==================== design 1
## config.mk

```make
export PLATFORM = sky130hd
export DESIGN_NAME = lcd_clock_mux
export DESIGN_NICKNAME = d
export VERILOG_FILES = /design/src/rtl/lcd_clock_mux.sv
export SDC_FILE = /design/constraint.sdc
export NUM_CORES = 1
export LEC_CHECK = 0
export CAP_MARGIN = 20
export CORE_UTILIZATION = 40
export CTS_CLUSTER_DIAMETER = 120
export DETAILED_ROUTE_END_ITERATION = 8
export DONT_BUFFER_PORTS = 1
export GPL_ROUTABILITY_DRIVEN = 0
export GPL_TIMING_DRIVEN = 0
export PLACE_DENSITY = 0.65
export SLEW_MARGIN = 25
export SYNTH_ARGS = -nofsm -noshare
export SYNTH_HDL_FRONTEND = slang
export SYNTH_SLANG_ARGS = --single-unit
```

## constraint.sdc

```tcl
create_clock -name clk -period 6.5 [get_ports clk]
set_clock_uncertainty 0.1 [all_clocks]
set_input_delay 1.3 -clock clk [delete_from_list [all_inputs] [get_ports clk]]
set_output_delay 1.3 -clock clk [all_outputs]
set_load 0.005 [all_outputs]
```

## src/rtl/lcd_clock_mux.sv

```systemverilog
// HD44780 4-bit driver: power-up init, per-frame snapshot of NUM_CH "MM:SS" clocks, nibble streaming.
// Define LCD_ACTIVE_MARK_EN to add the active input and a '*'/' ' marker before each clock.
`timescale 1ns/1ps
module lcd_clock_mux #(
   parameter int NUM_CH        = 2,
   parameter int TIME_W        = 6,
   parameter int DIV           = 50000,
   parameter int PWRUP_TICKS   = 20,
   parameter int REFRESH_TICKS = 100
) (
   input  logic                     clk,
   input  logic                     rst,
   input  logic [NUM_CH*TIME_W-1:0] min_flat,
   input  logic [NUM_CH*TIME_W-1:0] seg_flat,
`ifdef LCD_ACTIVE_MARK_EN
   input  logic [NUM_CH-1:0]        active,
`endif
   output logic [5:0]               lcd,
   output logic                     busy,
   output logic                     frame_done
);

   localparam int DIV_W   = (DIV > 1) ? $clog2(DIV) : 1;
   localparam int CNT_MAX = (PWRUP_TICKS > REFRESH_TICKS) ? PWRUP_TICKS : REFRESH_TICKS;
   localparam int CNT_W   = (CNT_MAX > 1) ? $clog2(CNT_MAX) : 1;
`ifdef LCD_ACTIVE_MARK_EN
   localparam int CHARS = 6;
`else
   localparam int CHARS = 5;
`endif

   typedef enum logic [2:0] {PWRUP, INIT, IDLE, SNAP, ADDR, CHAR, DONE} state_t;

   state_t                    r_state, w_state_nxt;
   logic [DIV_W-1:0]          r_div;
   logic [CNT_W-1:0]          r_cnt, w_cnt_nxt;
   logic [3:0]                r_idx, w_idx_nxt;
   logic [1:0]                r_phase, w_phase_nxt;
   logic                      r_half, w_half_nxt;
   logic [1:0]                r_ch, w_ch_nxt;
   logic [NUM_CH*TIME_W-1:0]  r_min, r_seg;
   logic [4:0]                r_last;
   logic                      w_tick, w_xfer, w_rs, w_last_ph;
   logic [3:0]                w_nib, w_init_nib, w_pos;
   logic [7:0]                w_byte, w_char, w_min_d, w_seg_d;
   logic [TIME_W-1:0]         w_min_v, w_seg_v;
`ifdef LCD_ACTIVE_MARK_EN
   logic [NUM_CH-1:0]         r_act;
   logic                      w_act;
`endif

   // Binary to {tens, ones} by repeated compare/subtract; 6 steps cover 0..63.
   function automatic logic [7:0] f_bcd(input logic [TIME_W-1:0] v);
      logic [7:0] rem;
      logic [3:0] t;
      rem = 8'(v);
      t   = 4'd0;
      for (int i = 0; i < 6; i++) begin
         if (rem >= 8'd10) begin
            rem = rem - 8'd10;
            t   = t + 4'd1;
         end
      end
      return {t, rem[3:0]};
   endfunction

   assign w_tick    = (r_div == DIV_W'(DIV - 1));
   assign w_last_ph = (r_phase == 2'd2);

   always_ff @(posedge clk or posedge rst) begin
      if (rst)         r_div <= '0;
      else if (w_tick) r_div <= '0;
      else             r_div <= r_div + 1'b1;
   end

   always_comb begin
      w_min_v = '0;
      w_seg_v = '0;
`ifdef LCD_ACTIVE_MARK_EN
      w_act   = 1'b0;
`endif
      for (int k = 0; k < NUM_CH; k++) begin
         if (r_ch == 2'(k)) begin
            w_min_v = r_min[k*TIME_W +: TIME_W];
            w_seg_v = r_seg[k*TIME_W +: TIME_W];
`ifdef LCD_ACTIVE_MARK_EN
            w_act   = r_act[k];
`endif
         end
      end
   end

   assign w_min_d = f_bcd(w_min_v);
   assign w_seg_d = f_bcd(w_seg_v);

   always_comb begin
      w_char = 8'h3A;
      w_pos  = r_idx;
`ifdef LCD_ACTIVE_MARK_EN
      w_pos  = r_idx - 4'd1;
`endif
      case (w_pos)
         4'd0:    w_char = {4'h3, w_min_d[7:4]};
         4'd1:    w_char = {4'h3, w_min_d[3:0]};
         4'd3:    w_char = {4'h3, w_seg_d[7:4]};
         4'd4:    w_char = {4'h3, w_seg_d[3:0]};
         default: w_char = 8'h3A;
      endcase
`ifdef LCD_ACTIVE_MARK_EN
      if (r_idx == 4'd0) w_char = w_act ? 8'h2A : 8'h20;
`endif
   end

   always_comb begin
      case (r_idx)
         4'd0, 4'd1, 4'd2: w_init_nib = 4'h3;
         4'd3, 4'd4:       w_init_nib = 4'h2;
         4'd5:             w_init_nib = 4'h8;
         4'd7:             w_init_nib = 4'hC;
         4'd9:             w_init_nib = 4'h6;
         4'd11:            w_init_nib = 4'h1;
         default:          w_init_nib = 4'h0;
      endcase
   end

   // Nibble currently on the bus; outside transfers the bus replays r_last with E low.
   always_comb begin
      w_xfer = 1'b0;
      w_rs   = 1'b0;
      w_byte = 8'h00;
      w_nib  = 4'h0;
      case (r_state)
         INIT: begin
            w_xfer = (r_idx < 4'd12);
            w_nib  = w_init_nib;
         end
         ADDR: begin
            w_xfer = 1'b1;
            w_byte = {1'b1, r_ch[0], 2'b00, r_ch[1], 3'b000};
            w_nib  = r_half ? w_byte[3:0] : w_byte[7:4];
         end
         CHAR: begin
            w_xfer = 1'b1;
            w_rs   = 1'b1;
            w_byte = w_char;
            w_nib  = r_half ? w_byte[3:0] : w_byte[7:4];
         end
         default: ;
      endcase
   end

   always_comb begin
      w_state_nxt = r_state;
      w_cnt_nxt   = r_cnt;
      w_idx_nxt   = r_idx;
      w_phase_nxt = r_phase;
      w_half_nxt  = r_half;
      w_ch_nxt    = r_ch;
      case (r_state)
         PWRUP: if (w_tick) begin
            if (r_cnt == CNT_W'(PWRUP_TICKS - 1)) begin
               w_state_nxt = INIT;
               w_cnt_nxt   = '0;
               w_idx_nxt   = 4'd0;
               w_phase_nxt = 2'd0;
            end else begin
               w_cnt_nxt = r_cnt + 1'b1;
            end
         end
         INIT: if (w_tick) begin
            if (r_idx < 4'd12) begin
               w_phase_nxt = w_last_ph ? 2'd0 : r_phase + 2'd1;
               if (w_last_ph) w_idx_nxt = r_idx + 4'd1;
            end else if (r_idx == 4'd13) begin
               w_state_nxt = SNAP;
               w_idx_nxt   = 4'd0;
            end else begin
               w_idx_nxt = r_idx + 4'd1;
            end
         end
         IDLE: if (w_tick) begin
            if (r_cnt == CNT_W'(REFRESH_TICKS - 1)) begin
               w_state_nxt = SNAP;
               w_cnt_nxt   = '0;
            end else begin
               w_cnt_nxt = r_cnt + 1'b1;
            end
         end
         SNAP: begin
            w_state_nxt = ADDR;
            w_ch_nxt    = 2'd0;
            w_idx_nxt   = 4'd0;
            w_phase_nxt = 2'd0;
            w_half_nxt  = 1'b0;
         end
         ADDR, CHAR: if (w_tick) begin
            w_phase_nxt = w_last_ph ? 2'd0 : r_phase + 2'd1;
            if (w_last_ph) begin
               w_half_nxt = ~r_half;
               if (r_half && r_state == ADDR) begin
                  w_state_nxt = CHAR;
                  w_idx_nxt   = 4'd0;
               end else if (r_half) begin
                  if (r_idx == 4'(CHARS - 1)) begin
                     w_idx_nxt = 4'd0;
                     if (r_ch == 2'(NUM_CH - 1)) begin
                        w_state_nxt = DONE;
                     end else begin
                        w_ch_nxt    = r_ch + 2'd1;
                        w_state_nxt = ADDR;
                     end
                  end else begin
                     w_idx_nxt = r_idx + 4'd1;
                  end
               end
            end
         end
         DONE: begin
            w_state_nxt = IDLE;
            w_cnt_nxt   = '0;
            w_ch_nxt    = 2'd0;
         end
         default: w_state_nxt = PWRUP;
      endcase
   end

   always_ff @(posedge clk or posedge rst) begin
      if (rst) begin
         r_state <= PWRUP;
         r_cnt   <= '0;
         r_idx   <= '0;
         r_phase <= '0;
         r_half  <= 1'b0;
         r_ch    <= '0;
      end else begin
         r_state <= w_state_nxt;
         r_cnt   <= w_cnt_nxt;
         r_idx   <= w_idx_nxt;
         r_phase <= w_phase_nxt;
         r_half  <= w_half_nxt;
         r_ch    <= w_ch_nxt;
      end
   end

   always_ff @(posedge clk or posedge rst) begin
      if (rst) begin
         r_min  <= '0;
         r_seg  <= '0;
`ifdef LCD_ACTIVE_MARK_EN
         r_act  <= '0;
`endif
         r_last <= '0;
      end else begin
         if (r_state == SNAP) begin
            r_min <= min_flat;
            r_seg <= seg_flat;
`ifdef LCD_ACTIVE_MARK_EN
            r_act <= active;
`endif
         end
         if (w_xfer) r_last <= {w_rs, w_nib};
      end
   end

   always_comb begin
      lcd        = w_xfer ? {(r_phase == 2'd1), w_rs, w_nib} : {1'b0, r_last};
      busy       = (r_state != IDLE) && (r_state != DONE);
      frame_done = (r_state == DONE);
   end

endmodule

```

Figure 1. Selected gate families (design 1).
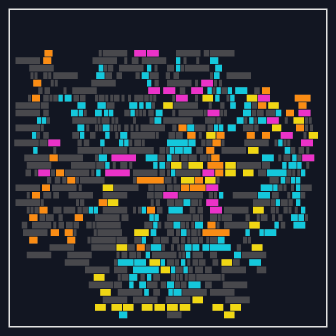
[magenta] adder and majority cells | cells: 23
[cyan] inverting AOI/OAI gates | cells: 135
[orange] XOR/XNOR gates | cells: 41
[yellow] multiplexers | cells: 39
most common library cell in the layout ignoring fill and taps: sky130_fd_sc_hd__dfrtp_1
Final Non-Filler Cells: 801

==> qor.txt <==
status: completed
setup slack, reg-to-reg: 1.73 ns
Yosys top cell by instances: sky130_fd_sc_hd__dfrtp_1
top_reg_cell synth: sky130_fd_sc_hd__dfrtp_1
max capacitance violation total: 0
Chip Height: 115 um
and+or+nand+nor area frac: 21.6%
setup bufs post-CTS: 6
post-synthesis instance total: 595
post-layout worst setup margin: 0.195 ns
DR iter-0 viols: 301
boundary pin count: 34
cell area after synthesis: 0.00511 mm^2
sequential element share of the synthesized area: 31.3%
Slew Viols, Final: 0
cells taking the most area after synthesis: sky130_fd_sc_hd__dfrtp_1, sky130_fd_sc_hd__mux2_2, sky130_fd_sc_hd__ha_1, sky130_fd_sc_hd__nand2_1, sky130_fd_sc_hd__o21ai_0
FF-to-FF path depth: 21
maximum level of the CTS H-tree: 3
part of the total power dissipated in combinational logic: 29.0%
Figure 2. Clock routing (design 1).
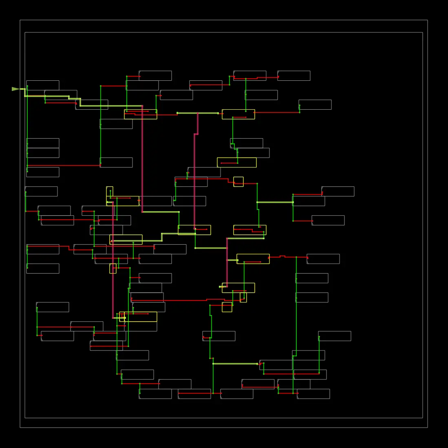
number of sinks on the clock net: 64
Layout clock buffers: 10
num sequential: 64
number of clock buffers inserted by TritonCTS: 9


==================== design 2
File: config.mk
export PLATFORM = sky130hd
export DESIGN_NAME = vga_timing_gen
export DESIGN_NICKNAME = d
export VERILOG_FILES = /design/src/rtl/vga_timing_gen.sv
export SDC_FILE = /design/constraint.sdc
export NUM_CORES = 1
export LEC_CHECK = 0
export ABC_CLOCK_PERIOD_IN_PS = 5300
export CAP_MARGIN = 25
export CORE_MARGIN = 2
export CORE_UTILIZATION = 50
export CTS_CLUSTER_SIZE = 40
export DETAILED_ROUTE_END_ITERATION = 7
export PLACE_DENSITY_LB_ADDON = 0.08
export SKIP_CTS_REPAIR_TIMING = 1
export SLEW_MARGIN = 20
export SYNTH_ARGS = -nofsm -noshare
export SYNTH_HDL_FRONTEND = slang
export SYNTH_SLANG_ARGS = --single-unit
export TNS_END_PERCENT = 50
File: constraint.sdc
create_clock -name clk_0 -period 5.3 [get_ports clk_0]
set_input_delay 1.325 -clock clk_0 [delete_from_list [all_inputs] [get_ports clk_0]]
set_output_delay 1.325 -clock clk_0 [all_outputs]
set_load 0.01 [all_outputs]
File: src/rtl/vga_timing_gen.sv
// vga_timing_gen: VGA raster counters with aligned sync, video_on and frame_start outputs
module vga_timing_gen #(
  parameter int H_VIDEO  = 640,
  parameter int H_FRONT  = 16,
  parameter int H_SYNC   = 96,
  parameter int H_BACK   = 48,
  parameter int V_VIDEO  = 480,
  parameter int V_FRONT  = 10,
  parameter int V_SYNC   = 2,
  parameter int V_BACK   = 33,
  parameter bit SYNC_POL = 1'b0
) (
  input  logic       clk_0,
  input  logic       rst,
  input  logic       pix_ce,
  output logic [9:0] pixel_x,
  output logic [9:0] pixel_y,
  output logic       video_on,
  output logic       hsync,
  output logic       vsync,
  output logic       frame_start
);
  localparam int H_TOTAL = H_VIDEO + H_FRONT + H_SYNC + H_BACK;
  localparam int V_TOTAL = V_VIDEO + V_FRONT + V_SYNC + V_BACK;
  localparam logic [9:0] H_LAST = 10'(H_TOTAL - 1);
  localparam logic [9:0] V_LAST = 10'(V_TOTAL - 1);
  localparam logic [9:0] H_VID  = 10'(H_VIDEO);
  localparam logic [9:0] V_VID  = 10'(V_VIDEO);
  localparam logic [9:0] HS_BEG = 10'(H_VIDEO + H_FRONT);
  localparam logic [9:0] HS_END = 10'(H_VIDEO + H_FRONT + H_SYNC - 1);
  localparam logic [9:0] VS_BEG = 10'(V_VIDEO + V_FRONT);
  localparam logic [9:0] VS_END = 10'(V_VIDEO + V_FRONT + V_SYNC - 1);
  logic [9:0] nx, ny;
  // next raster position; decoding it lets every registered output describe the same pixel
  always_comb begin
    nx = (pixel_x == H_LAST) ? '0 : pixel_x + 10'd1;
    ny = (pixel_x != H_LAST) ? pixel_y : (pixel_y == V_LAST) ? '0 : pixel_y + 10'd1;
  end
  // raster state; reset parks on the last pixel so the first advance lands on (0, 0)
  always_ff @(posedge clk_0 or negedge rst) begin
    if (!rst) begin
      pixel_x     <= H_LAST;
      pixel_y     <= V_LAST;
      video_on    <= 1'b0;
      hsync       <= ~SYNC_POL;
      vsync       <= ~SYNC_POL;
      frame_start <= 1'b0;
    end else if (pix_ce) begin
      pixel_x     <= nx;
      pixel_y     <= ny;
      video_on    <= (nx < H_VID) && (ny < V_VID);
      hsync       <= (nx >= HS_BEG && nx <= HS_END) ? SYNC_POL : ~SYNC_POL;
      vsync       <= (ny >= VS_BEG && ny <= VS_END) ? SYNC_POL : ~SYNC_POL;
      frame_start <= (nx == '0) && (ny == '0);
    end
  end
endmodule

Figure 3. Selected gate families (design 2).
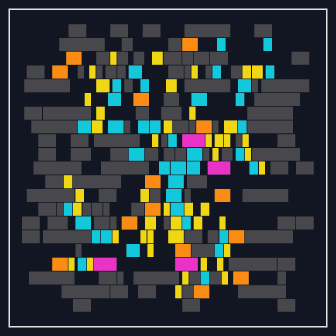
[cyan] inverting AOI/OAI gates | cells: 37
[magenta] adder and majority cells | cells: 4
[orange] XOR/XNOR gates | cells: 14
[yellow] NAND gates | cells: 46

Figure 4. Wires at chosen ports, followed through buffers (design 2).
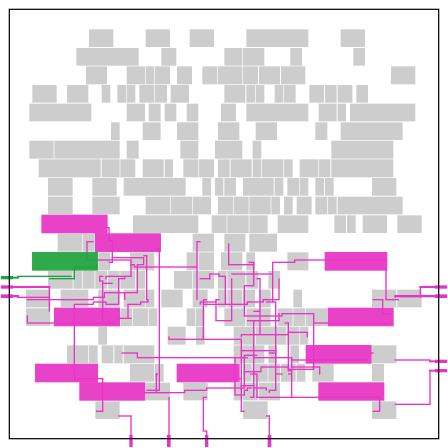
[green] hsync | bits: 1 | direction: output | edge: west | end cells: 1 | buffers: 1 | wire: 17.6 um
[magenta] pixel_x | bits: 10 | direction: output | edge: 4 south, 4 east, 2 west | end cells: 10 | buffers: 10 | wire: 569 um
number of buffers added on ports: 26
boundary pin count: 27

==> qor.txt <==
most area-hungry cell type in the Yosys netlist: sky130_fd_sc_hd__dfstp_2
placed standard-cell area: 0.00191 mm^2
group drawing the most power: registers
RSZ-0062 raised after global routing: false
leading post-synthesis cells by instance count: sky130_fd_sc_hd__nand2_1, sky130_fd_sc_hd__o21ai_0, sky130_fd_sc_hd__dfrtp_1, sky130_fd_sc_hd__dfstp_2, sky130_fd_sc_hd__nand3_1
# diodes: 0
number of buffers on the longest clock path: 2
total length of routed wires: 3960 um
Logic inverters: 7
hold violation count in the final report: 0
Synth Area in Compound Gates: 17.8%
number of enable flip-flop cells: 0
Yosys top cell by instances: sky130_fd_sc_hd__nand2_1
status: completed
Starting Density: 51.9%
wire length per cell: 15.6 um
and+or+nand+nor area frac: 26.1%
pin count of the biggest net entering global routing: 25
nature of the critical path endpoint: output pin
Final Non-Filler Cells: 254
number of multi-input combinational cells in the layout: 147
DR iter-0 viols: 79
Seq power: 262 uW
sequential fraction of design power: 52.0%
antenna-violating nets left: 0
Dominant comb cell: simple AND/OR/NAND/NOR gates
worst hold start: hsync$_DFFE_PN1P_
dpl ws: 2.16 ns
data arrival time of the worst path: 1.57 ns
Reg-to-Reg End: frame_start$_DFFE_PN0P_
Comb. pwr: 152 uW
register fraction of the total cell area: 31.9%
fraction of cell area in non-clock buffers: 13.2%
proportion of netlist area held by the largest area contributor: 18.4%

==================== design 3
$ cat config.mk
export PLATFORM = sky130hd
export DESIGN_NAME = otter_pipe_ctrl
export DESIGN_NICKNAME = d
export VERILOG_FILES = /design/src/rtl/otter_pipe_ctrl.sv
export SDC_FILE = /design/constraint.sdc
export NUM_CORES = 1
export LEC_CHECK = 0
export ABC_CLOCK_PERIOD_IN_PS = 5100
export CAP_MARGIN = 40
export CORE_MARGIN = 5
export CORE_UTILIZATION = 50
export CTS_CLUSTER_SIZE = 14
export DETAILED_ROUTE_END_ITERATION = 8
export PLACE_DENSITY = 0.86
export SLEW_MARGIN = 0
export SYNTH_ARGS = -nofsm -noshare
export SYNTH_HDL_FRONTEND = slang
export SYNTH_SLANG_ARGS = --single-unit
$ cat constraint.sdc
create_clock -name CLK -period 5.1 [get_ports CLK]
set_clock_uncertainty 0.1 [all_clocks]
set_input_delay 0.51 -clock CLK [delete_from_list [all_inputs] [get_ports CLK]]
set_output_delay 0.51 -clock CLK [all_outputs]
set_load 0.02 [all_outputs]
$ cat src/rtl/otter_pipe_ctrl.sv
// OTTER pipeline hazard/sequencing controller.
// Owns bubble bits, stalls, squash, mem-wait FSM, forwarding, perf counters.
module otter_pipe_ctrl #(
  parameter int TIMEOUT = 16,
  parameter int CNT_W   = 32
) (
  input  logic             CLK,
  input  logic             RESET,
  input  logic [4:0]       de_rs1,
  input  logic [4:0]       de_rs2,
  input  logic             de_rs1_used,
  input  logic             de_rs2_used,
  input  logic [4:0]       ex_rs1,
  input  logic [4:0]       ex_rs2,
  input  logic             ex_rs1_used,
  input  logic             ex_rs2_used,
  input  logic [4:0]       ex_rd,
  input  logic             ex_regWrite,
  input  logic             ex_memRead2,
  input  logic             branch_taken,
  input  logic [4:0]       mem_rd,
  input  logic             mem_regWrite,
  input  logic             mem_req,
  input  logic             mem_ready,
  input  logic [4:0]       wb_rd,
  input  logic             wb_regWrite,
  output logic             stall_pc,
  output logic             stall_if,
  output logic             stall_de,
  output logic             stall_ex,
  output logic             stall_mem,
  output logic             if_de_invalid,
  output logic             de_ex_invalid,
  output logic             ex_mem_invalid,
  output logic             mem_wb_invalid,
  output logic [1:0]       fwd_a_sel,
  output logic [1:0]       fwd_b_sel,
  output logic             mem_timeout,
  output logic [CNT_W-1:0] stall_cycles,
  output logic [CNT_W-1:0] flush_count
);

  localparam int WCW = (TIMEOUT > 1) ? $clog2(TIMEOUT) : 1;
  localparam logic [WCW-1:0] WLAST = WCW'(TIMEOUT - 1);

  typedef enum logic {
    S_RUN,
    S_WAIT
  } state_t;

  state_t           state_q, state_d;
  logic [WCW-1:0]   wcnt_q, wcnt_d;
  logic             ifde_q, ifde_d;
  logic             deex_q, deex_d;
  logic             exmem_q, exmem_d;
  logic             memwb_q, memwb_d;
  logic [CNT_W-1:0] stall_cycles_q, stall_cycles_d;
  logic [CNT_W-1:0] flush_count_q, flush_count_d;

  logic de_v, ex_v, mem_v, wb_v;
  logic req_miss, timeout, mem_stall;
  logic flush, lu_raw, load_use;
  logic front_stall;
  logic mem_fwd_ok, wb_fwd_ok;

  // Hazard detection and stall generation for the current cycle
  always_comb begin
    de_v  = ~ifde_q;
    ex_v  = ~deex_q;
    mem_v = ~exmem_q;
    wb_v  = ~memwb_q;

    req_miss = mem_v & mem_req & ~mem_ready;
    timeout  = (state_q == S_WAIT) & ~mem_ready
             & (wcnt_q == WLAST);

    if (state_q == S_RUN) begin
      mem_stall = req_miss;
    end else begin
      mem_stall = ~mem_ready & ~timeout;
    end

    flush = ex_v & branch_taken & ~mem_stall;

    lu_raw = ex_v & ex_memRead2 & ex_regWrite
           & (ex_rd != 5'd0) & de_v
           & ((de_rs1_used & (de_rs1 == ex_rd))
            | (de_rs2_used & (de_rs2 == ex_rd)));
    load_use = lu_raw & ~flush & ~mem_stall;

    front_stall = mem_stall | load_use;
    stall_pc    = front_stall;
    stall_if    = front_stall;
    stall_de    = front_stall;
    stall_ex    = mem_stall;
    stall_mem   = mem_stall;

    mem_timeout = timeout & ~RESET;
  end

  // EX operand forwarding; the younger MEM producer wins over WB
  always_comb begin
    mem_fwd_ok = mem_v & mem_regWrite & (mem_rd != 5'd0);
    wb_fwd_ok  = wb_v & wb_regWrite & (wb_rd != 5'd0);

    fwd_a_sel = 2'd0;
    if (ex_rs1_used & mem_fwd_ok & (mem_rd == ex_rs1)) begin
      fwd_a_sel = 2'd1;
    end else if (ex_rs1_used & wb_fwd_ok & (wb_rd == ex_rs1)) begin
      fwd_a_sel = 2'd2;
    end

    fwd_b_sel = 2'd0;
    if (ex_rs2_used & mem_fwd_ok & (mem_rd == ex_rs2)) begin
      fwd_b_sel = 2'd1;
    end else if (ex_rs2_used & wb_fwd_ok & (wb_rd == ex_rs2)) begin
      fwd_b_sel = 2'd2;
    end
  end

  // Next-state: memory FSM, bubble bits and counters
  always_comb begin
    state_d = state_q;
    wcnt_d  = wcnt_q;

    unique case (state_q)
      S_RUN: begin
        if (req_miss) begin
          state_d = S_WAIT;
          wcnt_d  = '0;
        end
      end
      S_WAIT: begin
        if (mem_ready | timeout) begin
          state_d = S_RUN;
        end else begin
          wcnt_d = wcnt_q + WCW'(1);
        end
      end
      default: state_d = S_RUN;
    endcase

    ifde_d = stall_if ? ifde_q : flush;

    if (!stall_de) begin
      deex_d = ifde_q | flush;
    end else if (!stall_ex) begin
      deex_d = 1'b1;
    end else begin
      deex_d = deex_q;
    end

    exmem_d = stall_ex ? exmem_q : deex_q;

    // An abandoned access leaves MEM as a bubble, never reaching WB
    if (timeout) begin
      memwb_d = 1'b1;
    end else if (!stall_mem) begin
      memwb_d = exmem_q;
    end else begin
      memwb_d = 1'b1;
    end

    stall_cycles_d = stall_cycles_q;
    if (front_stall) begin
      stall_cycles_d = stall_cycles_q + CNT_W'(1);
    end

    flush_count_d = flush_count_q;
    if (flush) begin
      flush_count_d = flush_count_q + CNT_W'(1);
    end
  end

  // State registers with synchronous reset
  always_ff @(posedge CLK) begin
    if (RESET) begin
      state_q        <= S_RUN;
      wcnt_q         <= '0;
      ifde_q         <= 1'b1;
      deex_q         <= 1'b1;
      exmem_q        <= 1'b1;
      memwb_q        <= 1'b1;
      stall_cycles_q <= '0;
      flush_count_q  <= '0;
    end else begin
      state_q        <= state_d;
      wcnt_q         <= wcnt_d;
      ifde_q         <= ifde_d;
      deex_q         <= deex_d;
      exmem_q        <= exmem_d;
      memwb_q        <= memwb_d;
      stall_cycles_q <= stall_cycles_d;
      flush_count_q  <= flush_count_d;
    end
  end

  assign if_de_invalid  = ifde_q;
  assign de_ex_invalid  = deex_q;
  assign ex_mem_invalid = exmem_q;
  assign mem_wb_invalid = memwb_q;
  assign stall_cycles   = stall_cycles_q;
  assign flush_count    = flush_count_q;

endmodule

==> qor.txt <==
switch share: 23.3%
global router's overall resource usage: 21.4%
Synth Area in Compound Gates: 11.6%
Netlist cell types: 46
xor-xnor portion of the synthesized cell area: 14.4%
dpl cells: 666
full die area: 0.00952 mm^2
met2 usage in global routing: 35.9%
die width: 97.6 um
number of stages on the worst setup path: 7
multi-input gate share of the layout cell area: 41.9%
total internal power: 870 uW
number of buffers added on ports: 125
share of cells above drive strength 1: 5.87%
first-pass GRT wire length: 17200 um
status: completed
number of clock buffers inserted by TritonCTS: 9
post-synthesis instance total: 461
# diodes: 0
cell area after synthesis: 0.00383 mm^2
count of hold buffers inserted by post-cts repair: 0
clock-net power: 448 uW
sequential element share of the synthesized area: 38.1%
Dominant comb cell: simple AND/OR/NAND/NOR gates
weighted congestion at the end of routability-driven global placement: 0.915
number of cells on the worst hold path: 2
top_reg_cell synth: sky130_fd_sc_hd__dfxtp_1
Figure 5. Placement by cell class (design 3).
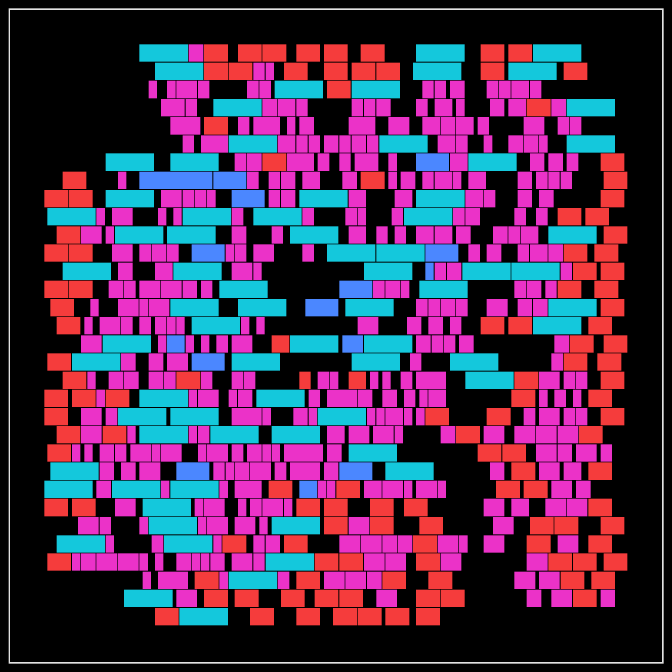
[cyan] flops | cells: 73 | share of their area: 28%
[red] other buffers and delay cells | cells: 127 | share of their area: 24%
[blue] clock drivers and dummy loads | cells: 15 | share of their area: 3.8%
[magenta] all other logic | cells: 364 | share of their area: 44%
core area: 0.00761 mm^2
register fraction of the total cell area: 27.6%
share of the core filled with cells: 69.6%

Figure 6. Where the registers sit (design 3).
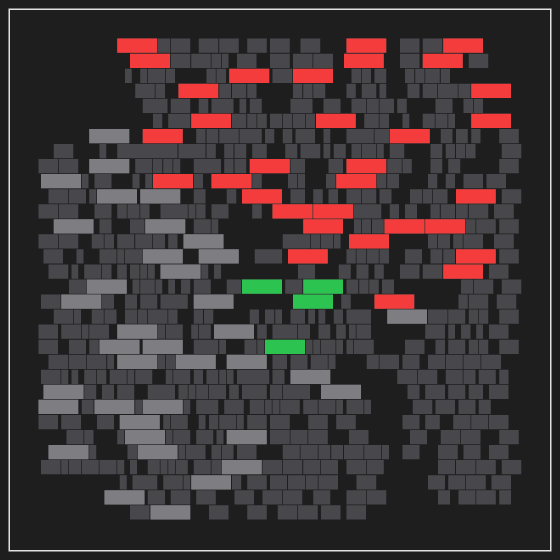
[red] stall_cycles | flops: 32
[green] wcnt_q | flops: 4 | where: center
combined flip-flop and latch cell area: 0.00146 mm^2
Seq power: 577 uW


==================== design 4
Figure 7. Clock routing (design 4).
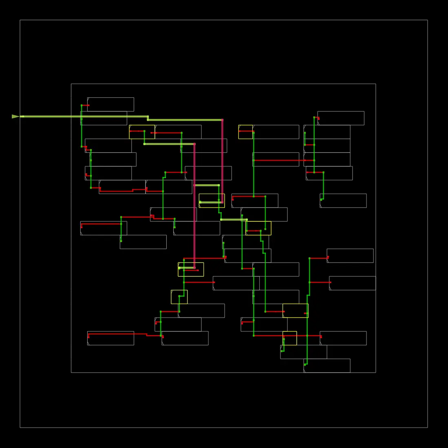
Figure 8. Clock distribution (design 4).
Bar = 20 um.
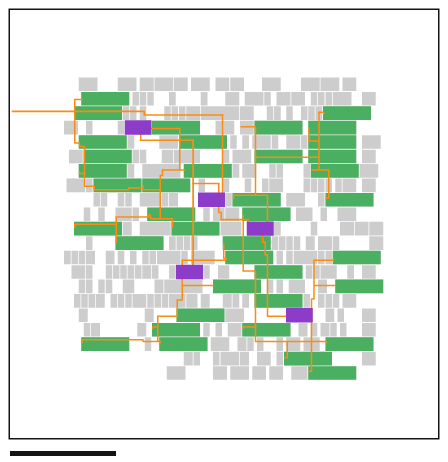
--- config.mk ---
export PLATFORM = sky130hd
export DESIGN_NAME = alu_op_sequencer
export DESIGN_NICKNAME = d
export VERILOG_FILES = /design/src/rtl/alu_op_sequencer.sv
export SDC_FILE = /design/constraint.sdc
export NUM_CORES = 1
export LEC_CHECK = 0
export ABC_AREA = 1
export CAP_MARGIN = 20
export CORE_MARGIN = 10
export CORE_UTILIZATION = 50
export DETAILED_ROUTE_END_ITERATION = 10
export PLACE_DENSITY_LB_ADDON = 0.15
export SETUP_SLACK_MARGIN = 0.5
export SLEW_MARGIN = 20
export SYNTH_ARGS = -nofsm -noshare
export SYNTH_HDL_FRONTEND = slang
export SYNTH_SLANG_ARGS = --single-unit
export TNS_END_PERCENT = 5
--- constraint.sdc ---
create_clock -name clock -period 2.8 [get_ports clock]
set_clock_uncertainty 0.2 [all_clocks]
set_input_delay 0.7 -clock clock [delete_from_list [all_inputs] [get_ports clock]]
set_output_delay 0.7 -clock clock [all_outputs]
set_load 0.1 [all_outputs]
--- src/rtl/alu_op_sequencer.sv ---
// Sequences one operation at a time onto an external ALU: drives registered
// operands, waits SETTLE_CYCLES edges, captures the result and holds it for a consumer.
module alu_op_sequencer #(
    parameter int unsigned SETTLE_CYCLES = 4
) (
    input  logic       clock,
    input  logic       reset,
    input  logic       cmd_valid,
    output logic       cmd_ready,
    input  logic [2:0] cmd_select,
    input  logic [3:0] cmd_a,
    input  logic [3:0] cmd_b,
    input  logic [3:0] cmd_c,
    output logic [2:0] alu_select,
    output logic [3:0] alu_a,
    output logic [3:0] alu_b,
    output logic [3:0] alu_c,
    input  logic [3:0] alu_regout,
    input  logic       alu_carryout,
    output logic       rsp_valid,
    input  logic       rsp_ready,
    output logic [3:0] rsp_data,
    output logic       rsp_carry,
    output logic       busy,
    output logic [7:0] op_count
);

    typedef enum logic [1:0] {
        IDLE   = 2'd0,
        SETTLE = 2'd1,
        RESP   = 2'd2
    } state_t;

    localparam logic [7:0] SETTLE_CNT = 8'(SETTLE_CYCLES);

    state_t     state_q, state_d;
    logic [7:0] cnt_q, cnt_d;
    logic [2:0] sel_q, sel_d;
    logic [3:0] a_q, a_d;
    logic [3:0] b_q, b_d;
    logic [3:0] c_q, c_d;
    logic [3:0] data_q, data_d;
    logic       carry_q, carry_d;
    logic       valid_q, valid_d;
    logic [7:0] ops_q, ops_d;

    always_ff @(posedge clock or posedge reset) begin
        if (reset) begin
            state_q <= IDLE;
            cnt_q   <= '0;
            sel_q   <= '0;
            a_q     <= '0;
            b_q     <= '0;
            c_q     <= '0;
            data_q  <= '0;
            carry_q <= 1'b0;
            valid_q <= 1'b0;
            ops_q   <= '0;
        end else begin
            state_q <= state_d;
            cnt_q   <= cnt_d;
            sel_q   <= sel_d;
            a_q     <= a_d;
            b_q     <= b_d;
            c_q     <= c_d;
            data_q  <= data_d;
            carry_q <= carry_d;
            valid_q <= valid_d;
            ops_q   <= ops_d;
        end
    end

    always_comb begin
        state_d = state_q;
        cnt_d   = cnt_q;
        sel_d   = sel_q;
        a_d     = a_q;
        b_d     = b_q;
        c_d     = c_q;
        data_d  = data_q;
        carry_d = carry_q;
        valid_d = valid_q;
        ops_d   = ops_q;
        case (state_q)
            IDLE: begin
                if (cmd_valid) begin
                    sel_d   = cmd_select;
                    a_d     = cmd_a;
                    b_d     = cmd_b;
                    c_d     = cmd_c;
                    cnt_d   = SETTLE_CNT;
                    state_d = SETTLE;
                end
            end
            SETTLE: begin
                // Capture on the edge where the count reaches 1, so the result
                // is sampled exactly SETTLE_CYCLES edges after acceptance.
                if (cnt_q > 8'd1) begin
                    cnt_d = cnt_q - 8'd1;
                end else begin
                    data_d  = alu_regout;
                    carry_d = alu_carryout;
                    valid_d = 1'b1;
                    state_d = RESP;
                end
            end
            RESP: begin
                if (rsp_ready) begin
                    valid_d = 1'b0;
                    ops_d   = ops_q + 8'd1;
                    state_d = IDLE;
                end
            end
            default: state_d = IDLE;
        endcase
    end

    assign cmd_ready  = (state_q == IDLE);
    assign busy       = (state_q != IDLE);
    assign alu_select = sel_q;
    assign alu_a      = a_q;
    assign alu_b      = b_q;
    assign alu_c      = c_q;
    assign rsp_valid  = valid_q;
    assign rsp_data   = data_q;
    assign rsp_carry  = carry_q;
    assign op_count   = ops_q;

endmodule

==> qor.txt <==
status: completed
# diodes: 0
via count of the first global-routing pass: 1521
Top Family by Delay on Critical Path: buffers and inverters
total number of yosys warnings: 0
setup bufs post-CTS: 0
Resize count post-CTS: 0
antenna-violating nets left: 0
register fraction of the total cell area: 39.7%
Final Non-Filler Cells: 325
met2 usage in global routing: 24.0%
Vias per Instance: 4.73
maximum fanout along the worst path: 3
number of multi-input combinational cells in the layout: 156
Mapped Nets: 245
proportion of netlist area held by the largest area contributor: 53.1%
first-pass GRT wire length: 7200 um
worst hold start: alu_b[2]$_DFFE_PP0P_
Crit Path Category: flip-flop to output pin
Total Negative Setup Slacks: 0 ns
met3 layer wire length in the routed design: 282 um
About Figure 7:
number of sinks on the clock net: 39
Layout clock buffers: 5
number of clock buffers inserted by TritonCTS: 5
insertion delay of the later-clocked pin in the worst-skew pair: 0.29 ns

About Figure 8:
[green] flip-flops | count: 39
[purple] cells driving clock nets | count: 5
[orange] clock wires | length: 439 um
routed clock nets: 6


==================== design 5
### src/rtl/vga_timing_prog.sv
// Runtime-programmable video timing generator: counters, sync/blank decode and a
// delay pipeline that lines sync/blank up with a downstream pixel pipeline.
module vga_timing_prog #(
    parameter int unsigned W     = 12,
    parameter int unsigned DELAY = 2,
    parameter int unsigned HVIS  = 1920,
    parameter int unsigned HSS   = 1976,
    parameter int unsigned HSE   = 2008,
    parameter int unsigned HTOT  = 2200,
    parameter int unsigned VVIS  = 1080,
    parameter int unsigned VSS   = 1083,
    parameter int unsigned VSE   = 1085,
    parameter int unsigned VTOT  = 1125,
    parameter logic        HPOL  = 1'b1,
    parameter logic        VPOL  = 1'b1
) (
    input  logic         clk,
    input  logic         rst_n,
    input  logic         en,
    input  logic [W-1:0] cfg_hvis,
    input  logic [W-1:0] cfg_hss,
    input  logic [W-1:0] cfg_hse,
    input  logic [W-1:0] cfg_htot,
    input  logic [W-1:0] cfg_vvis,
    input  logic [W-1:0] cfg_vss,
    input  logic [W-1:0] cfg_vse,
    input  logic [W-1:0] cfg_vtot,
    input  logic         cfg_hpol,
    input  logic         cfg_vpol,
    input  logic         cfg_load,
    output logic         cfg_busy,
    output logic         cfg_err,
    output logic [W-1:0] hdata,
    output logic [W-1:0] vdata,
    output logic         sol,
    output logic         sof,
    output logic         hsync,
    output logic         vsync,
    output logic         blank
);

    typedef struct packed {
        logic [W-1:0] hvis, hss, hse, htot;
        logic [W-1:0] vvis, vss, vse, vtot;
        logic         hpol, vpol;
    } cfg_t;

    localparam cfg_t CFG_RST = '{
        hvis: W'(HVIS), hss: W'(HSS), hse: W'(HSE), htot: W'(HTOT),
        vvis: W'(VVIS), vss: W'(VSS), vse: W'(VSE), vtot: W'(VTOT),
        hpol: HPOL, vpol: VPOL
    };
    localparam logic [2:0] PIPE_RST = {1'b1, ~HPOL, ~VPOL};

    cfg_t         a_q, a_d, s_q, s_d, cfg_in;
    logic         busy_q, busy_d, err_q, err_d;
    logic [W-1:0] h_q, h_d, v_q, v_d;
    logic         sol_q, sol_d, sof_q, sof_d;
    logic         cfg_valid, h_last, v_last, wrap;
    logic         vis, hs_act, vs_act;
    logic [2:0]   stage0;

    always_comb begin
        cfg_in = '{hvis: cfg_hvis, hss: cfg_hss, hse: cfg_hse, htot: cfg_htot,
                   vvis: cfg_vvis, vss: cfg_vss, vse: cfg_vse, vtot: cfg_vtot,
                   hpol: cfg_hpol, vpol: cfg_vpol};
        cfg_valid = (cfg_in.hvis != '0) && (cfg_in.hvis <= cfg_in.hss) &&
                    (cfg_in.hss < cfg_in.hse) && (cfg_in.hse <= cfg_in.htot) &&
                    (cfg_in.vvis != '0) && (cfg_in.vvis <= cfg_in.vss) &&
                    (cfg_in.vss < cfg_in.vse) && (cfg_in.vse <= cfg_in.vtot);

        h_last = (h_q == a_q.htot - W'(1));
        v_last = (v_q == a_q.vtot - W'(1));
        wrap   = en && h_last && v_last;

        h_d = h_q;
        v_d = v_q;
        if (en) begin
            if (h_last) begin
                h_d = '0;
                v_d = v_last ? '0 : v_q + W'(1);
            end else begin
                h_d = h_q + W'(1);
            end
        end
        sol_d = en && (h_d == '0);
        sof_d = en && (h_d == '0) && (v_d == '0);

        // The wrap consumes the shadow held before any same-cycle load; a new
        // capture then re-arms busy for the following frame.
        a_d    = (wrap && busy_q) ? s_q : a_q;
        busy_d = (wrap && busy_q) ? 1'b0 : busy_q;
        s_d    = s_q;
        err_d  = err_q;
        if (cfg_load) begin
            err_d = ~cfg_valid;
            if (cfg_valid) begin
                s_d    = cfg_in;
                busy_d = 1'b1;
            end
        end

        vis    = (h_q < a_q.hvis) && (v_q < a_q.vvis);
        hs_act = en && (h_q >= a_q.hss) && (h_q < a_q.hse);
        vs_act = en && (v_q >= a_q.vss) && (v_q < a_q.vse);
        stage0 = {~(en && vis),
                  hs_act ? a_q.hpol : ~a_q.hpol,
                  vs_act ? a_q.vpol : ~a_q.vpol};
    end

    always_ff @(posedge clk or negedge rst_n) begin
        if (!rst_n) begin
            a_q    <= CFG_RST;
            s_q    <= CFG_RST;
            busy_q <= 1'b0;
            err_q  <= 1'b0;
            h_q    <= '0;
            v_q    <= '0;
            sol_q  <= 1'b0;
            sof_q  <= 1'b0;
        end else begin
            a_q    <= a_d;
            s_q    <= s_d;
            busy_q <= busy_d;
            err_q  <= err_d;
            h_q    <= h_d;
            v_q    <= v_d;
            sol_q  <= sol_d;
            sof_q  <= sof_d;
        end
    end

    // Samples carry their final levels, so polarity follows the mode that decoded them.
    generate
        if (DELAY == 0) begin : g_nodelay
            assign {blank, hsync, vsync} = stage0;
        end else begin : g_delay
            genvar gi;
            for (gi = 0; gi < DELAY; gi++) begin : g_pipe
                logic [2:0] stage_q, stage_d;
                if (gi == 0) begin : g_first
                    always_comb stage_d = stage0;
                end else begin : g_next
                    always_comb stage_d = g_pipe[gi-1].stage_q;
                end
                always_ff @(posedge clk or negedge rst_n) begin
                    if (!rst_n) stage_q <= PIPE_RST;
                    else        stage_q <= stage_d;
                end
            end
            assign {blank, hsync, vsync} = g_pipe[DELAY-1].stage_q;
        end
    endgenerate

    assign hdata    = h_q;
    assign vdata    = v_q;
    assign sol      = sol_q;
    assign sof      = sof_q;
    assign cfg_busy = busy_q;
    assign cfg_err  = err_q;

endmodule

### config.mk
export PLATFORM = sky130hd
export DESIGN_NAME = vga_timing_prog
export DESIGN_NICKNAME = d
export VERILOG_FILES = /design/src/rtl/vga_timing_prog.sv
export SDC_FILE = /design/constraint.sdc
export NUM_CORES = 1
export LEC_CHECK = 0
export CAP_MARGIN = 40
export CORE_MARGIN = 4
export CORE_UTILIZATION = 60
export CTS_BUF_LIST = sky130_fd_sc_hd__clkbuf_2 sky130_fd_sc_hd__clkbuf_4 sky130_fd_sc_hd__clkbuf_8
export CTS_CLUSTER_SIZE = 28
export DETAILED_ROUTE_END_ITERATION = 10
export GPL_ROUTABILITY_DRIVEN = 0
export HOLD_SLACK_MARGIN = 0.1
export PLACE_DENSITY_LB_ADDON = 0.15
export SETUP_SLACK_MARGIN = 0.1
export SYNTH_ARGS = -nofsm -noshare
export SYNTH_HDL_FRONTEND = slang
export SYNTH_SLANG_ARGS = --single-unit
### constraint.sdc
create_clock -name clk -period 3.5 [get_ports clk]
set_input_delay 0.7 -clock clk [delete_from_list [all_inputs] [get_ports clk]]
set_output_delay 0.7 -clock clk [all_outputs]
set_load 0.005 [all_outputs]
Figure 9. Where the registers sit (design 5).
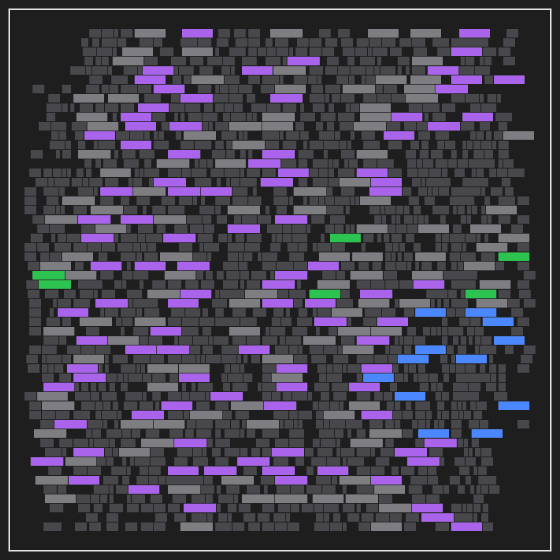
[purple] a_q | flops: 98 | where: spread over the die
[green] g_delay.g_pipe.stage_q | flops: 6
[blue] vdata | flops: 12
not colored: 114

Figure 10. Clock distribution (design 5).
Bar = 50 um.
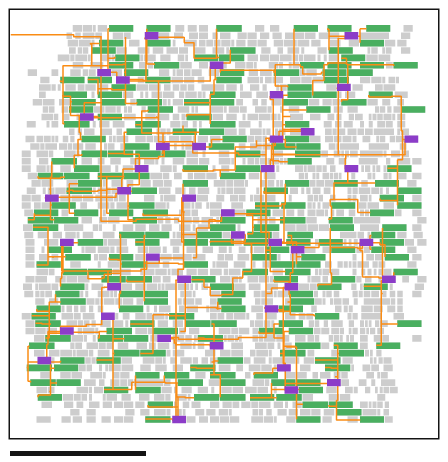
[purple] cells driving clock nets | count: 40
[orange] clock wires | length: 3150 um
[green] flip-flops | count: 230
routed clock nets: 41

==> qor.txt <==
cell area after layout: 0.0166 mm^2
# diodes: 0
Total Negative Setup Slacks: 0 ns
largest stage delay on the critical path: 0.62 ns
Yosys top cell by instances: sky130_fd_sc_hd__mux2_2
async set-or-reset flop fraction in the synthesized netlist: 100%
number of antenna violations at the first check in global routing: 0
max frequency: 303 MHz
sequential fraction of design power: 46.5%
status: completed
number of vias in the routed layout: 9781
FF-to-FF path depth: 13
end point of the critical path: sof$_DFF_PN0_
core area: 0.0220 mm^2
share of cells above drive strength 1: 30.8%
worst hold path class: input pin to async pin
post-route DRC violation count: 0
worst supply voltage drop on vdd: 0.000335 V
Post-DP HPWL: 23800 um
count of hold buffers inserted by post-cts repair: 0

==================== design 6
Figure 11. Clock distribution (design 6).
Bar = 20 um.
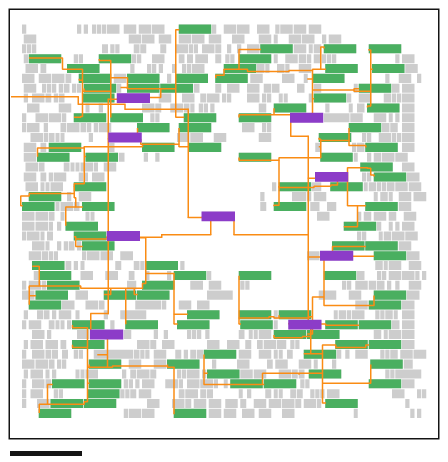
Figure 12. Where the registers sit (design 6).
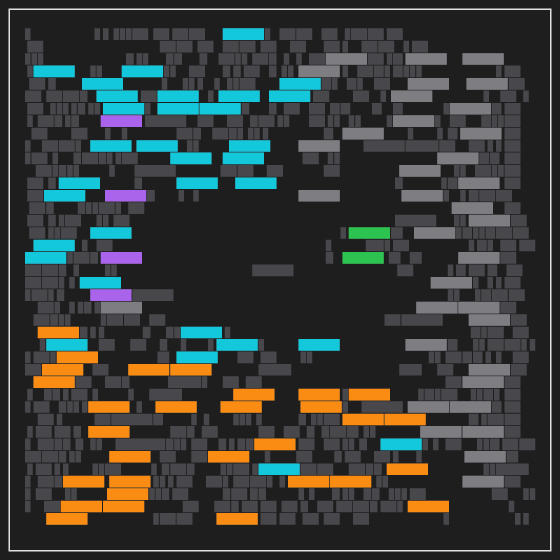
<file path="src/rtl/core_wb_bridge.sv">
// Core req/ack data port to Wishbone classic single-master bridge.
// Optional bus-timeout termination is enabled by defining BRIDGE_TIMEOUT_EN.
module core_wb_bridge #(
  parameter int unsigned TIMEOUT_CYCLES = 255,
  parameter logic [31:0] TIMEOUT_DATA   = 32'hDEAD_BEEF
) (
  input  logic        sys_clk,
  input  logic        rst_n,
  input  logic [31:0] core_addr_i,
  input  logic [31:0] core_wr_data_i,
  input  logic [3:0]  core_mask_i,
  input  logic        core_wr_en_i,
  input  logic        core_req_i,
  output logic [31:0] core_rd_data_o,
  output logic        core_ack_o,
  output logic        wb_cyc_o,
  output logic        wb_stb_o,
  output logic        wb_we_o,
  output logic [3:0]  wb_sel_o,
  output logic [31:0] wb_addr_o,
  output logic [31:0] wb_data_o,
  input  logic [31:0] wb_data_i,
  input  logic        wb_ack_i,
  output logic        timeout_o,
  output logic [31:0] err_addr_o
);

  typedef enum logic [1:0] {IDLE, BUS, RESP} state_t;

  state_t state;

`ifdef BRIDGE_TIMEOUT_EN
  // Counter holds the number of ack-less BUS cycles already elapsed, so the
  // limit is hit in the TIMEOUT_CYCLES-th BUS cycle.
  localparam logic [15:0] LIMIT = 16'(TIMEOUT_CYCLES - 1);

  logic [15:0] count;
  logic [31:0] addr_q;
`else
  assign timeout_o  = 1'b0;
  assign err_addr_o = '0;
`endif

  always_ff @(posedge sys_clk or negedge rst_n) begin
    if (!rst_n) begin
      state          <= IDLE;
      core_rd_data_o <= '0;
      core_ack_o     <= 1'b0;
      wb_cyc_o       <= 1'b0;
      wb_stb_o       <= 1'b0;
      wb_we_o        <= 1'b0;
      wb_sel_o       <= '0;
      wb_addr_o      <= '0;
      wb_data_o      <= '0;
`ifdef BRIDGE_TIMEOUT_EN
      count          <= '0;
      addr_q         <= '0;
      timeout_o      <= 1'b0;
      err_addr_o     <= '0;
`endif
    end else begin
      core_ack_o <= 1'b0;
`ifdef BRIDGE_TIMEOUT_EN
      timeout_o  <= 1'b0;
`endif
      case (state)
        IDLE: begin
          if (core_req_i) begin
            wb_addr_o <= {core_addr_i[31:2], 2'b00};
            wb_we_o   <= core_wr_en_i;
            wb_sel_o  <= core_wr_en_i ? core_mask_i : 4'b1111;
            wb_data_o <= core_wr_data_i;
            wb_cyc_o  <= 1'b1;
            wb_stb_o  <= 1'b1;
`ifdef BRIDGE_TIMEOUT_EN
            addr_q    <= core_addr_i;
            count     <= '0;
`endif
            state     <= BUS;
          end
        end
        BUS: begin
          if (wb_ack_i) begin
            core_rd_data_o <= wb_data_i;
            core_ack_o     <= 1'b1;
            wb_cyc_o       <= 1'b0;
            wb_stb_o       <= 1'b0;
            state          <= RESP;
          end
`ifdef BRIDGE_TIMEOUT_EN
          else if (count == LIMIT) begin
            core_rd_data_o <= TIMEOUT_DATA;
            core_ack_o     <= 1'b1;
            timeout_o      <= 1'b1;
            err_addr_o     <= addr_q;
            wb_cyc_o       <= 1'b0;
            wb_stb_o       <= 1'b0;
            state          <= RESP;
          end else begin
            count <= count + 16'd1;
          end
`endif
        end
        RESP: state <= IDLE;
        default: state <= IDLE;
      endcase
    end
  end

endmodule

</file>
<file path="config.mk">
export PLATFORM = sky130hd
export DESIGN_NAME = core_wb_bridge
export DESIGN_NICKNAME = d
export VERILOG_FILES = /design/src/rtl/core_wb_bridge.sv
export SDC_FILE = /design/constraint.sdc
export NUM_CORES = 1
export LEC_CHECK = 0
export ABC_AREA = 1
export CORE_MARGIN = 3
export CORE_UTILIZATION = 35
export DETAILED_ROUTE_END_ITERATION = 6
export PLACE_DENSITY = 0.75
export SLEW_MARGIN = 10
export SYNTH_ARGS = -nofsm -noshare
export SYNTH_HDL_FRONTEND = slang
export SYNTH_SLANG_ARGS = --single-unit
</file>
<file path="constraint.sdc">
create_clock -name sys_clk -period 2.1 [get_ports sys_clk]
set_clock_uncertainty 0.1 [all_clocks]
set_input_delay 0.315 -clock sys_clk [delete_from_list [all_inputs] [get_ports sys_clk]]
set_output_delay 0.315 -clock sys_clk [all_outputs]
set_load 0.02 [all_outputs]
</file>
==> qor.txt <==
most area-hungry cell type in the Yosys netlist: sky130_fd_sc_hd__dfrtp_1
Top Family by Delay on Critical Path: buffers and inverters
highest-delay cell along the critical path: sky130_fd_sc_hd__clkdlybuf4s50_1
setup bufs post-CTS: 0
# diodes: 0
worst path bufs/invs: 1
number of OpenROAD warnings: 30
via count of the first global-routing pass: 3847
number of cells on the worst hold path: 3
commonest cells after routing, fill and taps aside: sky130_fd_sc_hd__nand2_1, sky130_fd_sc_hd__clkdlybuf4s50_1, sky130_fd_sc_hd__dfrtp_1
core area: 0.0122 mm^2
number of multi-input combinational cells in the layout: 343
worst-margin pin slew: 0.553 ns
wire length per cell: 14.3 um
nature of the critical path endpoint: output pin
Synth Area in Compound Gates: 0.114%
number of clock buffers inserted by TritonCTS: 9
sequential fraction of design power: 34.9%
placed standard-cell area: 0.00645 mm^2
launching element of the worst setup path: wb_stb_o$_DFFE_PN0P_
Resize count post-CTS: 0
total internal power: 5890 uW
met1 layer usage reported by global route: 22.0%
multi-input gate share of the layout cell area: 21.7%
die width: 118 um
status: completed
total of fill cells in the finished design: 1104
leading post-synthesis cells by instance count: sky130_fd_sc_hd__nand2_1, sky130_fd_sc_hd__dfrtp_1, sky130_fd_sc_hd__nand3_1
group drawing the most power: combinational logic
Logic inverters: 7
Netlist cell types: 16
count of final setup violators: 0
end point of the critical path: wb_cyc_o
number of enable flip-flop cells: 0
met3 layer wire length in the routed design: 1130 um
chip area in the Yosys report: 0.00440 mm^2
number of vias in the routed layout: 3926
dpl cells: 835
total power per unit cell area: 1420 mW/mm^2
Notes on Figure 11 above:
[orange] clock wires | length: 1230 um
[purple] cells driving clock nets | count: 9
[green] flip-flops | count: 103
flops lie: spread over the die
routed clock nets: 10
insertion delay of the later-clocked pin in the worst-skew pair: 0.33 ns
clock-net power: 1640 uW
Clock Power Share: 17.1%

Notes on Figure 12 above:
[cyan] wb_data_o | flops: 32
[purple] wb_sel_o | flops: 4 | where: west
[orange] wb_addr_o | flops: 30
[green] state | flops: 2
not colored: 35
combined flip-flop and latch cell area: 0.00258 mm^2
register fraction of the total cell area: 38.1%
share of the core filled with cells: 55.6%
Seq power: 3340 uW


==================== design 7
**config.mk**
```make
export PLATFORM = sky130hd
export DESIGN_NAME = sram_arbiter
export DESIGN_NICKNAME = d
export VERILOG_FILES = /design/src/rtl/sram_arbiter.sv
export SDC_FILE = /design/constraint.sdc
export NUM_CORES = 1
export LEC_CHECK = 0
export ABC_CLOCK_PERIOD_IN_PS = 2300
export CORE_MARGIN = 3
export CORE_UTILIZATION = 40
export CTS_CLUSTER_SIZE = 20
export DETAILED_ROUTE_END_ITERATION = 8
export PLACE_DENSITY = 0.84
export SYNTH_ARGS = -nofsm -noshare
export SYNTH_HDL_FRONTEND = slang
export SYNTH_SLANG_ARGS = --single-unit
```
**constraint.sdc**
```tcl
create_clock -name clk -period 2.3 [get_ports clk]
set_input_delay 0.46 -clock clk [delete_from_list [all_inputs] [get_ports clk]]
set_output_delay 0.46 -clock clk [all_outputs]
set_load 0.05 [all_outputs]
```
**src/rtl/sram_arbiter.sv**
```systemverilog
// sram_arbiter: shares one asynchronous SRAM between Icache refill and
// the data port, with data-side priority and an Icache freeze signal.
module sram_arbiter #(
    parameter int ADDR_W    = 20,
    parameter int RD_CYCLES = 2,
    parameter int WR_CYCLES = 2
) (
    input  logic              clk,
    input  logic              rst,
    input  logic              i_req,
    input  logic [31:0]       i_addr,
    input  logic              i_abort,
    output logic [31:0]       i_rdata,
    output logic              i_valid,
    output logic              inst_stop,
    input  logic              d_req,
    input  logic              d_we,
    input  logic [31:0]       d_addr,
    input  logic [31:0]       d_wdata,
    input  logic [3:0]        d_be,
    output logic [31:0]       d_rdata,
    output logic              d_done,
    output logic [ADDR_W-1:0] sram_addr,
    output logic [31:0]       sram_dq_o,
    output logic              sram_dq_oe,
    input  logic [31:0]       sram_dq_i,
    output logic              sram_ce_n,
    output logic              sram_oe_n,
    output logic              sram_we_n,
    output logic [3:0]        sram_be_n
);

    localparam int MAXC = (RD_CYCLES > WR_CYCLES) ? RD_CYCLES : WR_CYCLES;
    localparam int CW   = $clog2(MAXC + 1);

    typedef enum logic [2:0] {
        IDLE, I_RD, D_RD, W_SETUP, W_PULSE, W_HOLD
    } state_t;

    state_t            state_q, state_d;
    logic [CW-1:0]     cnt_q, cnt_d;
    logic              kill_q, kill_d;
    logic [ADDR_W-1:0] addr_q, addr_d;
    logic [31:0]       wdata_q, wdata_d;
    logic [3:0]        be_q, be_d;
    logic [31:0]       i_rdata_q, i_rdata_d;
    logic [31:0]       d_rdata_q, d_rdata_d;
    logic              i_valid_q, i_valid_d;
    logic              d_done_q, d_done_d;
    logic              last;

    // Address bits outside the word address are intentionally ignored.
    logic unused_addr_bits;
    assign unused_addr_bits = ^{i_addr[31:ADDR_W+2], i_addr[1:0],
                                d_addr[31:ADDR_W+2], d_addr[1:0]};

    assign last = (cnt_q == '0);

    // Arbitration, access sequencing and result capture.
    always_comb begin
        state_d   = state_q;
        cnt_d     = cnt_q;
        kill_d    = kill_q;
        addr_d    = addr_q;
        wdata_d   = wdata_q;
        be_d      = be_q;
        i_rdata_d = i_rdata_q;
        d_rdata_d = d_rdata_q;
        i_valid_d = 1'b0;
        d_done_d  = 1'b0;
        unique case (state_q)
            IDLE: begin
                kill_d = 1'b0;
                if (d_req) begin
                    addr_d  = d_addr[ADDR_W+1:2];
                    wdata_d = d_wdata;
                    be_d    = d_be;
                    cnt_d   = CW'(RD_CYCLES - 1);
                    state_d = d_we ? W_SETUP : D_RD;
                end else if (i_req && !i_abort) begin
                    addr_d  = i_addr[ADDR_W+1:2];
                    cnt_d   = CW'(RD_CYCLES - 1);
                    state_d = I_RD;
                end
            end
            I_RD: begin
                if (i_abort) kill_d = 1'b1;
                if (last) begin
                    state_d = IDLE;
                    kill_d  = 1'b0;
                    if (!kill_q && !i_abort) begin
                        i_valid_d = 1'b1;
                        i_rdata_d = sram_dq_i;
                    end
                end else begin
                    cnt_d = cnt_q - CW'(1);
                end
            end
            D_RD: begin
                if (last) begin
                    state_d   = IDLE;
                    d_done_d  = 1'b1;
                    d_rdata_d = sram_dq_i;
                end else begin
                    cnt_d = cnt_q - CW'(1);
                end
            end
            W_SETUP: begin
                cnt_d   = CW'(WR_CYCLES - 1);
                state_d = W_PULSE;
            end
            W_PULSE: begin
                if (last) state_d = W_HOLD;
                else      cnt_d   = cnt_q - CW'(1);
            end
            W_HOLD: begin
                state_d  = IDLE;
                d_done_d = 1'b1;
            end
            default: state_d = IDLE;
        endcase
    end

    // State and datapath registers; reset aborts any access at once.
    always_ff @(posedge clk or negedge rst) begin
        if (!rst) begin
            state_q   <= IDLE;
            cnt_q     <= '0;
            kill_q    <= 1'b0;
            addr_q    <= '0;
            wdata_q   <= '0;
            be_q      <= '0;
            i_rdata_q <= '0;
            d_rdata_q <= '0;
            i_valid_q <= 1'b0;
            d_done_q  <= 1'b0;
        end else begin
            state_q   <= state_d;
            cnt_q     <= cnt_d;
            kill_q    <= kill_d;
            addr_q    <= addr_d;
            wdata_q   <= wdata_d;
            be_q      <= be_d;
            i_rdata_q <= i_rdata_d;
            d_rdata_q <= d_rdata_d;
            i_valid_q <= i_valid_d;
            d_done_q  <= d_done_d;
        end
    end

    // SRAM strobes decoded from the current state.
    always_comb begin
        sram_ce_n  = 1'b1;
        sram_oe_n  = 1'b1;
        sram_we_n  = 1'b1;
        sram_be_n  = 4'hF;
        sram_dq_oe = 1'b0;
        unique case (state_q)
            I_RD, D_RD: begin
                sram_ce_n = 1'b0;
                sram_oe_n = 1'b0;
                sram_be_n = 4'h0;
            end
            W_SETUP, W_HOLD: begin
                sram_ce_n  = 1'b0;
                sram_be_n  = ~be_q;
                sram_dq_oe = 1'b1;
            end
            W_PULSE: begin
                sram_ce_n  = 1'b0;
                sram_we_n  = 1'b0;
                sram_be_n  = ~be_q;
                sram_dq_oe = 1'b1;
            end
            default: ;
        endcase
    end

    assign inst_stop = d_req || (state_q == D_RD) || (state_q == W_SETUP)
                    || (state_q == W_PULSE) || (state_q == W_HOLD);
    assign sram_addr = addr_q;
    assign sram_dq_o = wdata_q;
    assign i_rdata   = i_rdata_q;
    assign d_rdata   = d_rdata_q;
    assign i_valid   = i_valid_q;
    assign d_done    = d_done_q;

endmodule
```
Figure 13. Clock routing (design 7).
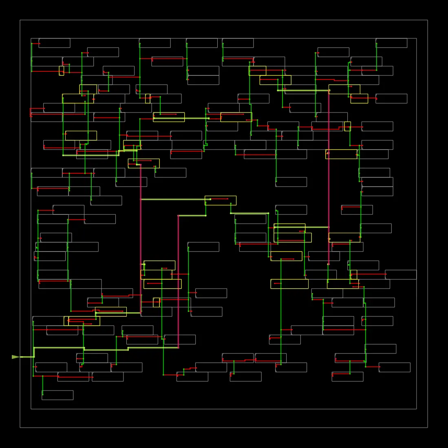
insertion delay of the later-clocked pin in the worst-skew pair: 0.40 ns
Clock Skew: 0.00570 ns

Figure 14. Placement by cell class (design 7).
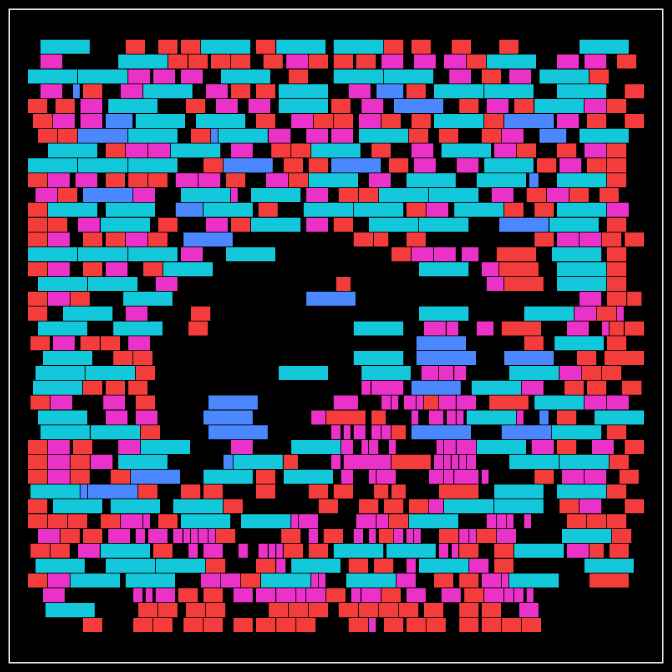
[cyan] flops | cells: 128 | share of their area: 39%
[red] other buffers and delay cells | cells: 252 | share of their area: 31%
[magenta] all other logic | cells: 214 | share of their area: 22%
[blue] clock drivers and dummy loads | cells: 30 | share of their area: 7.2%

==> qor.txt <==
number of sinks on the clock net: 128
post-layout minimum cycle time: 2.17 ns
async set-or-reset flop fraction in the synthesized netlist: 100%
setup bufs post-CTS: 0
largest stage delay on the critical path: 0.44 ns
number of multi-input combinational cells in the layout: 209
CTS tree: yes
number of OpenROAD warnings: 52
status: completed
setup slack, reg-to-reg: 0.31 ns
hold violation count in the final report: 0
launching element of the worst setup path: state_q[2]$_DFFE_PN0P_
met3 layer wire length in the routed design: 1130 um
register fraction of the total cell area: 37.9%
total number of yosys warnings: 0
most common library cell in the layout ignoring fill and taps: sky130_fd_sc_hd__clkdlybuf4s50_1
num sequential: 128
cell area after layout: 0.00846 mm^2
post-route DRC violation count: 0
nature of the critical path endpoint: output pin
Vias per Instance: 4.83
and+or+nand+nor area frac: 4.24%
type of element launching the critical path: flip-flop
max capacitance violation total: 0
multi-input gate share of the layout cell area: 21.7%
Logic cell area: 0.00184 mm^2
number of enable flip-flop cells: 0
most area-hungry cell type in the Yosys netlist: sky130_fd_sc_hd__dfrtp_1
post-synthesis instance total: 364
layout-stage area growth over the synthesis result: 63.8%
number of clock buffers inserted by TritonCTS: 17
first-pass GRT wire length: 22000 um
global router's overall resource usage: 19.6%
detailed-routed wire length on met2: 7160 um
Total Negative Setup Slacks: 0 ns
dpl cells: 762

==================== design 8
Figure 15. Clock distribution (design 8).
Bar = 100 um.
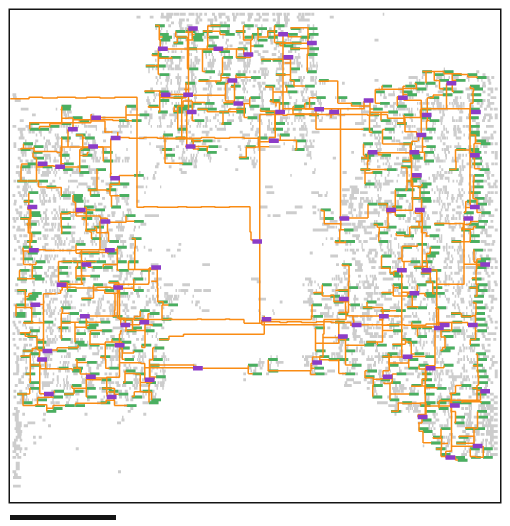
--- src/rtl/axi4_lite_pkg.sv ---
// Shared definitions for the AXI4-Lite register-file slave.
//   RESP_OKAY / RESP_SLVERR : AXI response codes driven on BRESP / RRESP
//   clog2()                 : constant ceil(log2) used to size address
//                             decode fields (byte-lane LSBs, index width)
package axi4_lite_pkg;

  localparam logic [1:0] RESP_OKAY   = 2'b00;
  localparam logic [1:0] RESP_SLVERR = 2'b10;

  // ceil(log2(value)); returns 0 for value <= 1.
  function automatic int clog2(input int value);
    int result;
    result = 0;
    for (int i = 0; i < 31; i++) begin
      if ((1 << i) < value) result = i + 1;
    end
    return result;
  endfunction

endpackage

--- src/rtl/axi4_lite_strb_merge.sv ---
// Byte-lane merge for a register write.
//   old_data : current register contents
//   wdata    : incoming AXI write data
//   wstrb    : one enable per byte lane; 1 takes the byte from wdata
//   merged   : resulting register value
module axi4_lite_strb_merge #(
  parameter int DATA_WIDTH = 32
) (
  input  logic [DATA_WIDTH-1:0]   old_data,
  input  logic [DATA_WIDTH-1:0]   wdata,
  input  logic [DATA_WIDTH/8-1:0] wstrb,
  output logic [DATA_WIDTH-1:0]   merged
);

  always_comb begin
    merged = old_data;
    for (int b = 0; b < DATA_WIDTH / 8; b++) begin
      if (wstrb[b]) merged[8*b +: 8] = wdata[8*b +: 8];
    end
  end

endmodule

--- src/rtl/axi4_lite_regfile_slave.sv ---
// AXI4-Lite slave in front of a register file of NUM_REGS words.
//   iCLK, iRST         : clock, asynchronous active-low reset
//   s_AW* / s_W* / s_B*: write address, write data, write response channels
//   s_AR* / s_R*       : read address and read data channels
//   iRO_DATA           : read values of read-only slots (word i at i*DATA_WIDTH)
//   oREGS              : flat view of all writable registers (read-only slots 0)
//
// Handshake semantics (all channels): a transfer happens on the rising edge
// where VALID and READY are both 1. A source keeps VALID and its payload
// stable until that edge. Here every READY depends only on internal state,
// never combinationally on the matching VALID, and BVALID/RVALID with their
// payloads hold until the master's BREADY/RREADY completes the transfer.
module axi4_lite_regfile_slave
  import axi4_lite_pkg::*;
#(
  parameter int                    DATA_WIDTH = 32,
  parameter int                    ADDR_WIDTH = 32,
  parameter int                    NUM_REGS   = 16,
  parameter logic [NUM_REGS-1:0]   RO_MASK    = '0,
  parameter logic [DATA_WIDTH-1:0] RESET_VAL  = '0
) (
  input  logic                           iCLK,
  input  logic                           iRST,
  input  logic                           s_AWVALID,
  output logic                           s_AWREADY,
  input  logic [ADDR_WIDTH-1:0]          s_AWADDR,
  input  logic                           s_WVALID,
  output logic                           s_WREADY,
  input  logic [DATA_WIDTH-1:0]          s_WDATA,
  input  logic [DATA_WIDTH/8-1:0]        s_WSTRB,
  output logic                           s_BVALID,
  input  logic                           s_BREADY,
  output logic [1:0]                     s_BRESP,
  input  logic                           s_ARVALID,
  output logic                           s_ARREADY,
  input  logic [ADDR_WIDTH-1:0]          s_ARADDR,
  output logic                           s_RVALID,
  input  logic                           s_RREADY,
  output logic [DATA_WIDTH-1:0]          s_RDATA,
  output logic [1:0]                     s_RRESP,
  input  logic [NUM_REGS*DATA_WIDTH-1:0] iRO_DATA,
  output logic [NUM_REGS*DATA_WIDTH-1:0] oREGS
);

  localparam int STRB_W = DATA_WIDTH / 8;
  localparam int LSB    = clog2(STRB_W);
  localparam int IDX_W  = clog2(NUM_REGS);
  localparam logic [ADDR_WIDTH-1:0] NUM_REGS_A = ADDR_WIDTH'(NUM_REGS);

  // Register storage views: reg_word is the writable contents (0 for
  // read-only slots), ro_word the fabric-supplied read-only values.
  logic [DATA_WIDTH-1:0] reg_word [NUM_REGS];
  logic [DATA_WIDTH-1:0] ro_word  [NUM_REGS];

  // ---------------------------------------------------------------- write
  logic                  aw_held, w_held;
  logic [ADDR_WIDTH-1:0] aw_addr_q;
  logic [DATA_WIDTH-1:0] w_data_q;
  logic [STRB_W-1:0]     w_strb_q;

  logic                  aw_fire, w_fire, commit;
  logic [ADDR_WIDTH-1:0] wr_addr, wr_word_addr;
  logic [DATA_WIDTH-1:0] wr_data, wr_old, wr_merged;
  logic [STRB_W-1:0]     wr_strb;
  logic [IDX_W-1:0]      wr_idx;
  logic                  wr_in_range, wr_ok, wr_en;

  assign s_AWREADY = !aw_held && !s_BVALID;
  assign s_WREADY  = !w_held  && !s_BVALID;
  assign aw_fire   = s_AWVALID && s_AWREADY;
  assign w_fire    = s_WVALID  && s_WREADY;

  // A channel counts as available if already held or handshaking this edge,
  // so a write commits on the very edge its second half arrives.
  assign commit  = (aw_held || aw_fire) && (w_held || w_fire);
  assign wr_addr = aw_held ? aw_addr_q : s_AWADDR;
  assign wr_data = w_held  ? w_data_q  : s_WDATA;
  assign wr_strb = w_held  ? w_strb_q  : s_WSTRB;

  // Full-width compare so high address bits beyond the index still decode
  // as out of range instead of aliasing onto a low register.
  assign wr_word_addr = wr_addr >> LSB;
  assign wr_in_range  = wr_word_addr < NUM_REGS_A;
  assign wr_idx       = wr_word_addr[IDX_W-1:0];
  assign wr_ok        = wr_in_range && !RO_MASK[wr_idx];
  assign wr_en        = commit && wr_ok;
  assign wr_old       = wr_in_range ? reg_word[wr_idx] : '0;

  axi4_lite_strb_merge #(
    .DATA_WIDTH (DATA_WIDTH)
  ) u_strb_merge (
    .old_data (wr_old),
    .wdata    (wr_data),
    .wstrb    (wr_strb),
    .merged   (wr_merged)
  );

  always_ff @(posedge iCLK or negedge iRST) begin
    if (!iRST) begin
      aw_held   <= 1'b0;
      w_held    <= 1'b0;
      aw_addr_q <= '0;
      w_data_q  <= '0;
      w_strb_q  <= '0;
    end else begin
      if (aw_fire) aw_addr_q <= s_AWADDR;
      if (w_fire) begin
        w_data_q <= s_WDATA;
        w_strb_q <= s_WSTRB;
      end
      if (commit) begin
        aw_held <= 1'b0;
        w_held  <= 1'b0;
      end else begin
        if (aw_fire) aw_held <= 1'b1;
        if (w_fire)  w_held  <= 1'b1;
      end
    end
  end

  always_ff @(posedge iCLK or negedge iRST) begin
    if (!iRST) begin
      s_BVALID <= 1'b0;
      s_BRESP  <= RESP_OKAY;
    end else if (commit) begin
      s_BVALID <= 1'b1;
      s_BRESP  <= wr_ok ? RESP_OKAY : RESP_SLVERR;
    end else if (s_BVALID && s_BREADY) begin
      s_BVALID <= 1'b0;
      s_BRESP  <= RESP_OKAY;
    end
  end

  // ------------------------------------------------------------ registers
  for (genvar i = 0; i < NUM_REGS; i++) begin : g_reg
    assign ro_word[i] = iRO_DATA[i*DATA_WIDTH +: DATA_WIDTH];

    if (RO_MASK[i]) begin : g_ro
      assign reg_word[i] = '0;
    end else begin : g_rw
      logic [DATA_WIDTH-1:0] q;
      always_ff @(posedge iCLK or negedge iRST) begin
        if (!iRST) q <= RESET_VAL;
        else if (wr_en && wr_idx == IDX_W'(i)) q <= wr_merged;
      end
      assign reg_word[i] = q;
    end

    assign oREGS[i*DATA_WIDTH +: DATA_WIDTH] = reg_word[i];
  end

  // ----------------------------------------------------------------- read
  logic                  ar_fire;
  logic [ADDR_WIDTH-1:0] rd_word_addr;
  logic [IDX_W-1:0]      rd_idx;
  logic                  rd_in_range;
  logic [DATA_WIDTH-1:0] rd_data;
  logic [1:0]            rd_resp;

  assign s_ARREADY    = !s_RVALID;
  assign ar_fire      = s_ARVALID && s_ARREADY;
  assign rd_word_addr = s_ARADDR >> LSB;
  assign rd_in_range  = rd_word_addr < NUM_REGS_A;
  assign rd_idx       = rd_word_addr[IDX_W-1:0];

  // Reads see the register value before any write committing on the same
  // edge, since reg_word is the flop output.
  always_comb begin
    rd_data = '0;
    rd_resp = RESP_SLVERR;
    if (rd_in_range) begin
      rd_resp = RESP_OKAY;
      rd_data = RO_MASK[rd_idx] ? ro_word[rd_idx] : reg_word[rd_idx];
    end
  end

  always_ff @(posedge iCLK or negedge iRST) begin
    if (!iRST) begin
      s_RVALID <= 1'b0;
      s_RDATA  <= '0;
      s_RRESP  <= RESP_OKAY;
    end else if (ar_fire) begin
      s_RVALID <= 1'b1;
      s_RDATA  <= rd_data;
      s_RRESP  <= rd_resp;
    end else if (s_RVALID && s_RREADY) begin
      s_RVALID <= 1'b0;
      s_RDATA  <= '0;
      s_RRESP  <= RESP_OKAY;
    end
  end

endmodule

--- config.mk ---
export PLATFORM = sky130hd
export DESIGN_NAME = axi4_lite_regfile_slave
export DESIGN_NICKNAME = d
export VERILOG_FILES = /design/src/rtl/axi4_lite_pkg.sv /design/src/rtl/axi4_lite_strb_merge.sv /design/src/rtl/axi4_lite_regfile_slave.sv
export SDC_FILE = /design/constraint.sdc
export NUM_CORES = 1
export LEC_CHECK = 0
export ABC_AREA = 1
export CAP_MARGIN = 20
export CORE_AREA = 2 2 461 463
export DETAILED_ROUTE_END_ITERATION = 16
export DIE_AREA = 0 0 463 465
export PLACE_DENSITY = 0.42
export SKIP_LAST_GASP = 1
export SLEW_MARGIN = 20
export SYNTH_ARGS = -nofsm -noshare
export SYNTH_HDL_FRONTEND = slang
export SYNTH_HIERARCHICAL = 1
export SYNTH_SLANG_ARGS = --single-unit
--- constraint.sdc ---
create_clock -name iCLK -period 3.2 [get_ports iCLK]
set_clock_uncertainty 0.2 [all_clocks]
set_input_delay 0.32 -clock iCLK [delete_from_list [all_inputs] [get_ports iCLK]]
set_output_delay 0.32 -clock iCLK [all_outputs]
set_load 0.1 [all_outputs]
==> qor.txt <==
number of sinks on the clock net: 616
status: completed
Slew Viols, Final: 0
Reg-to-Reg End: g_reg[8].g_rw.q[4]$_DFFE_PN0P_
leading post-synthesis cells by instance count: sky130_fd_sc_hd__nand2_1, sky130_fd_sc_hd__dfrtp_1, sky130_fd_sc_hd__o21ai_0
placed standard-cell area: 0.0452 mm^2
Clk pin slew, worst setup/hold paths: 0.06 ns
worst-margin pin slew: 0.911 ns
Seq power: 8570 uW
insertion delay of the later-clocked pin in the worst-skew pair: 0.75 ns
Final Non-Filler Cells: 8811
Clock Tree Root: sky130_fd_sc_hd__clkbuf_16
boundary pin count: 1172
ClkCell Share: 5.74%
cell class with the largest area share: multi-input combinational cells
non-clock buffer total of the final layout: 937
async set-or-reset flop fraction in the synthesized netlist: 100%
switch share: 43.2%
Synth Area in Compound Gates: 9.42%
setup slack, reg-to-reg: 0.19 ns
worst hold path class: input pin to flip-flop
post-layout minimum cycle time: 3.06 ns
clock-net power: 9730 uW
commonest cells after routing, fill and taps aside: sky130_fd_sc_hd__nand2_1, sky130_fd_sc_hd__buf_4, sky130_fd_sc_hd__dfrtp_1
About Figure 15:
[orange] clock wires | length: 11700 um
[purple] cells driving clock nets | count: 82
[green] flip-flops | count: 616
routed clock nets: 83
flops lie: spread over the die


==================== design 9
**config.mk**
```make
export PLATFORM = sky130hd
export DESIGN_NAME = interleaver_blk_ctrl
export DESIGN_NICKNAME = d
export VERILOG_FILES = /design/src/rtl/interleaver_blk_ctrl.sv
export SDC_FILE = /design/constraint.sdc
export NUM_CORES = 1
export LEC_CHECK = 0
export CAP_MARGIN = 20
export CORE_AREA = 3 3 55 68
export CTS_BUF_LIST = sky130_fd_sc_hd__clkbuf_8
export DETAILED_ROUTE_END_ITERATION = 8
export DIE_AREA = 0 0 58 71
export GPL_TIMING_DRIVEN = 0
export MAX_ROUTING_LAYER = met4
export PLACE_DENSITY_LB_ADDON = 0.08
export SLEW_MARGIN = 20
export SYNTH_ARGS = -nofsm -noshare
export SYNTH_HDL_FRONTEND = slang
export SYNTH_SLANG_ARGS = --single-unit
```
**constraint.sdc**
```tcl
create_clock -name clock -period 5.65 [get_ports clock]
set_clock_uncertainty 0.15 [all_clocks]
set_input_delay 0.565 -clock clock [delete_from_list [all_inputs] [get_ports clock]]
set_output_delay 0.565 -clock clock [all_outputs]
set_load 0.02 [all_outputs]
```
**src/rtl/interleaver_blk_ctrl.sv**
```systemverilog
// Block sequencer for the turbo-coder interleaver: byte fill, buffer load, bit-index stream.
// Optional status outputs (blk_count, overrun) are built when INTLV_CTRL_STATUS_EN is defined.
`timescale 1ns/1ps

module interleaver_blk_ctrl #(
    parameter int K_SMALL = 1056,
    parameter int K_LARGE = 6144
) (
    input  logic        clock,
    input  logic        rst,
    input  logic        k_size_6144,
    input  logic        byte_valid,
    output logic        byte_ready,
    output logic        shift_en,
    output logic        buf_load,
    output logic        k_out,
    output logic [13:0] bit_idx,
    output logic        out_valid,
    input  logic        out_ready,
    output logic        blk_start,
    output logic        blk_end,
    output logic [15:0] blk_count,
    output logic        overrun
);

    localparam logic [9:0]  LAST_SMALL = 10'(K_SMALL / 8 - 1);
    localparam logic [9:0]  LAST_LARGE = 10'(K_LARGE / 8 - 1);
    localparam logic [13:0] END_SMALL  = 14'(K_SMALL - 1);
    localparam logic [13:0] END_LARGE  = 14'(K_LARGE - 1);

    typedef enum logic {
        IDLE,
        STREAM
    } state_t;

    state_t      state;
    state_t      state_nx;
    logic [9:0]  byte_cnt;
    logic        full;
    logic        k_fill;
    logic        k_cur;
    logic        last_byte;
    logic        stream_free;
    logic        end_take;
    logic [13:0] idx_nx;
    logic        k_out_nx;

    // Fill side
    assign byte_ready = !full;
    assign shift_en   = byte_valid & byte_ready;
    // The size select only matters on the first byte of a block.
    assign k_cur      = (byte_cnt == '0) ? k_size_6144 : k_fill;
    assign last_byte  = byte_cnt == (k_cur ? LAST_LARGE : LAST_SMALL);

    always_ff @(posedge clock or posedge rst) begin
        if (rst) begin
            byte_cnt <= '0;
            full     <= 1'b0;
            k_fill   <= 1'b0;
        end else begin
            if (buf_load) begin
                full <= 1'b0;
            end
            if (shift_en) begin
                if (byte_cnt == '0) begin
                    k_fill <= k_size_6144;
                end
                if (last_byte) begin
                    byte_cnt <= '0;
                    full     <= 1'b1;
                end else begin
                    byte_cnt <= byte_cnt + 10'd1;
                end
            end
        end
    end

    // Stream side
    assign out_valid   = state == STREAM;
    assign blk_start   = out_valid & (bit_idx == '0);
    assign blk_end     = out_valid & (bit_idx == (k_out ? END_LARGE : END_SMALL));
    assign end_take    = blk_end & out_ready;
    assign stream_free = (state == IDLE) | end_take;
    assign buf_load    = full & stream_free;

    always_comb begin
        state_nx = state;
        idx_nx   = bit_idx;
        k_out_nx = k_out;
        if (buf_load) begin
            state_nx = STREAM;
            idx_nx   = '0;
            k_out_nx = k_fill;
        end else if (end_take) begin
            state_nx = IDLE;
            idx_nx   = '0;
        end else if (out_valid && out_ready) begin
            idx_nx = bit_idx + 14'd1;
        end
    end

    always_ff @(posedge clock or posedge rst) begin
        if (rst) begin
            state   <= IDLE;
            bit_idx <= '0;
            k_out   <= 1'b0;
        end else begin
            state   <= state_nx;
            bit_idx <= idx_nx;
            k_out   <= k_out_nx;
        end
    end

`ifdef INTLV_CTRL_STATUS_EN
    always_ff @(posedge clock or posedge rst) begin
        if (rst) begin
            blk_count <= '0;
            overrun   <= 1'b0;
        end else begin
            if (end_take) begin
                blk_count <= blk_count + 16'd1;
            end
            if (byte_valid && !byte_ready) begin
                overrun <= 1'b1;
            end
        end
    end
`else
    assign blk_count = '0;
    assign overrun   = 1'b0;
`endif

endmodule

```
Figure 16. Selected gate families (design 9).
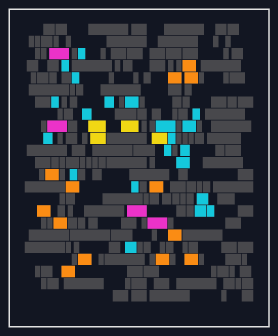
[orange] XOR/XNOR gates | cells: 13
[yellow] multiplexers | cells: 4 | where: center
[magenta] adder and majority cells | cells: 4
[cyan] inverting AOI/OAI gates | cells: 21

==> qor.txt <==
antenna-violating nets left: 0
Netlist cell types: 42
maximum fanout along the worst path: 7
met3 Track Usage GR: 2.37%
Layout clock buffers: 3
number of buffers added on ports: 25
full die area: 0.00412 mm^2
Clock Tree Root: sky130_fd_sc_hd__clkbuf_8
Top Family by Delay on Critical Path: simple AND/OR/NAND/NOR gates
leakage: 0.000965 uW
type of element launching the critical path: flip-flop
# diodes: 0
first-pass GRT wire length: 6210 um
number of well taps: 37
remaining global-route overflow: 0
count of hold buffers inserted by post-cts repair: 0
status: completed
Starting Density: 52.3%
Figure 17. Where the registers sit (design 9).
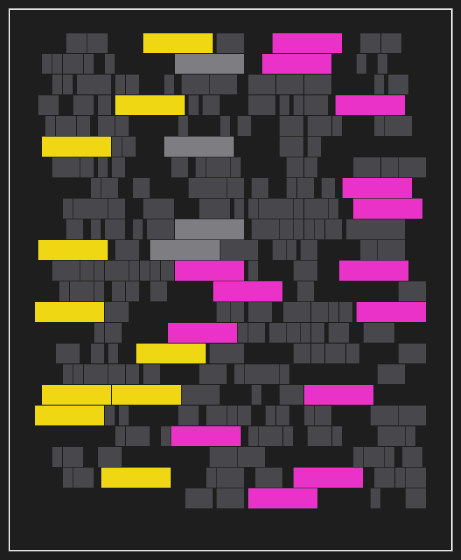
[magenta] bit_idx | flops: 14
[yellow] byte_cnt | flops: 10
not colored: 4
register fraction of the total cell area: 33.6%
Seq power: 310 uW
share of the core filled with cells: 64.6%
combined flip-flop and latch cell area: 701 um^2


==================== design 10
Figure 18. Placement by cell class (design 10).
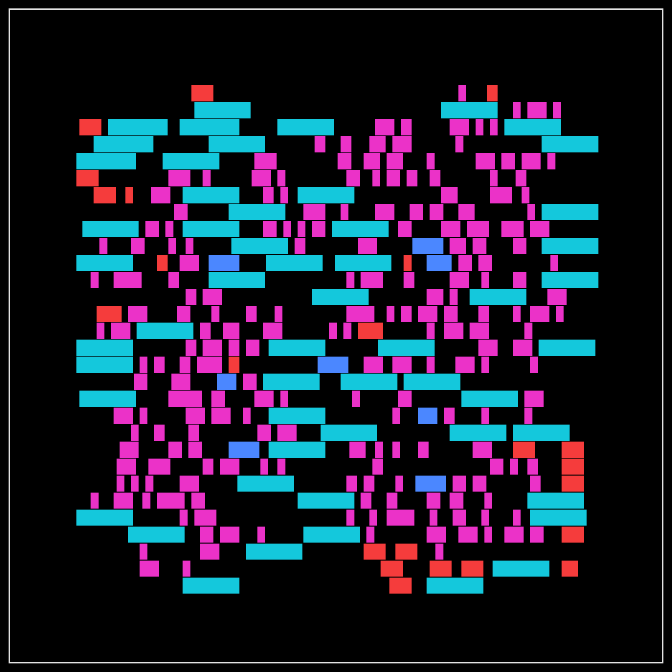
Figure 19. Selected gate families (design 10).
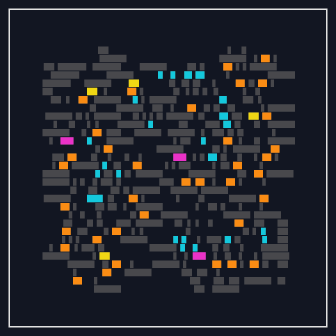
`src/rtl/blow_input_conditioner_if.sv`:
```
`default_nettype none
// ============================================================================
// Module   : blow_input_conditioner_if
// Purpose  : Pin-side and game-side signals of the blow input conditioner.
// Revision : 1.0 - initial release
// ============================================================================
interface blow_input_conditioner_if #(
    parameter int STRENGTH_W = 8
);
    logic                  frame;
    logic                  sensor_n;
    logic                  manual_n;
    logic                  manual_sel;
    logic                  blow;
    logic                  blow_rise;
    logic [STRENGTH_W-1:0] blow_strength;
    logic                  sensor_level;

    modport master (
        output frame, sensor_n, manual_n, manual_sel,
        input  blow, blow_rise, blow_strength, sensor_level
    );

    modport slave (
        input  frame, sensor_n, manual_n, manual_sel,
        output blow, blow_rise, blow_strength, sensor_level
    );
endinterface
`default_nettype wire

```
`src/rtl/blow_input_conditioner.sv`:
```
`default_nettype none
// ============================================================================
// Module   : blow_input_conditioner
// Purpose  : Synchronise/debounce sensor and key, select one, frame-align it.
// Revision : 1.0 - initial release
// ============================================================================
module blow_input_conditioner #(
    parameter int DEBOUNCE_CYCLES = 50000,
    parameter int STRENGTH_W      = 8
) (
    input  wire logic               clock,
    input  wire logic               reset,
    blow_input_conditioner_if.slave bus
);
    localparam int               CNT_W          = $clog2(DEBOUNCE_CYCLES + 1);
    localparam logic [CNT_W-1:0] c_DEB_TARGET   = CNT_W'(DEBOUNCE_CYCLES);
    localparam logic [CNT_W-1:0] c_CNT_ONE      = CNT_W'(1);
    localparam bit               c_ONE_DONE     = (DEBOUNCE_CYCLES <= 1);
    localparam logic [1:0]       c_IDLE         = 2'd0;
    localparam logic [1:0]       c_PRESS_WAIT   = 2'd1;
    localparam logic [1:0]       c_ACTIVE       = 2'd2;
    localparam logic [1:0]       c_RELEASE_WAIT = 2'd3;
    localparam logic [STRENGTH_W-1:0] c_STR_MAX = '1;

    logic [1:0]            r_sensor_sync;
    logic [1:0]            r_manual_sync;
    logic [1:0]            r_sel_sync;
    logic [1:0]            w_raw_active;
    logic [1:0]            w_deb_level;
    logic                  w_act_nxt;
    logic                  w_blow_nxt;
    logic                  r_act;
    logic                  r_seen;
    logic                  r_blow;
    logic                  r_blow_rise;
    logic [STRENGTH_W-1:0] r_strength;

    always_ff @(posedge clock or negedge reset) begin
        if (!reset) begin
            r_sensor_sync <= 2'b11;
            r_manual_sync <= 2'b11;
            r_sel_sync    <= 2'b00;
        end else begin
            r_sensor_sync <= {r_sensor_sync[0], bus.sensor_n};
            r_manual_sync <= {r_manual_sync[0], bus.manual_n};
            r_sel_sync    <= {r_sel_sync[0], bus.manual_sel};
        end
    end

    // Index 0 = sensor, index 1 = key; active-high after inversion.
    assign w_raw_active = {~r_manual_sync[1], ~r_sensor_sync[1]};

    genvar k;
    generate
        for (k = 0; k < 2; k++) begin : g_deb
            logic [1:0]       r_state;
            logic [1:0]       w_state_nxt;
            logic [CNT_W-1:0] r_cnt;
            logic [CNT_W-1:0] w_cnt_nxt;
            logic [CNT_W-1:0] w_cnt_inc;
            logic             w_low;
            logic             w_level;

            assign w_low     = w_raw_active[k];
            assign w_cnt_inc = r_cnt + c_CNT_ONE;

            always_ff @(posedge clock or negedge reset) begin
                if (!reset) begin
                    r_state <= c_IDLE;
                    r_cnt   <= '0;
                end else begin
                    r_state <= w_state_nxt;
                    r_cnt   <= w_cnt_nxt;
                end
            end

            // The edge that leaves a stable state already counts as the first
            // stable cycle of the new level; the count never exceeds the target.
            always_comb begin
                w_state_nxt = r_state;
                w_cnt_nxt   = '0;
                case (r_state)
                    c_IDLE: begin
                        if (w_low) begin
                            w_state_nxt = c_ONE_DONE ? c_ACTIVE : c_PRESS_WAIT;
                            w_cnt_nxt   = c_ONE_DONE ? '0 : c_CNT_ONE;
                        end
                    end
                    c_PRESS_WAIT: begin
                        if (!w_low) begin
                            w_state_nxt = c_IDLE;
                        end else if (w_cnt_inc == c_DEB_TARGET) begin
                            w_state_nxt = c_ACTIVE;
                        end else begin
                            w_cnt_nxt = w_cnt_inc;
                        end
                    end
                    c_ACTIVE: begin
                        if (!w_low) begin
                            w_state_nxt = c_ONE_DONE ? c_IDLE : c_RELEASE_WAIT;
                            w_cnt_nxt   = c_ONE_DONE ? '0 : c_CNT_ONE;
                        end
                    end
                    c_RELEASE_WAIT: begin
                        if (w_low) begin
                            w_state_nxt = c_ACTIVE;
                        end else if (w_cnt_inc == c_DEB_TARGET) begin
                            w_state_nxt = c_IDLE;
                        end else begin
                            w_cnt_nxt = w_cnt_inc;
                        end
                    end
                    default: w_state_nxt = c_IDLE;
                endcase
            end

            always_comb begin
                w_level = (r_state == c_ACTIVE) || (r_state == c_RELEASE_WAIT);
            end

            assign w_deb_level[k] = w_level;
        end
    endgenerate

    assign w_act_nxt  = r_sel_sync[1] ? w_deb_level[1] : w_deb_level[0];
    assign w_blow_nxt = r_seen | r_act;

    // Activity present on a frame edge is counted in both adjacent windows.
    always_ff @(posedge clock or negedge reset) begin
        if (!reset) begin
            r_act       <= 1'b0;
            r_seen      <= 1'b0;
            r_blow      <= 1'b0;
            r_blow_rise <= 1'b0;
            r_strength  <= '0;
        end else begin
            r_act       <= w_act_nxt;
            r_blow_rise <= 1'b0;
            if (bus.frame) begin
                r_blow      <= w_blow_nxt;
                r_seen      <= r_act;
                r_blow_rise <= w_blow_nxt & ~r_blow;
                if (!w_blow_nxt) begin
                    r_strength <= '0;
                end else if (r_strength != c_STR_MAX) begin
                    r_strength <= r_strength + 1'b1;
                end
            end else begin
                r_seen <= r_seen | r_act;
            end
        end
    end

    assign bus.blow          = r_blow;
    assign bus.blow_rise     = r_blow_rise;
    assign bus.blow_strength = r_strength;
    assign bus.sensor_level  = w_deb_level[0];
endmodule
`default_nettype wire

```
`src/flat_wrapper.sv`:
```
// flat-port wrapper written by rule: the top's interface ports become plain ports
module blow_input_conditioner_flat 
#(
    parameter int DEBOUNCE_CYCLES = 50000,
    parameter int STRENGTH_W      = 8
)
  (clock, reset, bus_frame, bus_sensor_n, bus_manual_n, bus_manual_sel, bus_blow, bus_blow_rise, bus_blow_strength, bus_sensor_level);
  blow_input_conditioner_if #(.STRENGTH_W(STRENGTH_W)) bus_i ();
  input  wire logic clock;
  input  wire logic reset;
  input wire logic [$bits(bus_i.frame)-1:0] bus_frame;
  input wire logic [$bits(bus_i.sensor_n)-1:0] bus_sensor_n;
  input wire logic [$bits(bus_i.manual_n)-1:0] bus_manual_n;
  input wire logic [$bits(bus_i.manual_sel)-1:0] bus_manual_sel;
  output wire logic [$bits(bus_i.blow)-1:0] bus_blow;
  output wire logic [$bits(bus_i.blow_rise)-1:0] bus_blow_rise;
  output wire logic [$bits(bus_i.blow_strength)-1:0] bus_blow_strength;
  output wire logic [$bits(bus_i.sensor_level)-1:0] bus_sensor_level;
  assign bus_i.frame = bus_frame;
  assign bus_i.sensor_n = bus_sensor_n;
  assign bus_i.manual_n = bus_manual_n;
  assign bus_i.manual_sel = bus_manual_sel;
  assign bus_blow = bus_i.blow;
  assign bus_blow_rise = bus_i.blow_rise;
  assign bus_blow_strength = bus_i.blow_strength;
  assign bus_sensor_level = bus_i.sensor_level;
  blow_input_conditioner #(.DEBOUNCE_CYCLES(DEBOUNCE_CYCLES), .STRENGTH_W(STRENGTH_W)) u_core (.clock(clock), .reset(reset), .bus(bus_i));
endmodule
```
`config.mk`:
```
export PLATFORM = sky130hd
export DESIGN_NAME = blow_input_conditioner_flat
export DESIGN_NICKNAME = d
export VERILOG_FILES = /design/src/rtl/blow_input_conditioner_if.sv /design/src/rtl/blow_input_conditioner.sv /design/src/flat_wrapper.sv
export SDC_FILE = /design/constraint.sdc
export NUM_CORES = 1
export LEC_CHECK = 0
export ABC_CLOCK_PERIOD_IN_PS = 6900
export CAP_MARGIN = 30
export CELL_PAD_IN_SITES_DETAIL_PLACEMENT = 1
export CELL_PAD_IN_SITES_GLOBAL_PLACEMENT = 1
export CORE_MARGIN = 10
export CORE_UTILIZATION = 38
export DETAILED_ROUTE_END_ITERATION = 12
export GPL_TIMING_DRIVEN = 0
export PLACE_DENSITY_LB_ADDON = 0.1
export SLEW_MARGIN = 10
export SYNTH_ARGS = -nofsm -noshare
export SYNTH_HDL_FRONTEND = slang
export SYNTH_SLANG_ARGS = --single-unit
export TNS_END_PERCENT = 1
```
`constraint.sdc`:
```
create_clock -name clock -period 6.9 [get_ports clock]
set_clock_uncertainty 0.05 [all_clocks]
set_input_delay 1.035 -clock clock [delete_from_list [all_inputs] [get_ports clock]]
set_output_delay 1.035 -clock clock [all_outputs]
set_load 0.005 [all_outputs]
```
==> qor.txt <==
status: completed
first-pass GRT wire length: 10100 um
post-synthesis instance total: 273
count of final setup violators: 0
leakage: 0.00128 uW
Yosys top cell by instances: sky130_fd_sc_hd__dfrtp_1
fraction of cell area in non-clock buffers: 6.57%
number of flip-flops under the largest register name: 32
proportion of netlist area held by the largest area contributor: 46.2%
xor-xnor portion of the synthesized cell area: 11.6%
worst-margin pin slew: 0.809 ns
group drawing the most power: registers
dpl cells: 385
worst hold start: u_core.r_manual_sync[0]$_DFF_PN1_
number of antenna violations at the first check in global routing: 0
die width: 104 um
Synth Area in Compound Gates: 7.39%
Clock Power Share: 35.7%
Clk pin slew, worst setup/hold paths: 0.11 ns
number of multi-input combinational cells in the layout: 202
## Picture notes: Figure 18
[magenta] all other logic | cells: 212 | share of their area: 44%
[cyan] flops | cells: 54 | share of their area: 46%
[red] other buffers and delay cells | cells: 23 | share of their area: 6.8%
[blue] clock drivers and dummy loads | cells: 8 | share of their area: 3.3%
cell area after layout: 0.00309 mm^2
row count: 30
share of the core filled with cells: 44.9%
register fraction of the total cell area: 44.0%

## Picture notes: Figure 19
[cyan] inverting AOI/OAI gates | cells: 23
[yellow] multiplexers | cells: 4
[magenta] adder and majority cells | cells: 3
[orange] XOR/XNOR gates | cells: 36
most common library cell in the layout ignoring fill and taps: sky130_fd_sc_hd__dfrtp_1
Final Non-Filler Cells: 393


==================== design 11
--- src/rtl/cw_pkg.sv ---
`timescale 1ns/1ps
// cw_pkg: definitions shared by the CW receive decoder and the TX encoder.
//   - cw_state_e    : receive FSM states
//   - HU_* constants: half-unit thresholds for element and gap classification
//   - CHAR_UNKNOWN  : character index reported for an unrecognised pattern
//   - ITU_CODE/LEN  : ITU Morse table, index 0-25 = A-Z, 26-35 = '0'-'9'.
//                     bit0 = first element, 1 = dash, unused bits 0.
package cw_pkg;

    typedef enum logic [1:0] {
        ST_IDLE,
        ST_MARK,
        ST_SPACE
    } cw_state_e;

    localparam logic [3:0] HU_DASH = 4'd4;
    localparam logic [3:0] HU_ERR  = 4'd10;
    localparam logic [3:0] HU_CHAR = 4'd4;
    localparam logic [3:0] HU_WORD = 4'd10;

    localparam logic [5:0] CHAR_UNKNOWN = 6'd63;

    localparam int N_CHARS = 36;

    localparam logic [4:0] ITU_CODE [N_CHARS] = '{
        5'b00010, 5'b00001, 5'b00101, 5'b00001, 5'b00000, 5'b00100, // A-F
        5'b00011, 5'b00000, 5'b00000, 5'b01110, 5'b00101, 5'b00010, // G-L
        5'b00011, 5'b00001, 5'b00111, 5'b00110, 5'b01011, 5'b00010, // M-R
        5'b00000, 5'b00001, 5'b00100, 5'b01000, 5'b00110, 5'b01001, // S-X
        5'b01101, 5'b00011,                                         // Y-Z
        5'b11111, 5'b11110, 5'b11100, 5'b11000, 5'b10000,           // 0-4
        5'b00000, 5'b00001, 5'b00011, 5'b00111, 5'b01111            // 5-9
    };

    localparam logic [2:0] ITU_LEN [N_CHARS] = '{
        3'd2, 3'd4, 3'd4, 3'd3, 3'd1, 3'd4,
        3'd3, 3'd4, 3'd2, 3'd4, 3'd3, 3'd4,
        3'd2, 3'd2, 3'd3, 3'd4, 3'd4, 3'd3,
        3'd3, 3'd1, 3'd3, 3'd4, 3'd3, 3'd4,
        3'd4, 3'd4,
        3'd5, 3'd5, 3'd5, 3'd5, 3'd5,
        3'd5, 3'd5, 3'd5, 3'd5, 3'd5
    };

endpackage

--- src/rtl/cw_char_lut.sv ---
`timescale 1ns/1ps
// cw_char_lut: combinational Morse pattern -> character index lookup.
//   sym_code : elements, bit0 = first, 1 = dash (unused bits must be 0)
//   sym_len  : element count 1..5
//   char_idx : 0-25 = A-Z, 26-35 = '0'-'9', CHAR_UNKNOWN otherwise
module cw_char_lut (
    input  logic [4:0] sym_code,
    input  logic [2:0] sym_len,
    output logic [5:0] char_idx
);
    import cw_pkg::*;

    always_comb begin
        char_idx = CHAR_UNKNOWN;
        for (int i = 0; i < N_CHARS; i++) begin
            if (sym_code == ITU_CODE[i] && sym_len == ITU_LEN[i]) begin
                char_idx = 6'(i);
            end
        end
    end

endmodule

--- src/rtl/cw_rx_decoder.sv ---
`timescale 1ns/1ps
// cw_rx_decoder: CW (Morse) receiver. Synchronises and deglitches a keyed
// on/off line, times marks and spaces in half-unit ticks, classifies dots and
// dashes and emits one decoded character per inter-character gap.
//   CLK       : system clock
//   RST       : synchronous active-high reset
//   RX_IN     : raw keyed line (1 = mark), asynchronous
//   KEY_LED   : filtered line level
//   SYM_VALID : one-cycle pulse, character decoded
//   SYM_CODE  : elements of the last character, bit0 first, 1 = dash
//   SYM_LEN   : element count of the last character
//   CHAR_IDX  : 0-25 A-Z, 26-35 '0'-'9', 63 unknown
//   WORD_GAP  : one-cycle pulse, word space detected
//   ERR       : one-cycle pulse, overlong mark or more than 5 elements
module cw_rx_decoder #(
    parameter int UNIT_CYCLES   = 2_500_000,
    parameter int GLITCH_CYCLES = 1000
) (
    input  logic       CLK,
    input  logic       RST,
    input  logic       RX_IN,
    output logic       KEY_LED,
    output logic       SYM_VALID,
    output logic [4:0] SYM_CODE,
    output logic [2:0] SYM_LEN,
    output logic [5:0] CHAR_IDX,
    output logic       WORD_GAP,
    output logic       ERR
);
    import cw_pkg::*;

    localparam int HALF_CYCLES = UNIT_CYCLES / 2;
    localparam int PRE_W       = $clog2(HALF_CYCLES);
    localparam int GL_W        = $clog2(GLITCH_CYCLES + 1);
    localparam logic [PRE_W-1:0] PRE_LAST = PRE_W'(HALF_CYCLES - 1);
    localparam logic [GL_W-1:0]  GL_LAST  = GL_W'(GLITCH_CYCLES - 1);

    logic             sync_p0, sync_p1;
    logic             key_lvl;
    logic [GL_W-1:0]  glitch_cnt;
    logic             key_flip, key_rise, key_fall;
    logic [PRE_W-1:0] pre_cnt;
    logic [3:0]       hu, hu_inc;
    logic             tick;
    cw_state_e        state, state_nx;
    logic [4:0]       elem_code;
    logic [2:0]       elem_cnt;
    logic             char_bad;
    logic             elem_dash;
    logic             sym_fire, word_fire, err_fire;
    logic             elem_push, bad_set, buf_clr;
    logic [5:0]       lut_idx;

    // Stage p0/p1: two-flop synchroniser, then the glitch filter. The filter
    // flips on the GLITCH_CYCLES-th consecutive cycle of disagreement.
    assign key_flip = (sync_p1 != key_lvl) && (glitch_cnt == GL_LAST);
    assign key_rise = key_flip & ~key_lvl;
    assign key_fall = key_flip &  key_lvl;

    always_ff @(posedge CLK) begin
        if (RST) begin
            sync_p0    <= 1'b0;
            sync_p1    <= 1'b0;
            key_lvl    <= 1'b0;
            glitch_cnt <= '0;
        end else begin
            sync_p0 <= RX_IN;
            sync_p1 <= sync_p0;
            if (sync_p1 == key_lvl || key_flip) begin
                glitch_cnt <= '0;
            end else begin
                glitch_cnt <= glitch_cnt + GL_W'(1);
            end
            if (key_flip) begin
                key_lvl <= ~key_lvl;
            end
        end
    end

    assign KEY_LED = key_lvl;

    // Timing stage: half-unit prescaler and saturating half-unit counter,
    // both restarted by every filtered edge.
    assign tick   = (pre_cnt == PRE_LAST);
    assign hu_inc = hu + 4'd1;

    always_ff @(posedge CLK) begin
        if (RST || key_flip) begin
            pre_cnt <= '0;
            hu      <= '0;
        end else if (tick) begin
            pre_cnt <= '0;
            if (hu != 4'd15) begin
                hu <= hu_inc;
            end
        end else begin
            pre_cnt <= pre_cnt + PRE_W'(1);
        end
    end

    // Classification / FSM stage. An edge always wins over a coincident tick,
    // so every tick-driven branch sits behind the edge test.
    assign elem_dash = (hu >= HU_DASH);

    always_ff @(posedge CLK) begin
        if (RST) begin
            state <= ST_IDLE;
        end else begin
            state <= state_nx;
        end
    end

    always_comb begin
        state_nx  = state;
        sym_fire  = 1'b0;
        word_fire = 1'b0;
        err_fire  = 1'b0;
        elem_push = 1'b0;
        bad_set   = 1'b0;
        buf_clr   = 1'b0;
        case (state)
            ST_IDLE: begin
                if (key_rise) begin
                    state_nx = ST_MARK;
                end
            end
            ST_MARK: begin
                if (key_fall) begin
                    state_nx = ST_SPACE;
                    // A bad character (overlong mark) never accepts more elements.
                    if (!char_bad) begin
                        if (elem_cnt == 3'd5) begin
                            bad_set = 1'b1;
                        end else begin
                            elem_push = 1'b1;
                        end
                    end
                end else if (tick && hu_inc == HU_ERR) begin
                    err_fire = 1'b1;
                    bad_set  = 1'b1;
                end
            end
            ST_SPACE: begin
                if (key_rise) begin
                    state_nx = ST_MARK;
                end else if (tick && hu_inc == HU_CHAR) begin
                    buf_clr = 1'b1;
                    if (char_bad) begin
                        err_fire = 1'b1;
                    end else if (elem_cnt != 3'd0) begin
                        sym_fire = 1'b1;
                    end
                end else if (tick && hu_inc == HU_WORD) begin
                    word_fire = 1'b1;
                    state_nx  = ST_IDLE;
                end
            end
            default: state_nx = ST_IDLE;
        endcase
    end

    cw_char_lut u_lut (
        .sym_code (elem_code),
        .sym_len  (elem_cnt),
        .char_idx (lut_idx)
    );

    // Output stage: element buffer and registered pulses / character fields.
    always_ff @(posedge CLK) begin
        if (RST) begin
            elem_code <= '0;
            elem_cnt  <= '0;
            char_bad  <= 1'b0;
            SYM_VALID <= 1'b0;
            WORD_GAP  <= 1'b0;
            ERR       <= 1'b0;
            SYM_CODE  <= '0;
            SYM_LEN   <= '0;
            CHAR_IDX  <= '0;
        end else begin
            SYM_VALID <= sym_fire;
            WORD_GAP  <= word_fire;
            ERR       <= err_fire;
            if (buf_clr) begin
                elem_code <= '0;
                elem_cnt  <= '0;
                char_bad  <= 1'b0;
            end else begin
                if (elem_push) begin
                    elem_code <= elem_code | (5'(elem_dash) << elem_cnt);
                    elem_cnt  <= elem_cnt + 3'd1;
                end
                if (bad_set) begin
                    char_bad <= 1'b1;
                end
            end
            if (sym_fire) begin
                SYM_CODE <= elem_code;
                SYM_LEN  <= elem_cnt;
                CHAR_IDX <= lut_idx;
            end
        end
    end

endmodule

--- config.mk ---
export PLATFORM = sky130hd
export DESIGN_NAME = cw_rx_decoder
export DESIGN_NICKNAME = d
export VERILOG_FILES = /design/src/rtl/cw_pkg.sv /design/src/rtl/cw_char_lut.sv /design/src/rtl/cw_rx_decoder.sv
export SDC_FILE = /design/constraint.sdc
export NUM_CORES = 1
export LEC_CHECK = 0
export CAP_MARGIN = 20
export CORE_MARGIN = 2
export CORE_UTILIZATION = 54
export DETAILED_ROUTE_END_ITERATION = 8
export GPL_TIMING_DRIVEN = 0
export PLACE_DENSITY = 0.77
export SLEW_MARGIN = 30
export SYNTH_ARGS = -nofsm -noshare
export SYNTH_HDL_FRONTEND = slang
export SYNTH_SLANG_ARGS = --single-unit
--- constraint.sdc ---
create_clock -name CLK -period 1.99 [get_ports CLK]
set_input_delay 0.199 -clock CLK [delete_from_list [all_inputs] [get_ports CLK]]
set_output_delay 0.199 -clock CLK [all_outputs]
set_load 0.005 [all_outputs]
Figure 20. Placement by cell class (design 11).
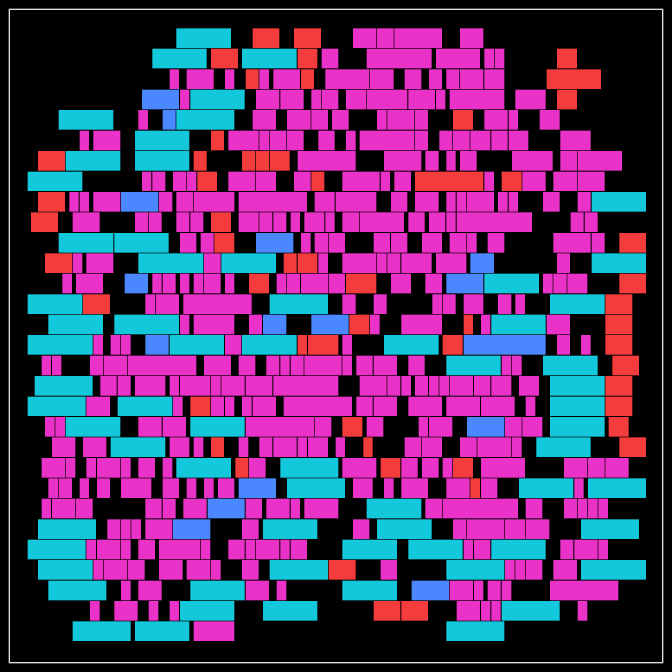
[red] other buffers and delay cells | cells: 56 | share of their area: 10%
[cyan] flops | cells: 66 | share of their area: 29%
[magenta] all other logic | cells: 361 | share of their area: 56%
[blue] clock drivers and dummy loads | cells: 16 | share of their area: 4.5%

Figure 21. Selected gate families (design 11).
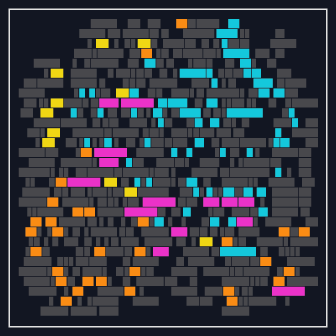
[yellow] multiplexers | cells: 11
[orange] XOR/XNOR gates | cells: 31
[cyan] inverting AOI/OAI gates | cells: 58
[magenta] adder and majority cells | cells: 14

==> qor.txt <==
status: finished, violations left
violations in the final reports: setup timing
ClkCell Share: 4.38%
insertion delay of the later-clocked pin in the worst-skew pair: 0.36 ns
detailed-routed wire length on met2: 4350 um
Cell Chain, Critical Path: ha_4, and3_4, nand4_1, nor2_4, or4b_4, o31a_1
MUX area fraction: 2.98%
launching point of the worst reg2reg path: pre_cnt[1]$_SDFF_PP0_
worst hold path class: input pin to flip-flop
count of final setup violators: 1
total number of yosys warnings: 0
dpl ws: -0.395 ns
FF-to-FF path depth: 6
part of the total power dissipated in combinational logic: 2.8%
post-layout worst setup margin: -0.0202 ns
setup slack, reg-to-reg: -0.02 ns
Comb. pwr: 73.1 uW
antenna-violating nets left: 0
Figure 22. Clock routing (design 11).
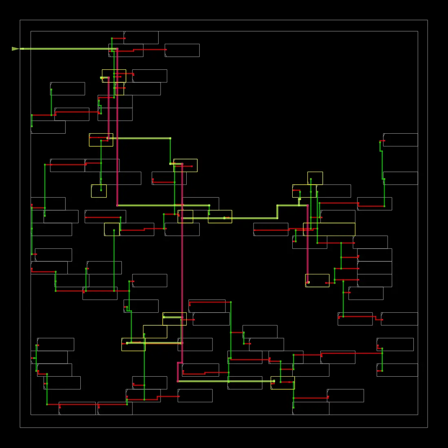
num sequential: 66
Layout clock buffers: 10
clock-net power: 1170 uW
number of clock buffers inserted by TritonCTS: 9


==================== design 12
--- src/rtl/mux2x1_arb_pkg.sv ---
// Shared types and constants for the hierarchical-ring control-word mux arbiter.
package mux2x1_arb_pkg;

  localparam int unsigned CTRL_W_DEF    = 144;
  localparam int unsigned VALID_BIT_DEF = 143;
  localparam int unsigned CNT_W_DEF     = 16;

  typedef enum logic {
    PORT0 = 1'b0,
    PORT1 = 1'b1
  } port_e;

  function automatic logic valid_f(input logic [CTRL_W_DEF-1:0] word);
    return word[VALID_BIT_DEF];
  endfunction

endpackage

--- src/rtl/mux2x1_arb_rr_arb2.sv ---
// Pure two-requester round-robin decision; reusable by the other hring arbiters.
module rr_arb2
  import mux2x1_arb_pkg::*;
(
  input  logic  req0,
  input  logic  req1,
  input  port_e last,
  output port_e win,
  output logic  any
);

  always_comb begin
    any = req0 | req1;
    win = last;
    if (req0 && !req1) begin
      win = PORT0;
    end else if (req1 && !req0) begin
      win = PORT1;
    end else if (req0 && req1) begin
      win = (last == PORT0) ? PORT1 : PORT0;
    end
  end

endmodule

--- src/rtl/mux2x1_arb.sv ---
// Round-robin sequencer for the two-input control-word mux of a ring router stage.
// Optional grant counters are enabled with MUX2X1_ARB_STATS_EN.
module mux2x1_arb
  import mux2x1_arb_pkg::*;
#(
  parameter int unsigned CTRL_W    = CTRL_W_DEF,
  parameter int unsigned VALID_BIT = VALID_BIT_DEF,
  parameter int unsigned CNT_W     = CNT_W_DEF
) (
  input  logic              clk,
  input  logic              rst,
  input  logic [CTRL_W-1:0] port0_ci,
  input  logic [CTRL_W-1:0] port1_ci,
  input  logic              stall_i,
  output logic              sel,
  output logic              gnt0,
  output logic              gnt1,
  output logic [CTRL_W-1:0] port0_co,
`ifdef MUX2X1_ARB_STATS_EN
  output logic [CNT_W-1:0]  gcnt0_o,
  output logic [CNT_W-1:0]  gcnt1_o,
`endif
  output logic              last_o
);

  logic  req0;
  logic  req1;
  logic  any;
  port_e win;
  port_e last_q;

  assign req0 = port0_ci[VALID_BIT] & ~rst;
  assign req1 = port1_ci[VALID_BIT] & ~rst;

  rr_arb2 u_rr_arb2 (
    .req0 (req0),
    .req1 (req1),
    .last (last_q),
    .win  (win),
    .any  (any)
  );

  // sel follows the winner even while stalled so the mux stays put.
  always_comb begin
    sel  = 1'b0;
    gnt0 = 1'b0;
    gnt1 = 1'b0;
    if (!rst) begin
      sel  = win;
      gnt0 = any & (win == PORT0) & ~stall_i;
      gnt1 = any & (win == PORT1) & ~stall_i;
    end
  end

  always_ff @(posedge clk) begin
    if (rst) begin
      port0_co <= '0;
      last_q   <= PORT1;
    end else if (!stall_i) begin
      if (any) begin
        port0_co <= (win == PORT1) ? port1_ci : port0_ci;
        last_q   <= win;
      end else begin
        port0_co <= '0;
      end
    end
  end

  assign last_o = last_q;

`ifdef MUX2X1_ARB_STATS_EN
  always_ff @(posedge clk) begin
    if (rst) begin
      gcnt0_o <= '0;
      gcnt1_o <= '0;
    end else begin
      if (gnt0 && (gcnt0_o != '1)) gcnt0_o <= gcnt0_o + 1'b1;
      if (gnt1 && (gcnt1_o != '1)) gcnt1_o <= gcnt1_o + 1'b1;
    end
  end
`endif

endmodule

--- config.mk ---
export PLATFORM = sky130hd
export DESIGN_NAME = mux2x1_arb
export DESIGN_NICKNAME = d
export VERILOG_FILES = /design/src/rtl/mux2x1_arb_pkg.sv /design/src/rtl/mux2x1_arb_rr_arb2.sv /design/src/rtl/mux2x1_arb.sv
export SDC_FILE = /design/constraint.sdc
export NUM_CORES = 1
export LEC_CHECK = 0
export CORE_AREA = 2 2 168 170
export CTS_CLUSTER_DIAMETER = 60
export DETAILED_ROUTE_END_ITERATION = 12
export DIE_AREA = 0 0 170 172
export PLACE_DENSITY_LB_ADDON = 0.05
export SYNTH_ARGS = -nofsm -noshare
export SYNTH_HDL_FRONTEND = slang
export SYNTH_SLANG_ARGS = --single-unit
--- constraint.sdc ---
create_clock -name clk -period 1.85 [get_ports clk]
set_input_delay 0.185 -clock clk [delete_from_list [all_inputs] [get_ports clk]]
set_output_delay 0.185 -clock clk [all_outputs]
set_load 0.1 [all_outputs]
==> qor.txt <==
status: completed
Clock Skew: 0.0111 ns
met3 Track Usage GR: 6.75%
number of multi-input combinational cells in the layout: 298
MUX area fraction: 0%
part of the total power dissipated in combinational logic: 29.7%
num sequential: 145
total number of yosys warnings: 0
Slew Viols, Final: 0
count of final setup violators: 0
insertion delay of the later-clocked pin in the worst-skew pair: 0.42 ns
post-synthesis instance total: 491
number of buffers added on ports: 438
detailed-routed wire length on met2: 13000 um
maximum level of the CTS H-tree: 4
fraction of cell area in non-clock buffers: 40.0%
Comb. pwr: 2910 uW
number of buffers on the longest clock path: 2
Post-DP HPWL: 18900 um
max frequency: 580 MHz
and+or+nand+nor area frac: 16.9%
remaining global-route overflow: 0
data arrival time of the worst path: 1.54 ns
dpl ws: 0.00980 ns
largest stage delay on the critical path: 0.36 ns
post-layout worst setup margin: 0.125 ns
Endpoint, Worst Hold: port0_co[8]$_SDFFE_PP0N_
Seq power: 3430 uW
number of antenna violations at the first check in global routing: 0
top layer used by detailed routing: met4
number of clock buffers inserted by TritonCTS: 17
nature of the critical path endpoint: output pin
FF-to-FF path depth: 4
layout-stage area growth over the synthesis result: 88.5%
final worst-path cycle share: 93.2%
number of stages on the worst setup path: 4
Dominant comb cell: AND-OR/OR-AND gates
sequential element share of the synthesized area: 51.9%
row count: 61
Figure 23. Placement by cell class (design 12).
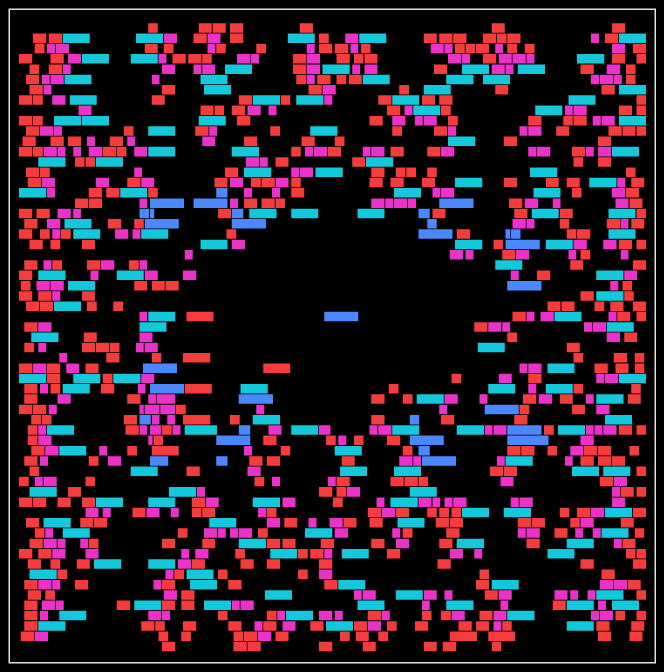
[blue] clock drivers and dummy loads | cells: 32 | share of their area: 5.6%
[cyan] flops | cells: 145 | share of their area: 29%
[red] other buffers and delay cells | cells: 451 | share of their area: 42%
[magenta] all other logic | cells: 298 | share of their area: 24%

Figure 24. Selected gate families (design 12).
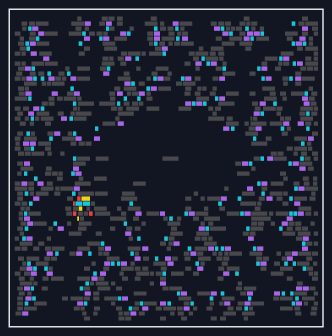
[red] NAND gates | cells: 4
[cyan] AND and OR gates | cells: 145 | where: spread over the die
[yellow] NOR gates | cells: 3
[purple] AND-OR and OR-AND gates | cells: 144 | where: spread over the die
multi-input gate share of the layout cell area: 23.0%
Final Non-Filler Cells: 1272
most common library cell in the layout ignoring fill and taps: sky130_fd_sc_hd__clkdlybuf4s50_1


==================== design 13
Figure 25. Placement by cell class (design 13).
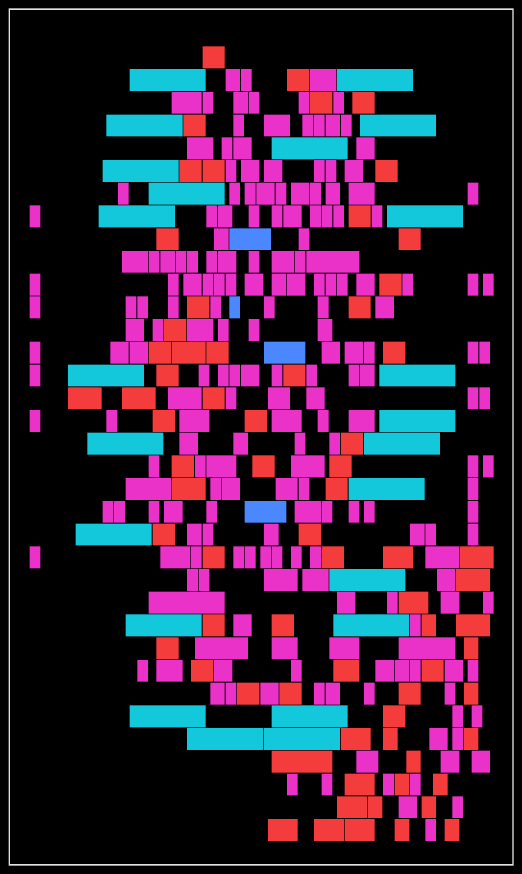
Figure 26. Wires at chosen ports, followed through buffers (design 13).
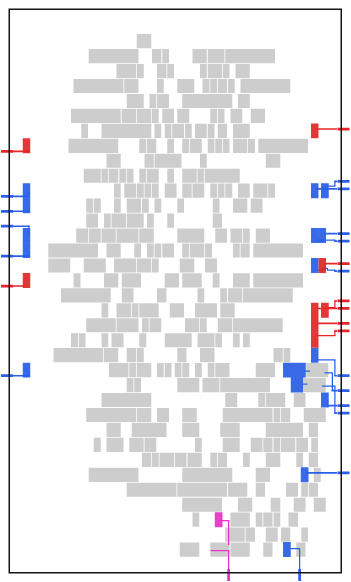
Figure 27. Clock distribution (design 13).
Bar = 20 um.
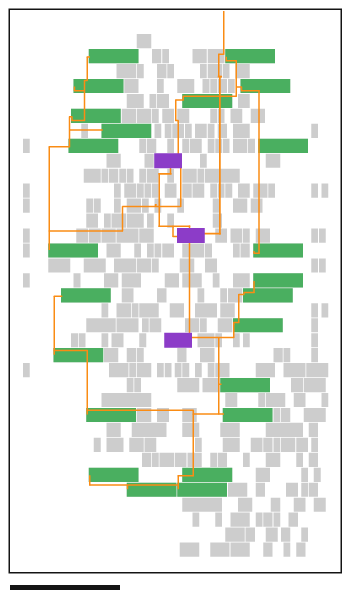
[src/rtl/kw11l_pkg.sv]
// kw11l_pkg: shared constants for the KW11-L line-clock controller
package kw11l_pkg;
    localparam logic [12:0] KW11L_CSR_ADDR = 13'o17546;
    localparam logic [7:0]  KW11L_VECTOR   = 8'o100;
    localparam int          KW11L_CLK_DIV  = 833333;
    localparam int          MON_BIT        = 7;
    localparam int          IE_BIT         = 6;
endpackage

[src/rtl/kw11l_tick_gen.sv]
// kw11l_tick_gen: line tick from an internal prescaler or a synchronised external input
module kw11l_tick_gen
    import kw11l_pkg::*;
#(
    parameter int CLK_DIV      = KW11L_CLK_DIV,
    parameter bit USE_EXT_TICK = 1'b0
) (
    input  logic clk,
    input  logic reset,
    input  logic line_tick_in,
    output logic tick
);
    localparam int CW = (CLK_DIV > 2) ? $clog2(CLK_DIV) : 1;
    localparam logic [CW-1:0] LAST = CW'(CLK_DIV - 1);
    logic [CW-1:0] cnt;
    logic s1, s2, prev, ext_tick;
    // free-running prescaler plus two-flop synchroniser and registered rising-edge detect
    always_ff @(posedge clk or posedge reset) begin
        if (reset) begin
            cnt      <= '0;
            s1       <= 1'b0;
            s2       <= 1'b0;
            prev     <= 1'b0;
            ext_tick <= 1'b0;
        end else begin
            cnt      <= (cnt == LAST) ? '0 : cnt + CW'(1);
            s1       <= line_tick_in;
            s2       <= s1;
            prev     <= s2;
            ext_tick <= s2 & ~prev;
        end
    end
    assign tick = USE_EXT_TICK ? ext_tick : (cnt == LAST);
endmodule

[src/rtl/kw11l_ctl.sv]
// kw11l_ctl: KW11-L line-clock CSR, bus decode and interrupt sequencing
module kw11l_ctl
    import kw11l_pkg::*;
#(
    parameter int          CLK_DIV      = KW11L_CLK_DIV,
    parameter bit          USE_EXT_TICK = 1'b0,
    parameter logic [7:0]  VECTOR       = KW11L_VECTOR,
    parameter logic [12:0] CSR_ADDR     = KW11L_CSR_ADDR
) (
    input  logic        clk,
    input  logic        reset,
    input  logic [12:0] iopage_addr,
    input  logic [15:0] data_in,
    output logic [15:0] data_out,
    output logic        decode,
    input  logic        iopage_rd,
    input  logic        iopage_wr,
    input  logic        iopage_byte_op,
    input  logic        line_tick_in,
    output logic        interrupt,
    input  logic        interrupt_ack,
    output logic [7:0]  vector,
    output logic        tick
);
    logic mon, ie, irq_pending, wr, ie_eff, unused_data;
    kw11l_tick_gen #(.CLK_DIV(CLK_DIV), .USE_EXT_TICK(USE_EXT_TICK)) u_tick (
        .clk          (clk),
        .reset        (reset),
        .line_tick_in (line_tick_in),
        .tick         (tick)
    );
    assign decode      = (iopage_addr[12:1] == CSR_ADDR[12:1]);
    assign wr          = decode & iopage_wr & ~(iopage_byte_op & iopage_addr[0]);
    assign ie_eff      = wr ? data_in[IE_BIT] : ie;
    assign unused_data = ^{data_in[15:8], data_in[5:0]};
    // tick sets MONITOR over a clearing write; a new tick request beats a same-cycle ack
    always_ff @(posedge clk or posedge reset) begin
        if (reset) begin
            mon         <= 1'b0;
            ie          <= 1'b0;
            irq_pending <= 1'b0;
        end else begin
            mon         <= tick | (mon & ~(wr & ~data_in[MON_BIT]));
            ie          <= ie_eff;
            irq_pending <= (tick & ie_eff) | (irq_pending & ~interrupt_ack & ~(wr & ~data_in[IE_BIT]));
        end
    end
    assign data_out  = (decode & iopage_rd) ? {8'b0, mon, ie, 6'b0} : 16'b0;
    assign interrupt = irq_pending;
    assign vector    = VECTOR;
endmodule

[config.mk]
export PLATFORM = sky130hd
export DESIGN_NAME = kw11l_ctl
export DESIGN_NICKNAME = d
export VERILOG_FILES = /design/src/rtl/kw11l_pkg.sv /design/src/rtl/kw11l_tick_gen.sv /design/src/rtl/kw11l_ctl.sv
export SDC_FILE = /design/constraint.sdc
export NUM_CORES = 1
export LEC_CHECK = 0
export ABC_AREA = 1
export CAP_MARGIN = 20
export CORE_ASPECT_RATIO = 1.75
export CORE_MARGIN = 2
export CORE_UTILIZATION = 30
export CTS_BUF_LIST = sky130_fd_sc_hd__clkbuf_8 sky130_fd_sc_hd__clkbuf_16
export DETAILED_ROUTE_END_ITERATION = 10
export MAX_ROUTING_LAYER = met4
export PLACE_DENSITY = 0.59
export SLEW_MARGIN = 20
export SYNTH_ARGS = -nofsm -noshare
export SYNTH_HDL_FRONTEND = slang
export SYNTH_SLANG_ARGS = --single-unit
export TNS_END_PERCENT = 20
[constraint.sdc]
create_clock -name clk -period 1.3 [get_ports clk]
set_input_delay 0.26 -clock clk [delete_from_list [all_inputs] [get_ports clk]]
set_output_delay 0.26 -clock clk [all_outputs]
set_load 0.02 [all_outputs]
==> qor.txt <==
largest stage delay on the critical path: 0.38 ns
Data required, critical path: 1.04 ns
violations in the final reports: setup timing
xor-xnor portion of the synthesized cell area: 5.30%
total power per unit cell area: 564 mW/mm^2
status: finished, violations left
pin count of the biggest net entering global routing: 24
number of well taps: 74
count of final setup violators: 17
fraction of cell area in non-clock buffers: 23.5%
met2 usage in global routing: 29.8%
Comb. pwr: 142 uW
post-route DRC violation count: 0
share of the core filled with cells: 44.6%
cells taking the most area after synthesis: sky130_fd_sc_hd__dfrtp_1, sky130_fd_sc_hd__nand2_1, sky130_fd_sc_hd__buf_4, sky130_fd_sc_hd__nor2_1, sky130_fd_sc_hd__inv_1
Dominant comb cell: simple AND/OR/NAND/NOR gates
proportion of netlist area held by the largest area contributor: 34.8%
Top Family by Delay on Critical Path: flip-flops
number of stages on the worst setup path: 7
number of buffers on the longest clock path: 2
Reg-to-Reg End: u_tick.cnt[18]$_DFF_PP0_
Logic cell area: 960 um^2
# diodes: 0
Post-Synthesis Mean Instance Area: 7.16 um^2
post-synthesis cell count from yosys: 231
weighted congestion at the end of routability-driven global placement: 0.915
multi-input gate share of the layout cell area: 40.6%
post-layout worst setup margin: -0.326 ns
Cell Chain, Critical Path: inv_1, ha_2, nand2_2, nor2_2, nand3_2, nor2_4, buf_6
share of cells above drive strength 1: 37.7%
Notes on Figure 25 above:
[cyan] flops | cells: 23 | share of their area: 25%
[blue] clock drivers and dummy loads | cells: 4 | share of their area: 2.0%
[red] other buffers and delay cells | cells: 70 | share of their area: 24%
[magenta] all other logic | cells: 205 | share of their area: 48%

Notes on Figure 26 above:
[red] vector | bits: 8 | direction: output | edge: 6 east, 2 west | end cells: 8 | buffers: 0 | wire: 26.6 um
[blue] data_out | bits: 16 | direction: output | edge: 10 east, 5 west, 1 south | end cells: 16 | buffers: 2 | wire: 70.0 um
[magenta] interrupt_ack | bits: 1 | direction: input | edge: south | end cells: 1 | buffers: 1 | wire: 13.2 um

Notes on Figure 27 above:
[orange] clock wires | length: 388 um
[purple] cells driving clock nets | count: 3
[green] flip-flops | count: 23
routed clock nets: 4
clock-net power: 476 uW
insertion delay of the later-clocked pin in the worst-skew pair: 0.28 ns
Clock Power Share: 35.7%
Clock Skew: 0.00728 ns



==> gallery <==
Selected gate families.
Plate I
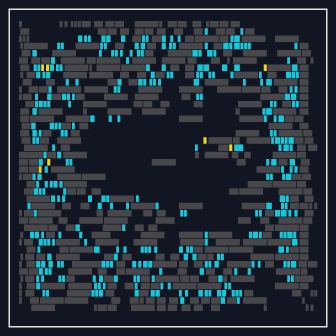
Plate II
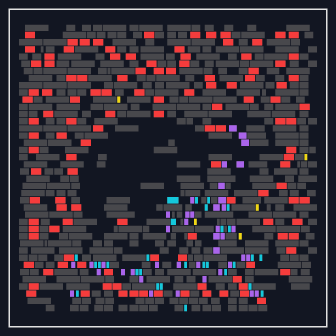
Plate III
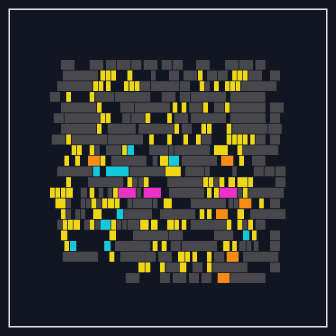
Plate IV
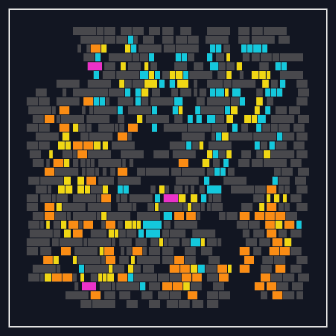
Plate V
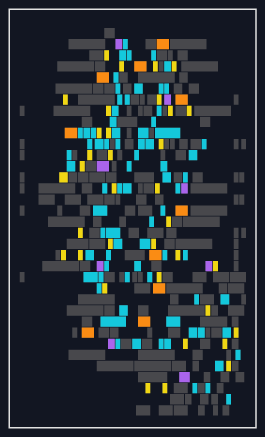
Plate VI
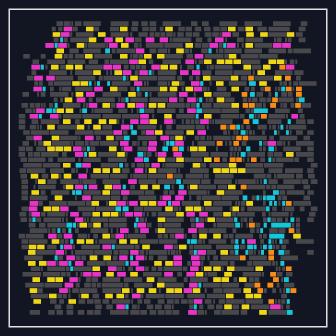
Plate I is design 6.
Plate III is design 4.
Plate VI is design 5.
Plate IV is design 3.
Plate V is design 13.
Plate II is design 7.
- most cells: Plate VI

Key to Plate II:
[red] multiplexers | cells: 122 | where: spread over the die
[purple] inverting AOI/OAI gates | cells: 40
[yellow] inverters | cells: 5
[cyan] NAND gates | cells: 28


==> gallery <==
Clock routing.
(a)
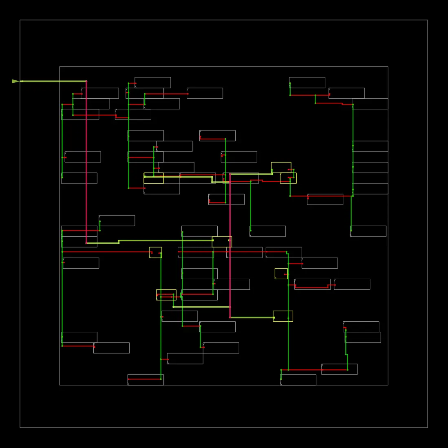
(b)
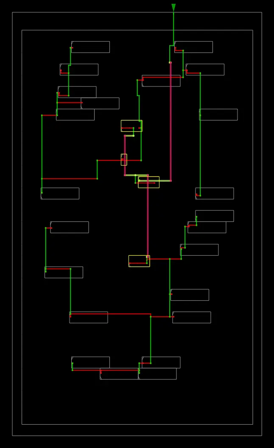
(c)
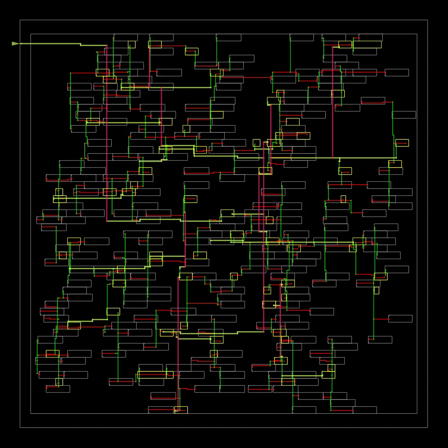
(d)
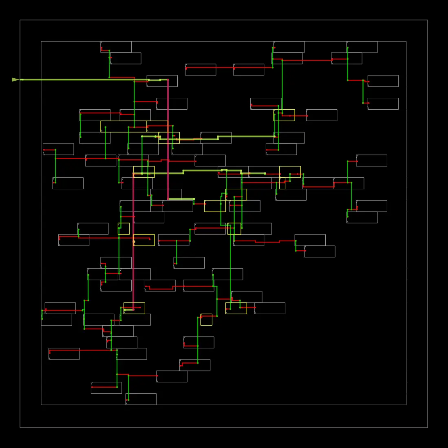
(e)
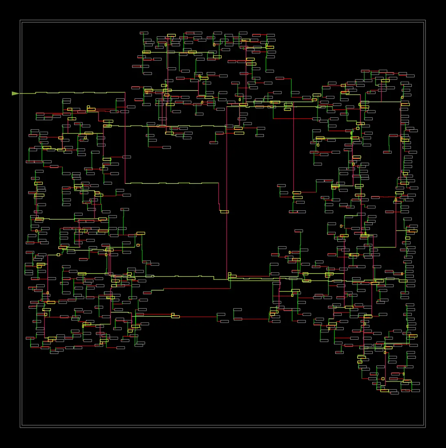
(f)
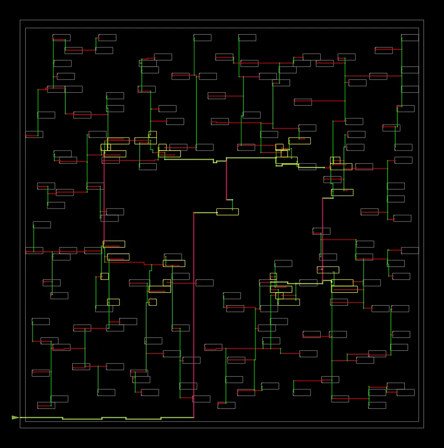
design 5 -> (c)
design 8 -> (e)
design 10 -> (a)
design 13 -> (b)
design 12 -> (f)
design 3 -> (d)
- most clock buffers: (e)
- fewest sequential cells: (b)

Power and IR drop assume default switching activity.
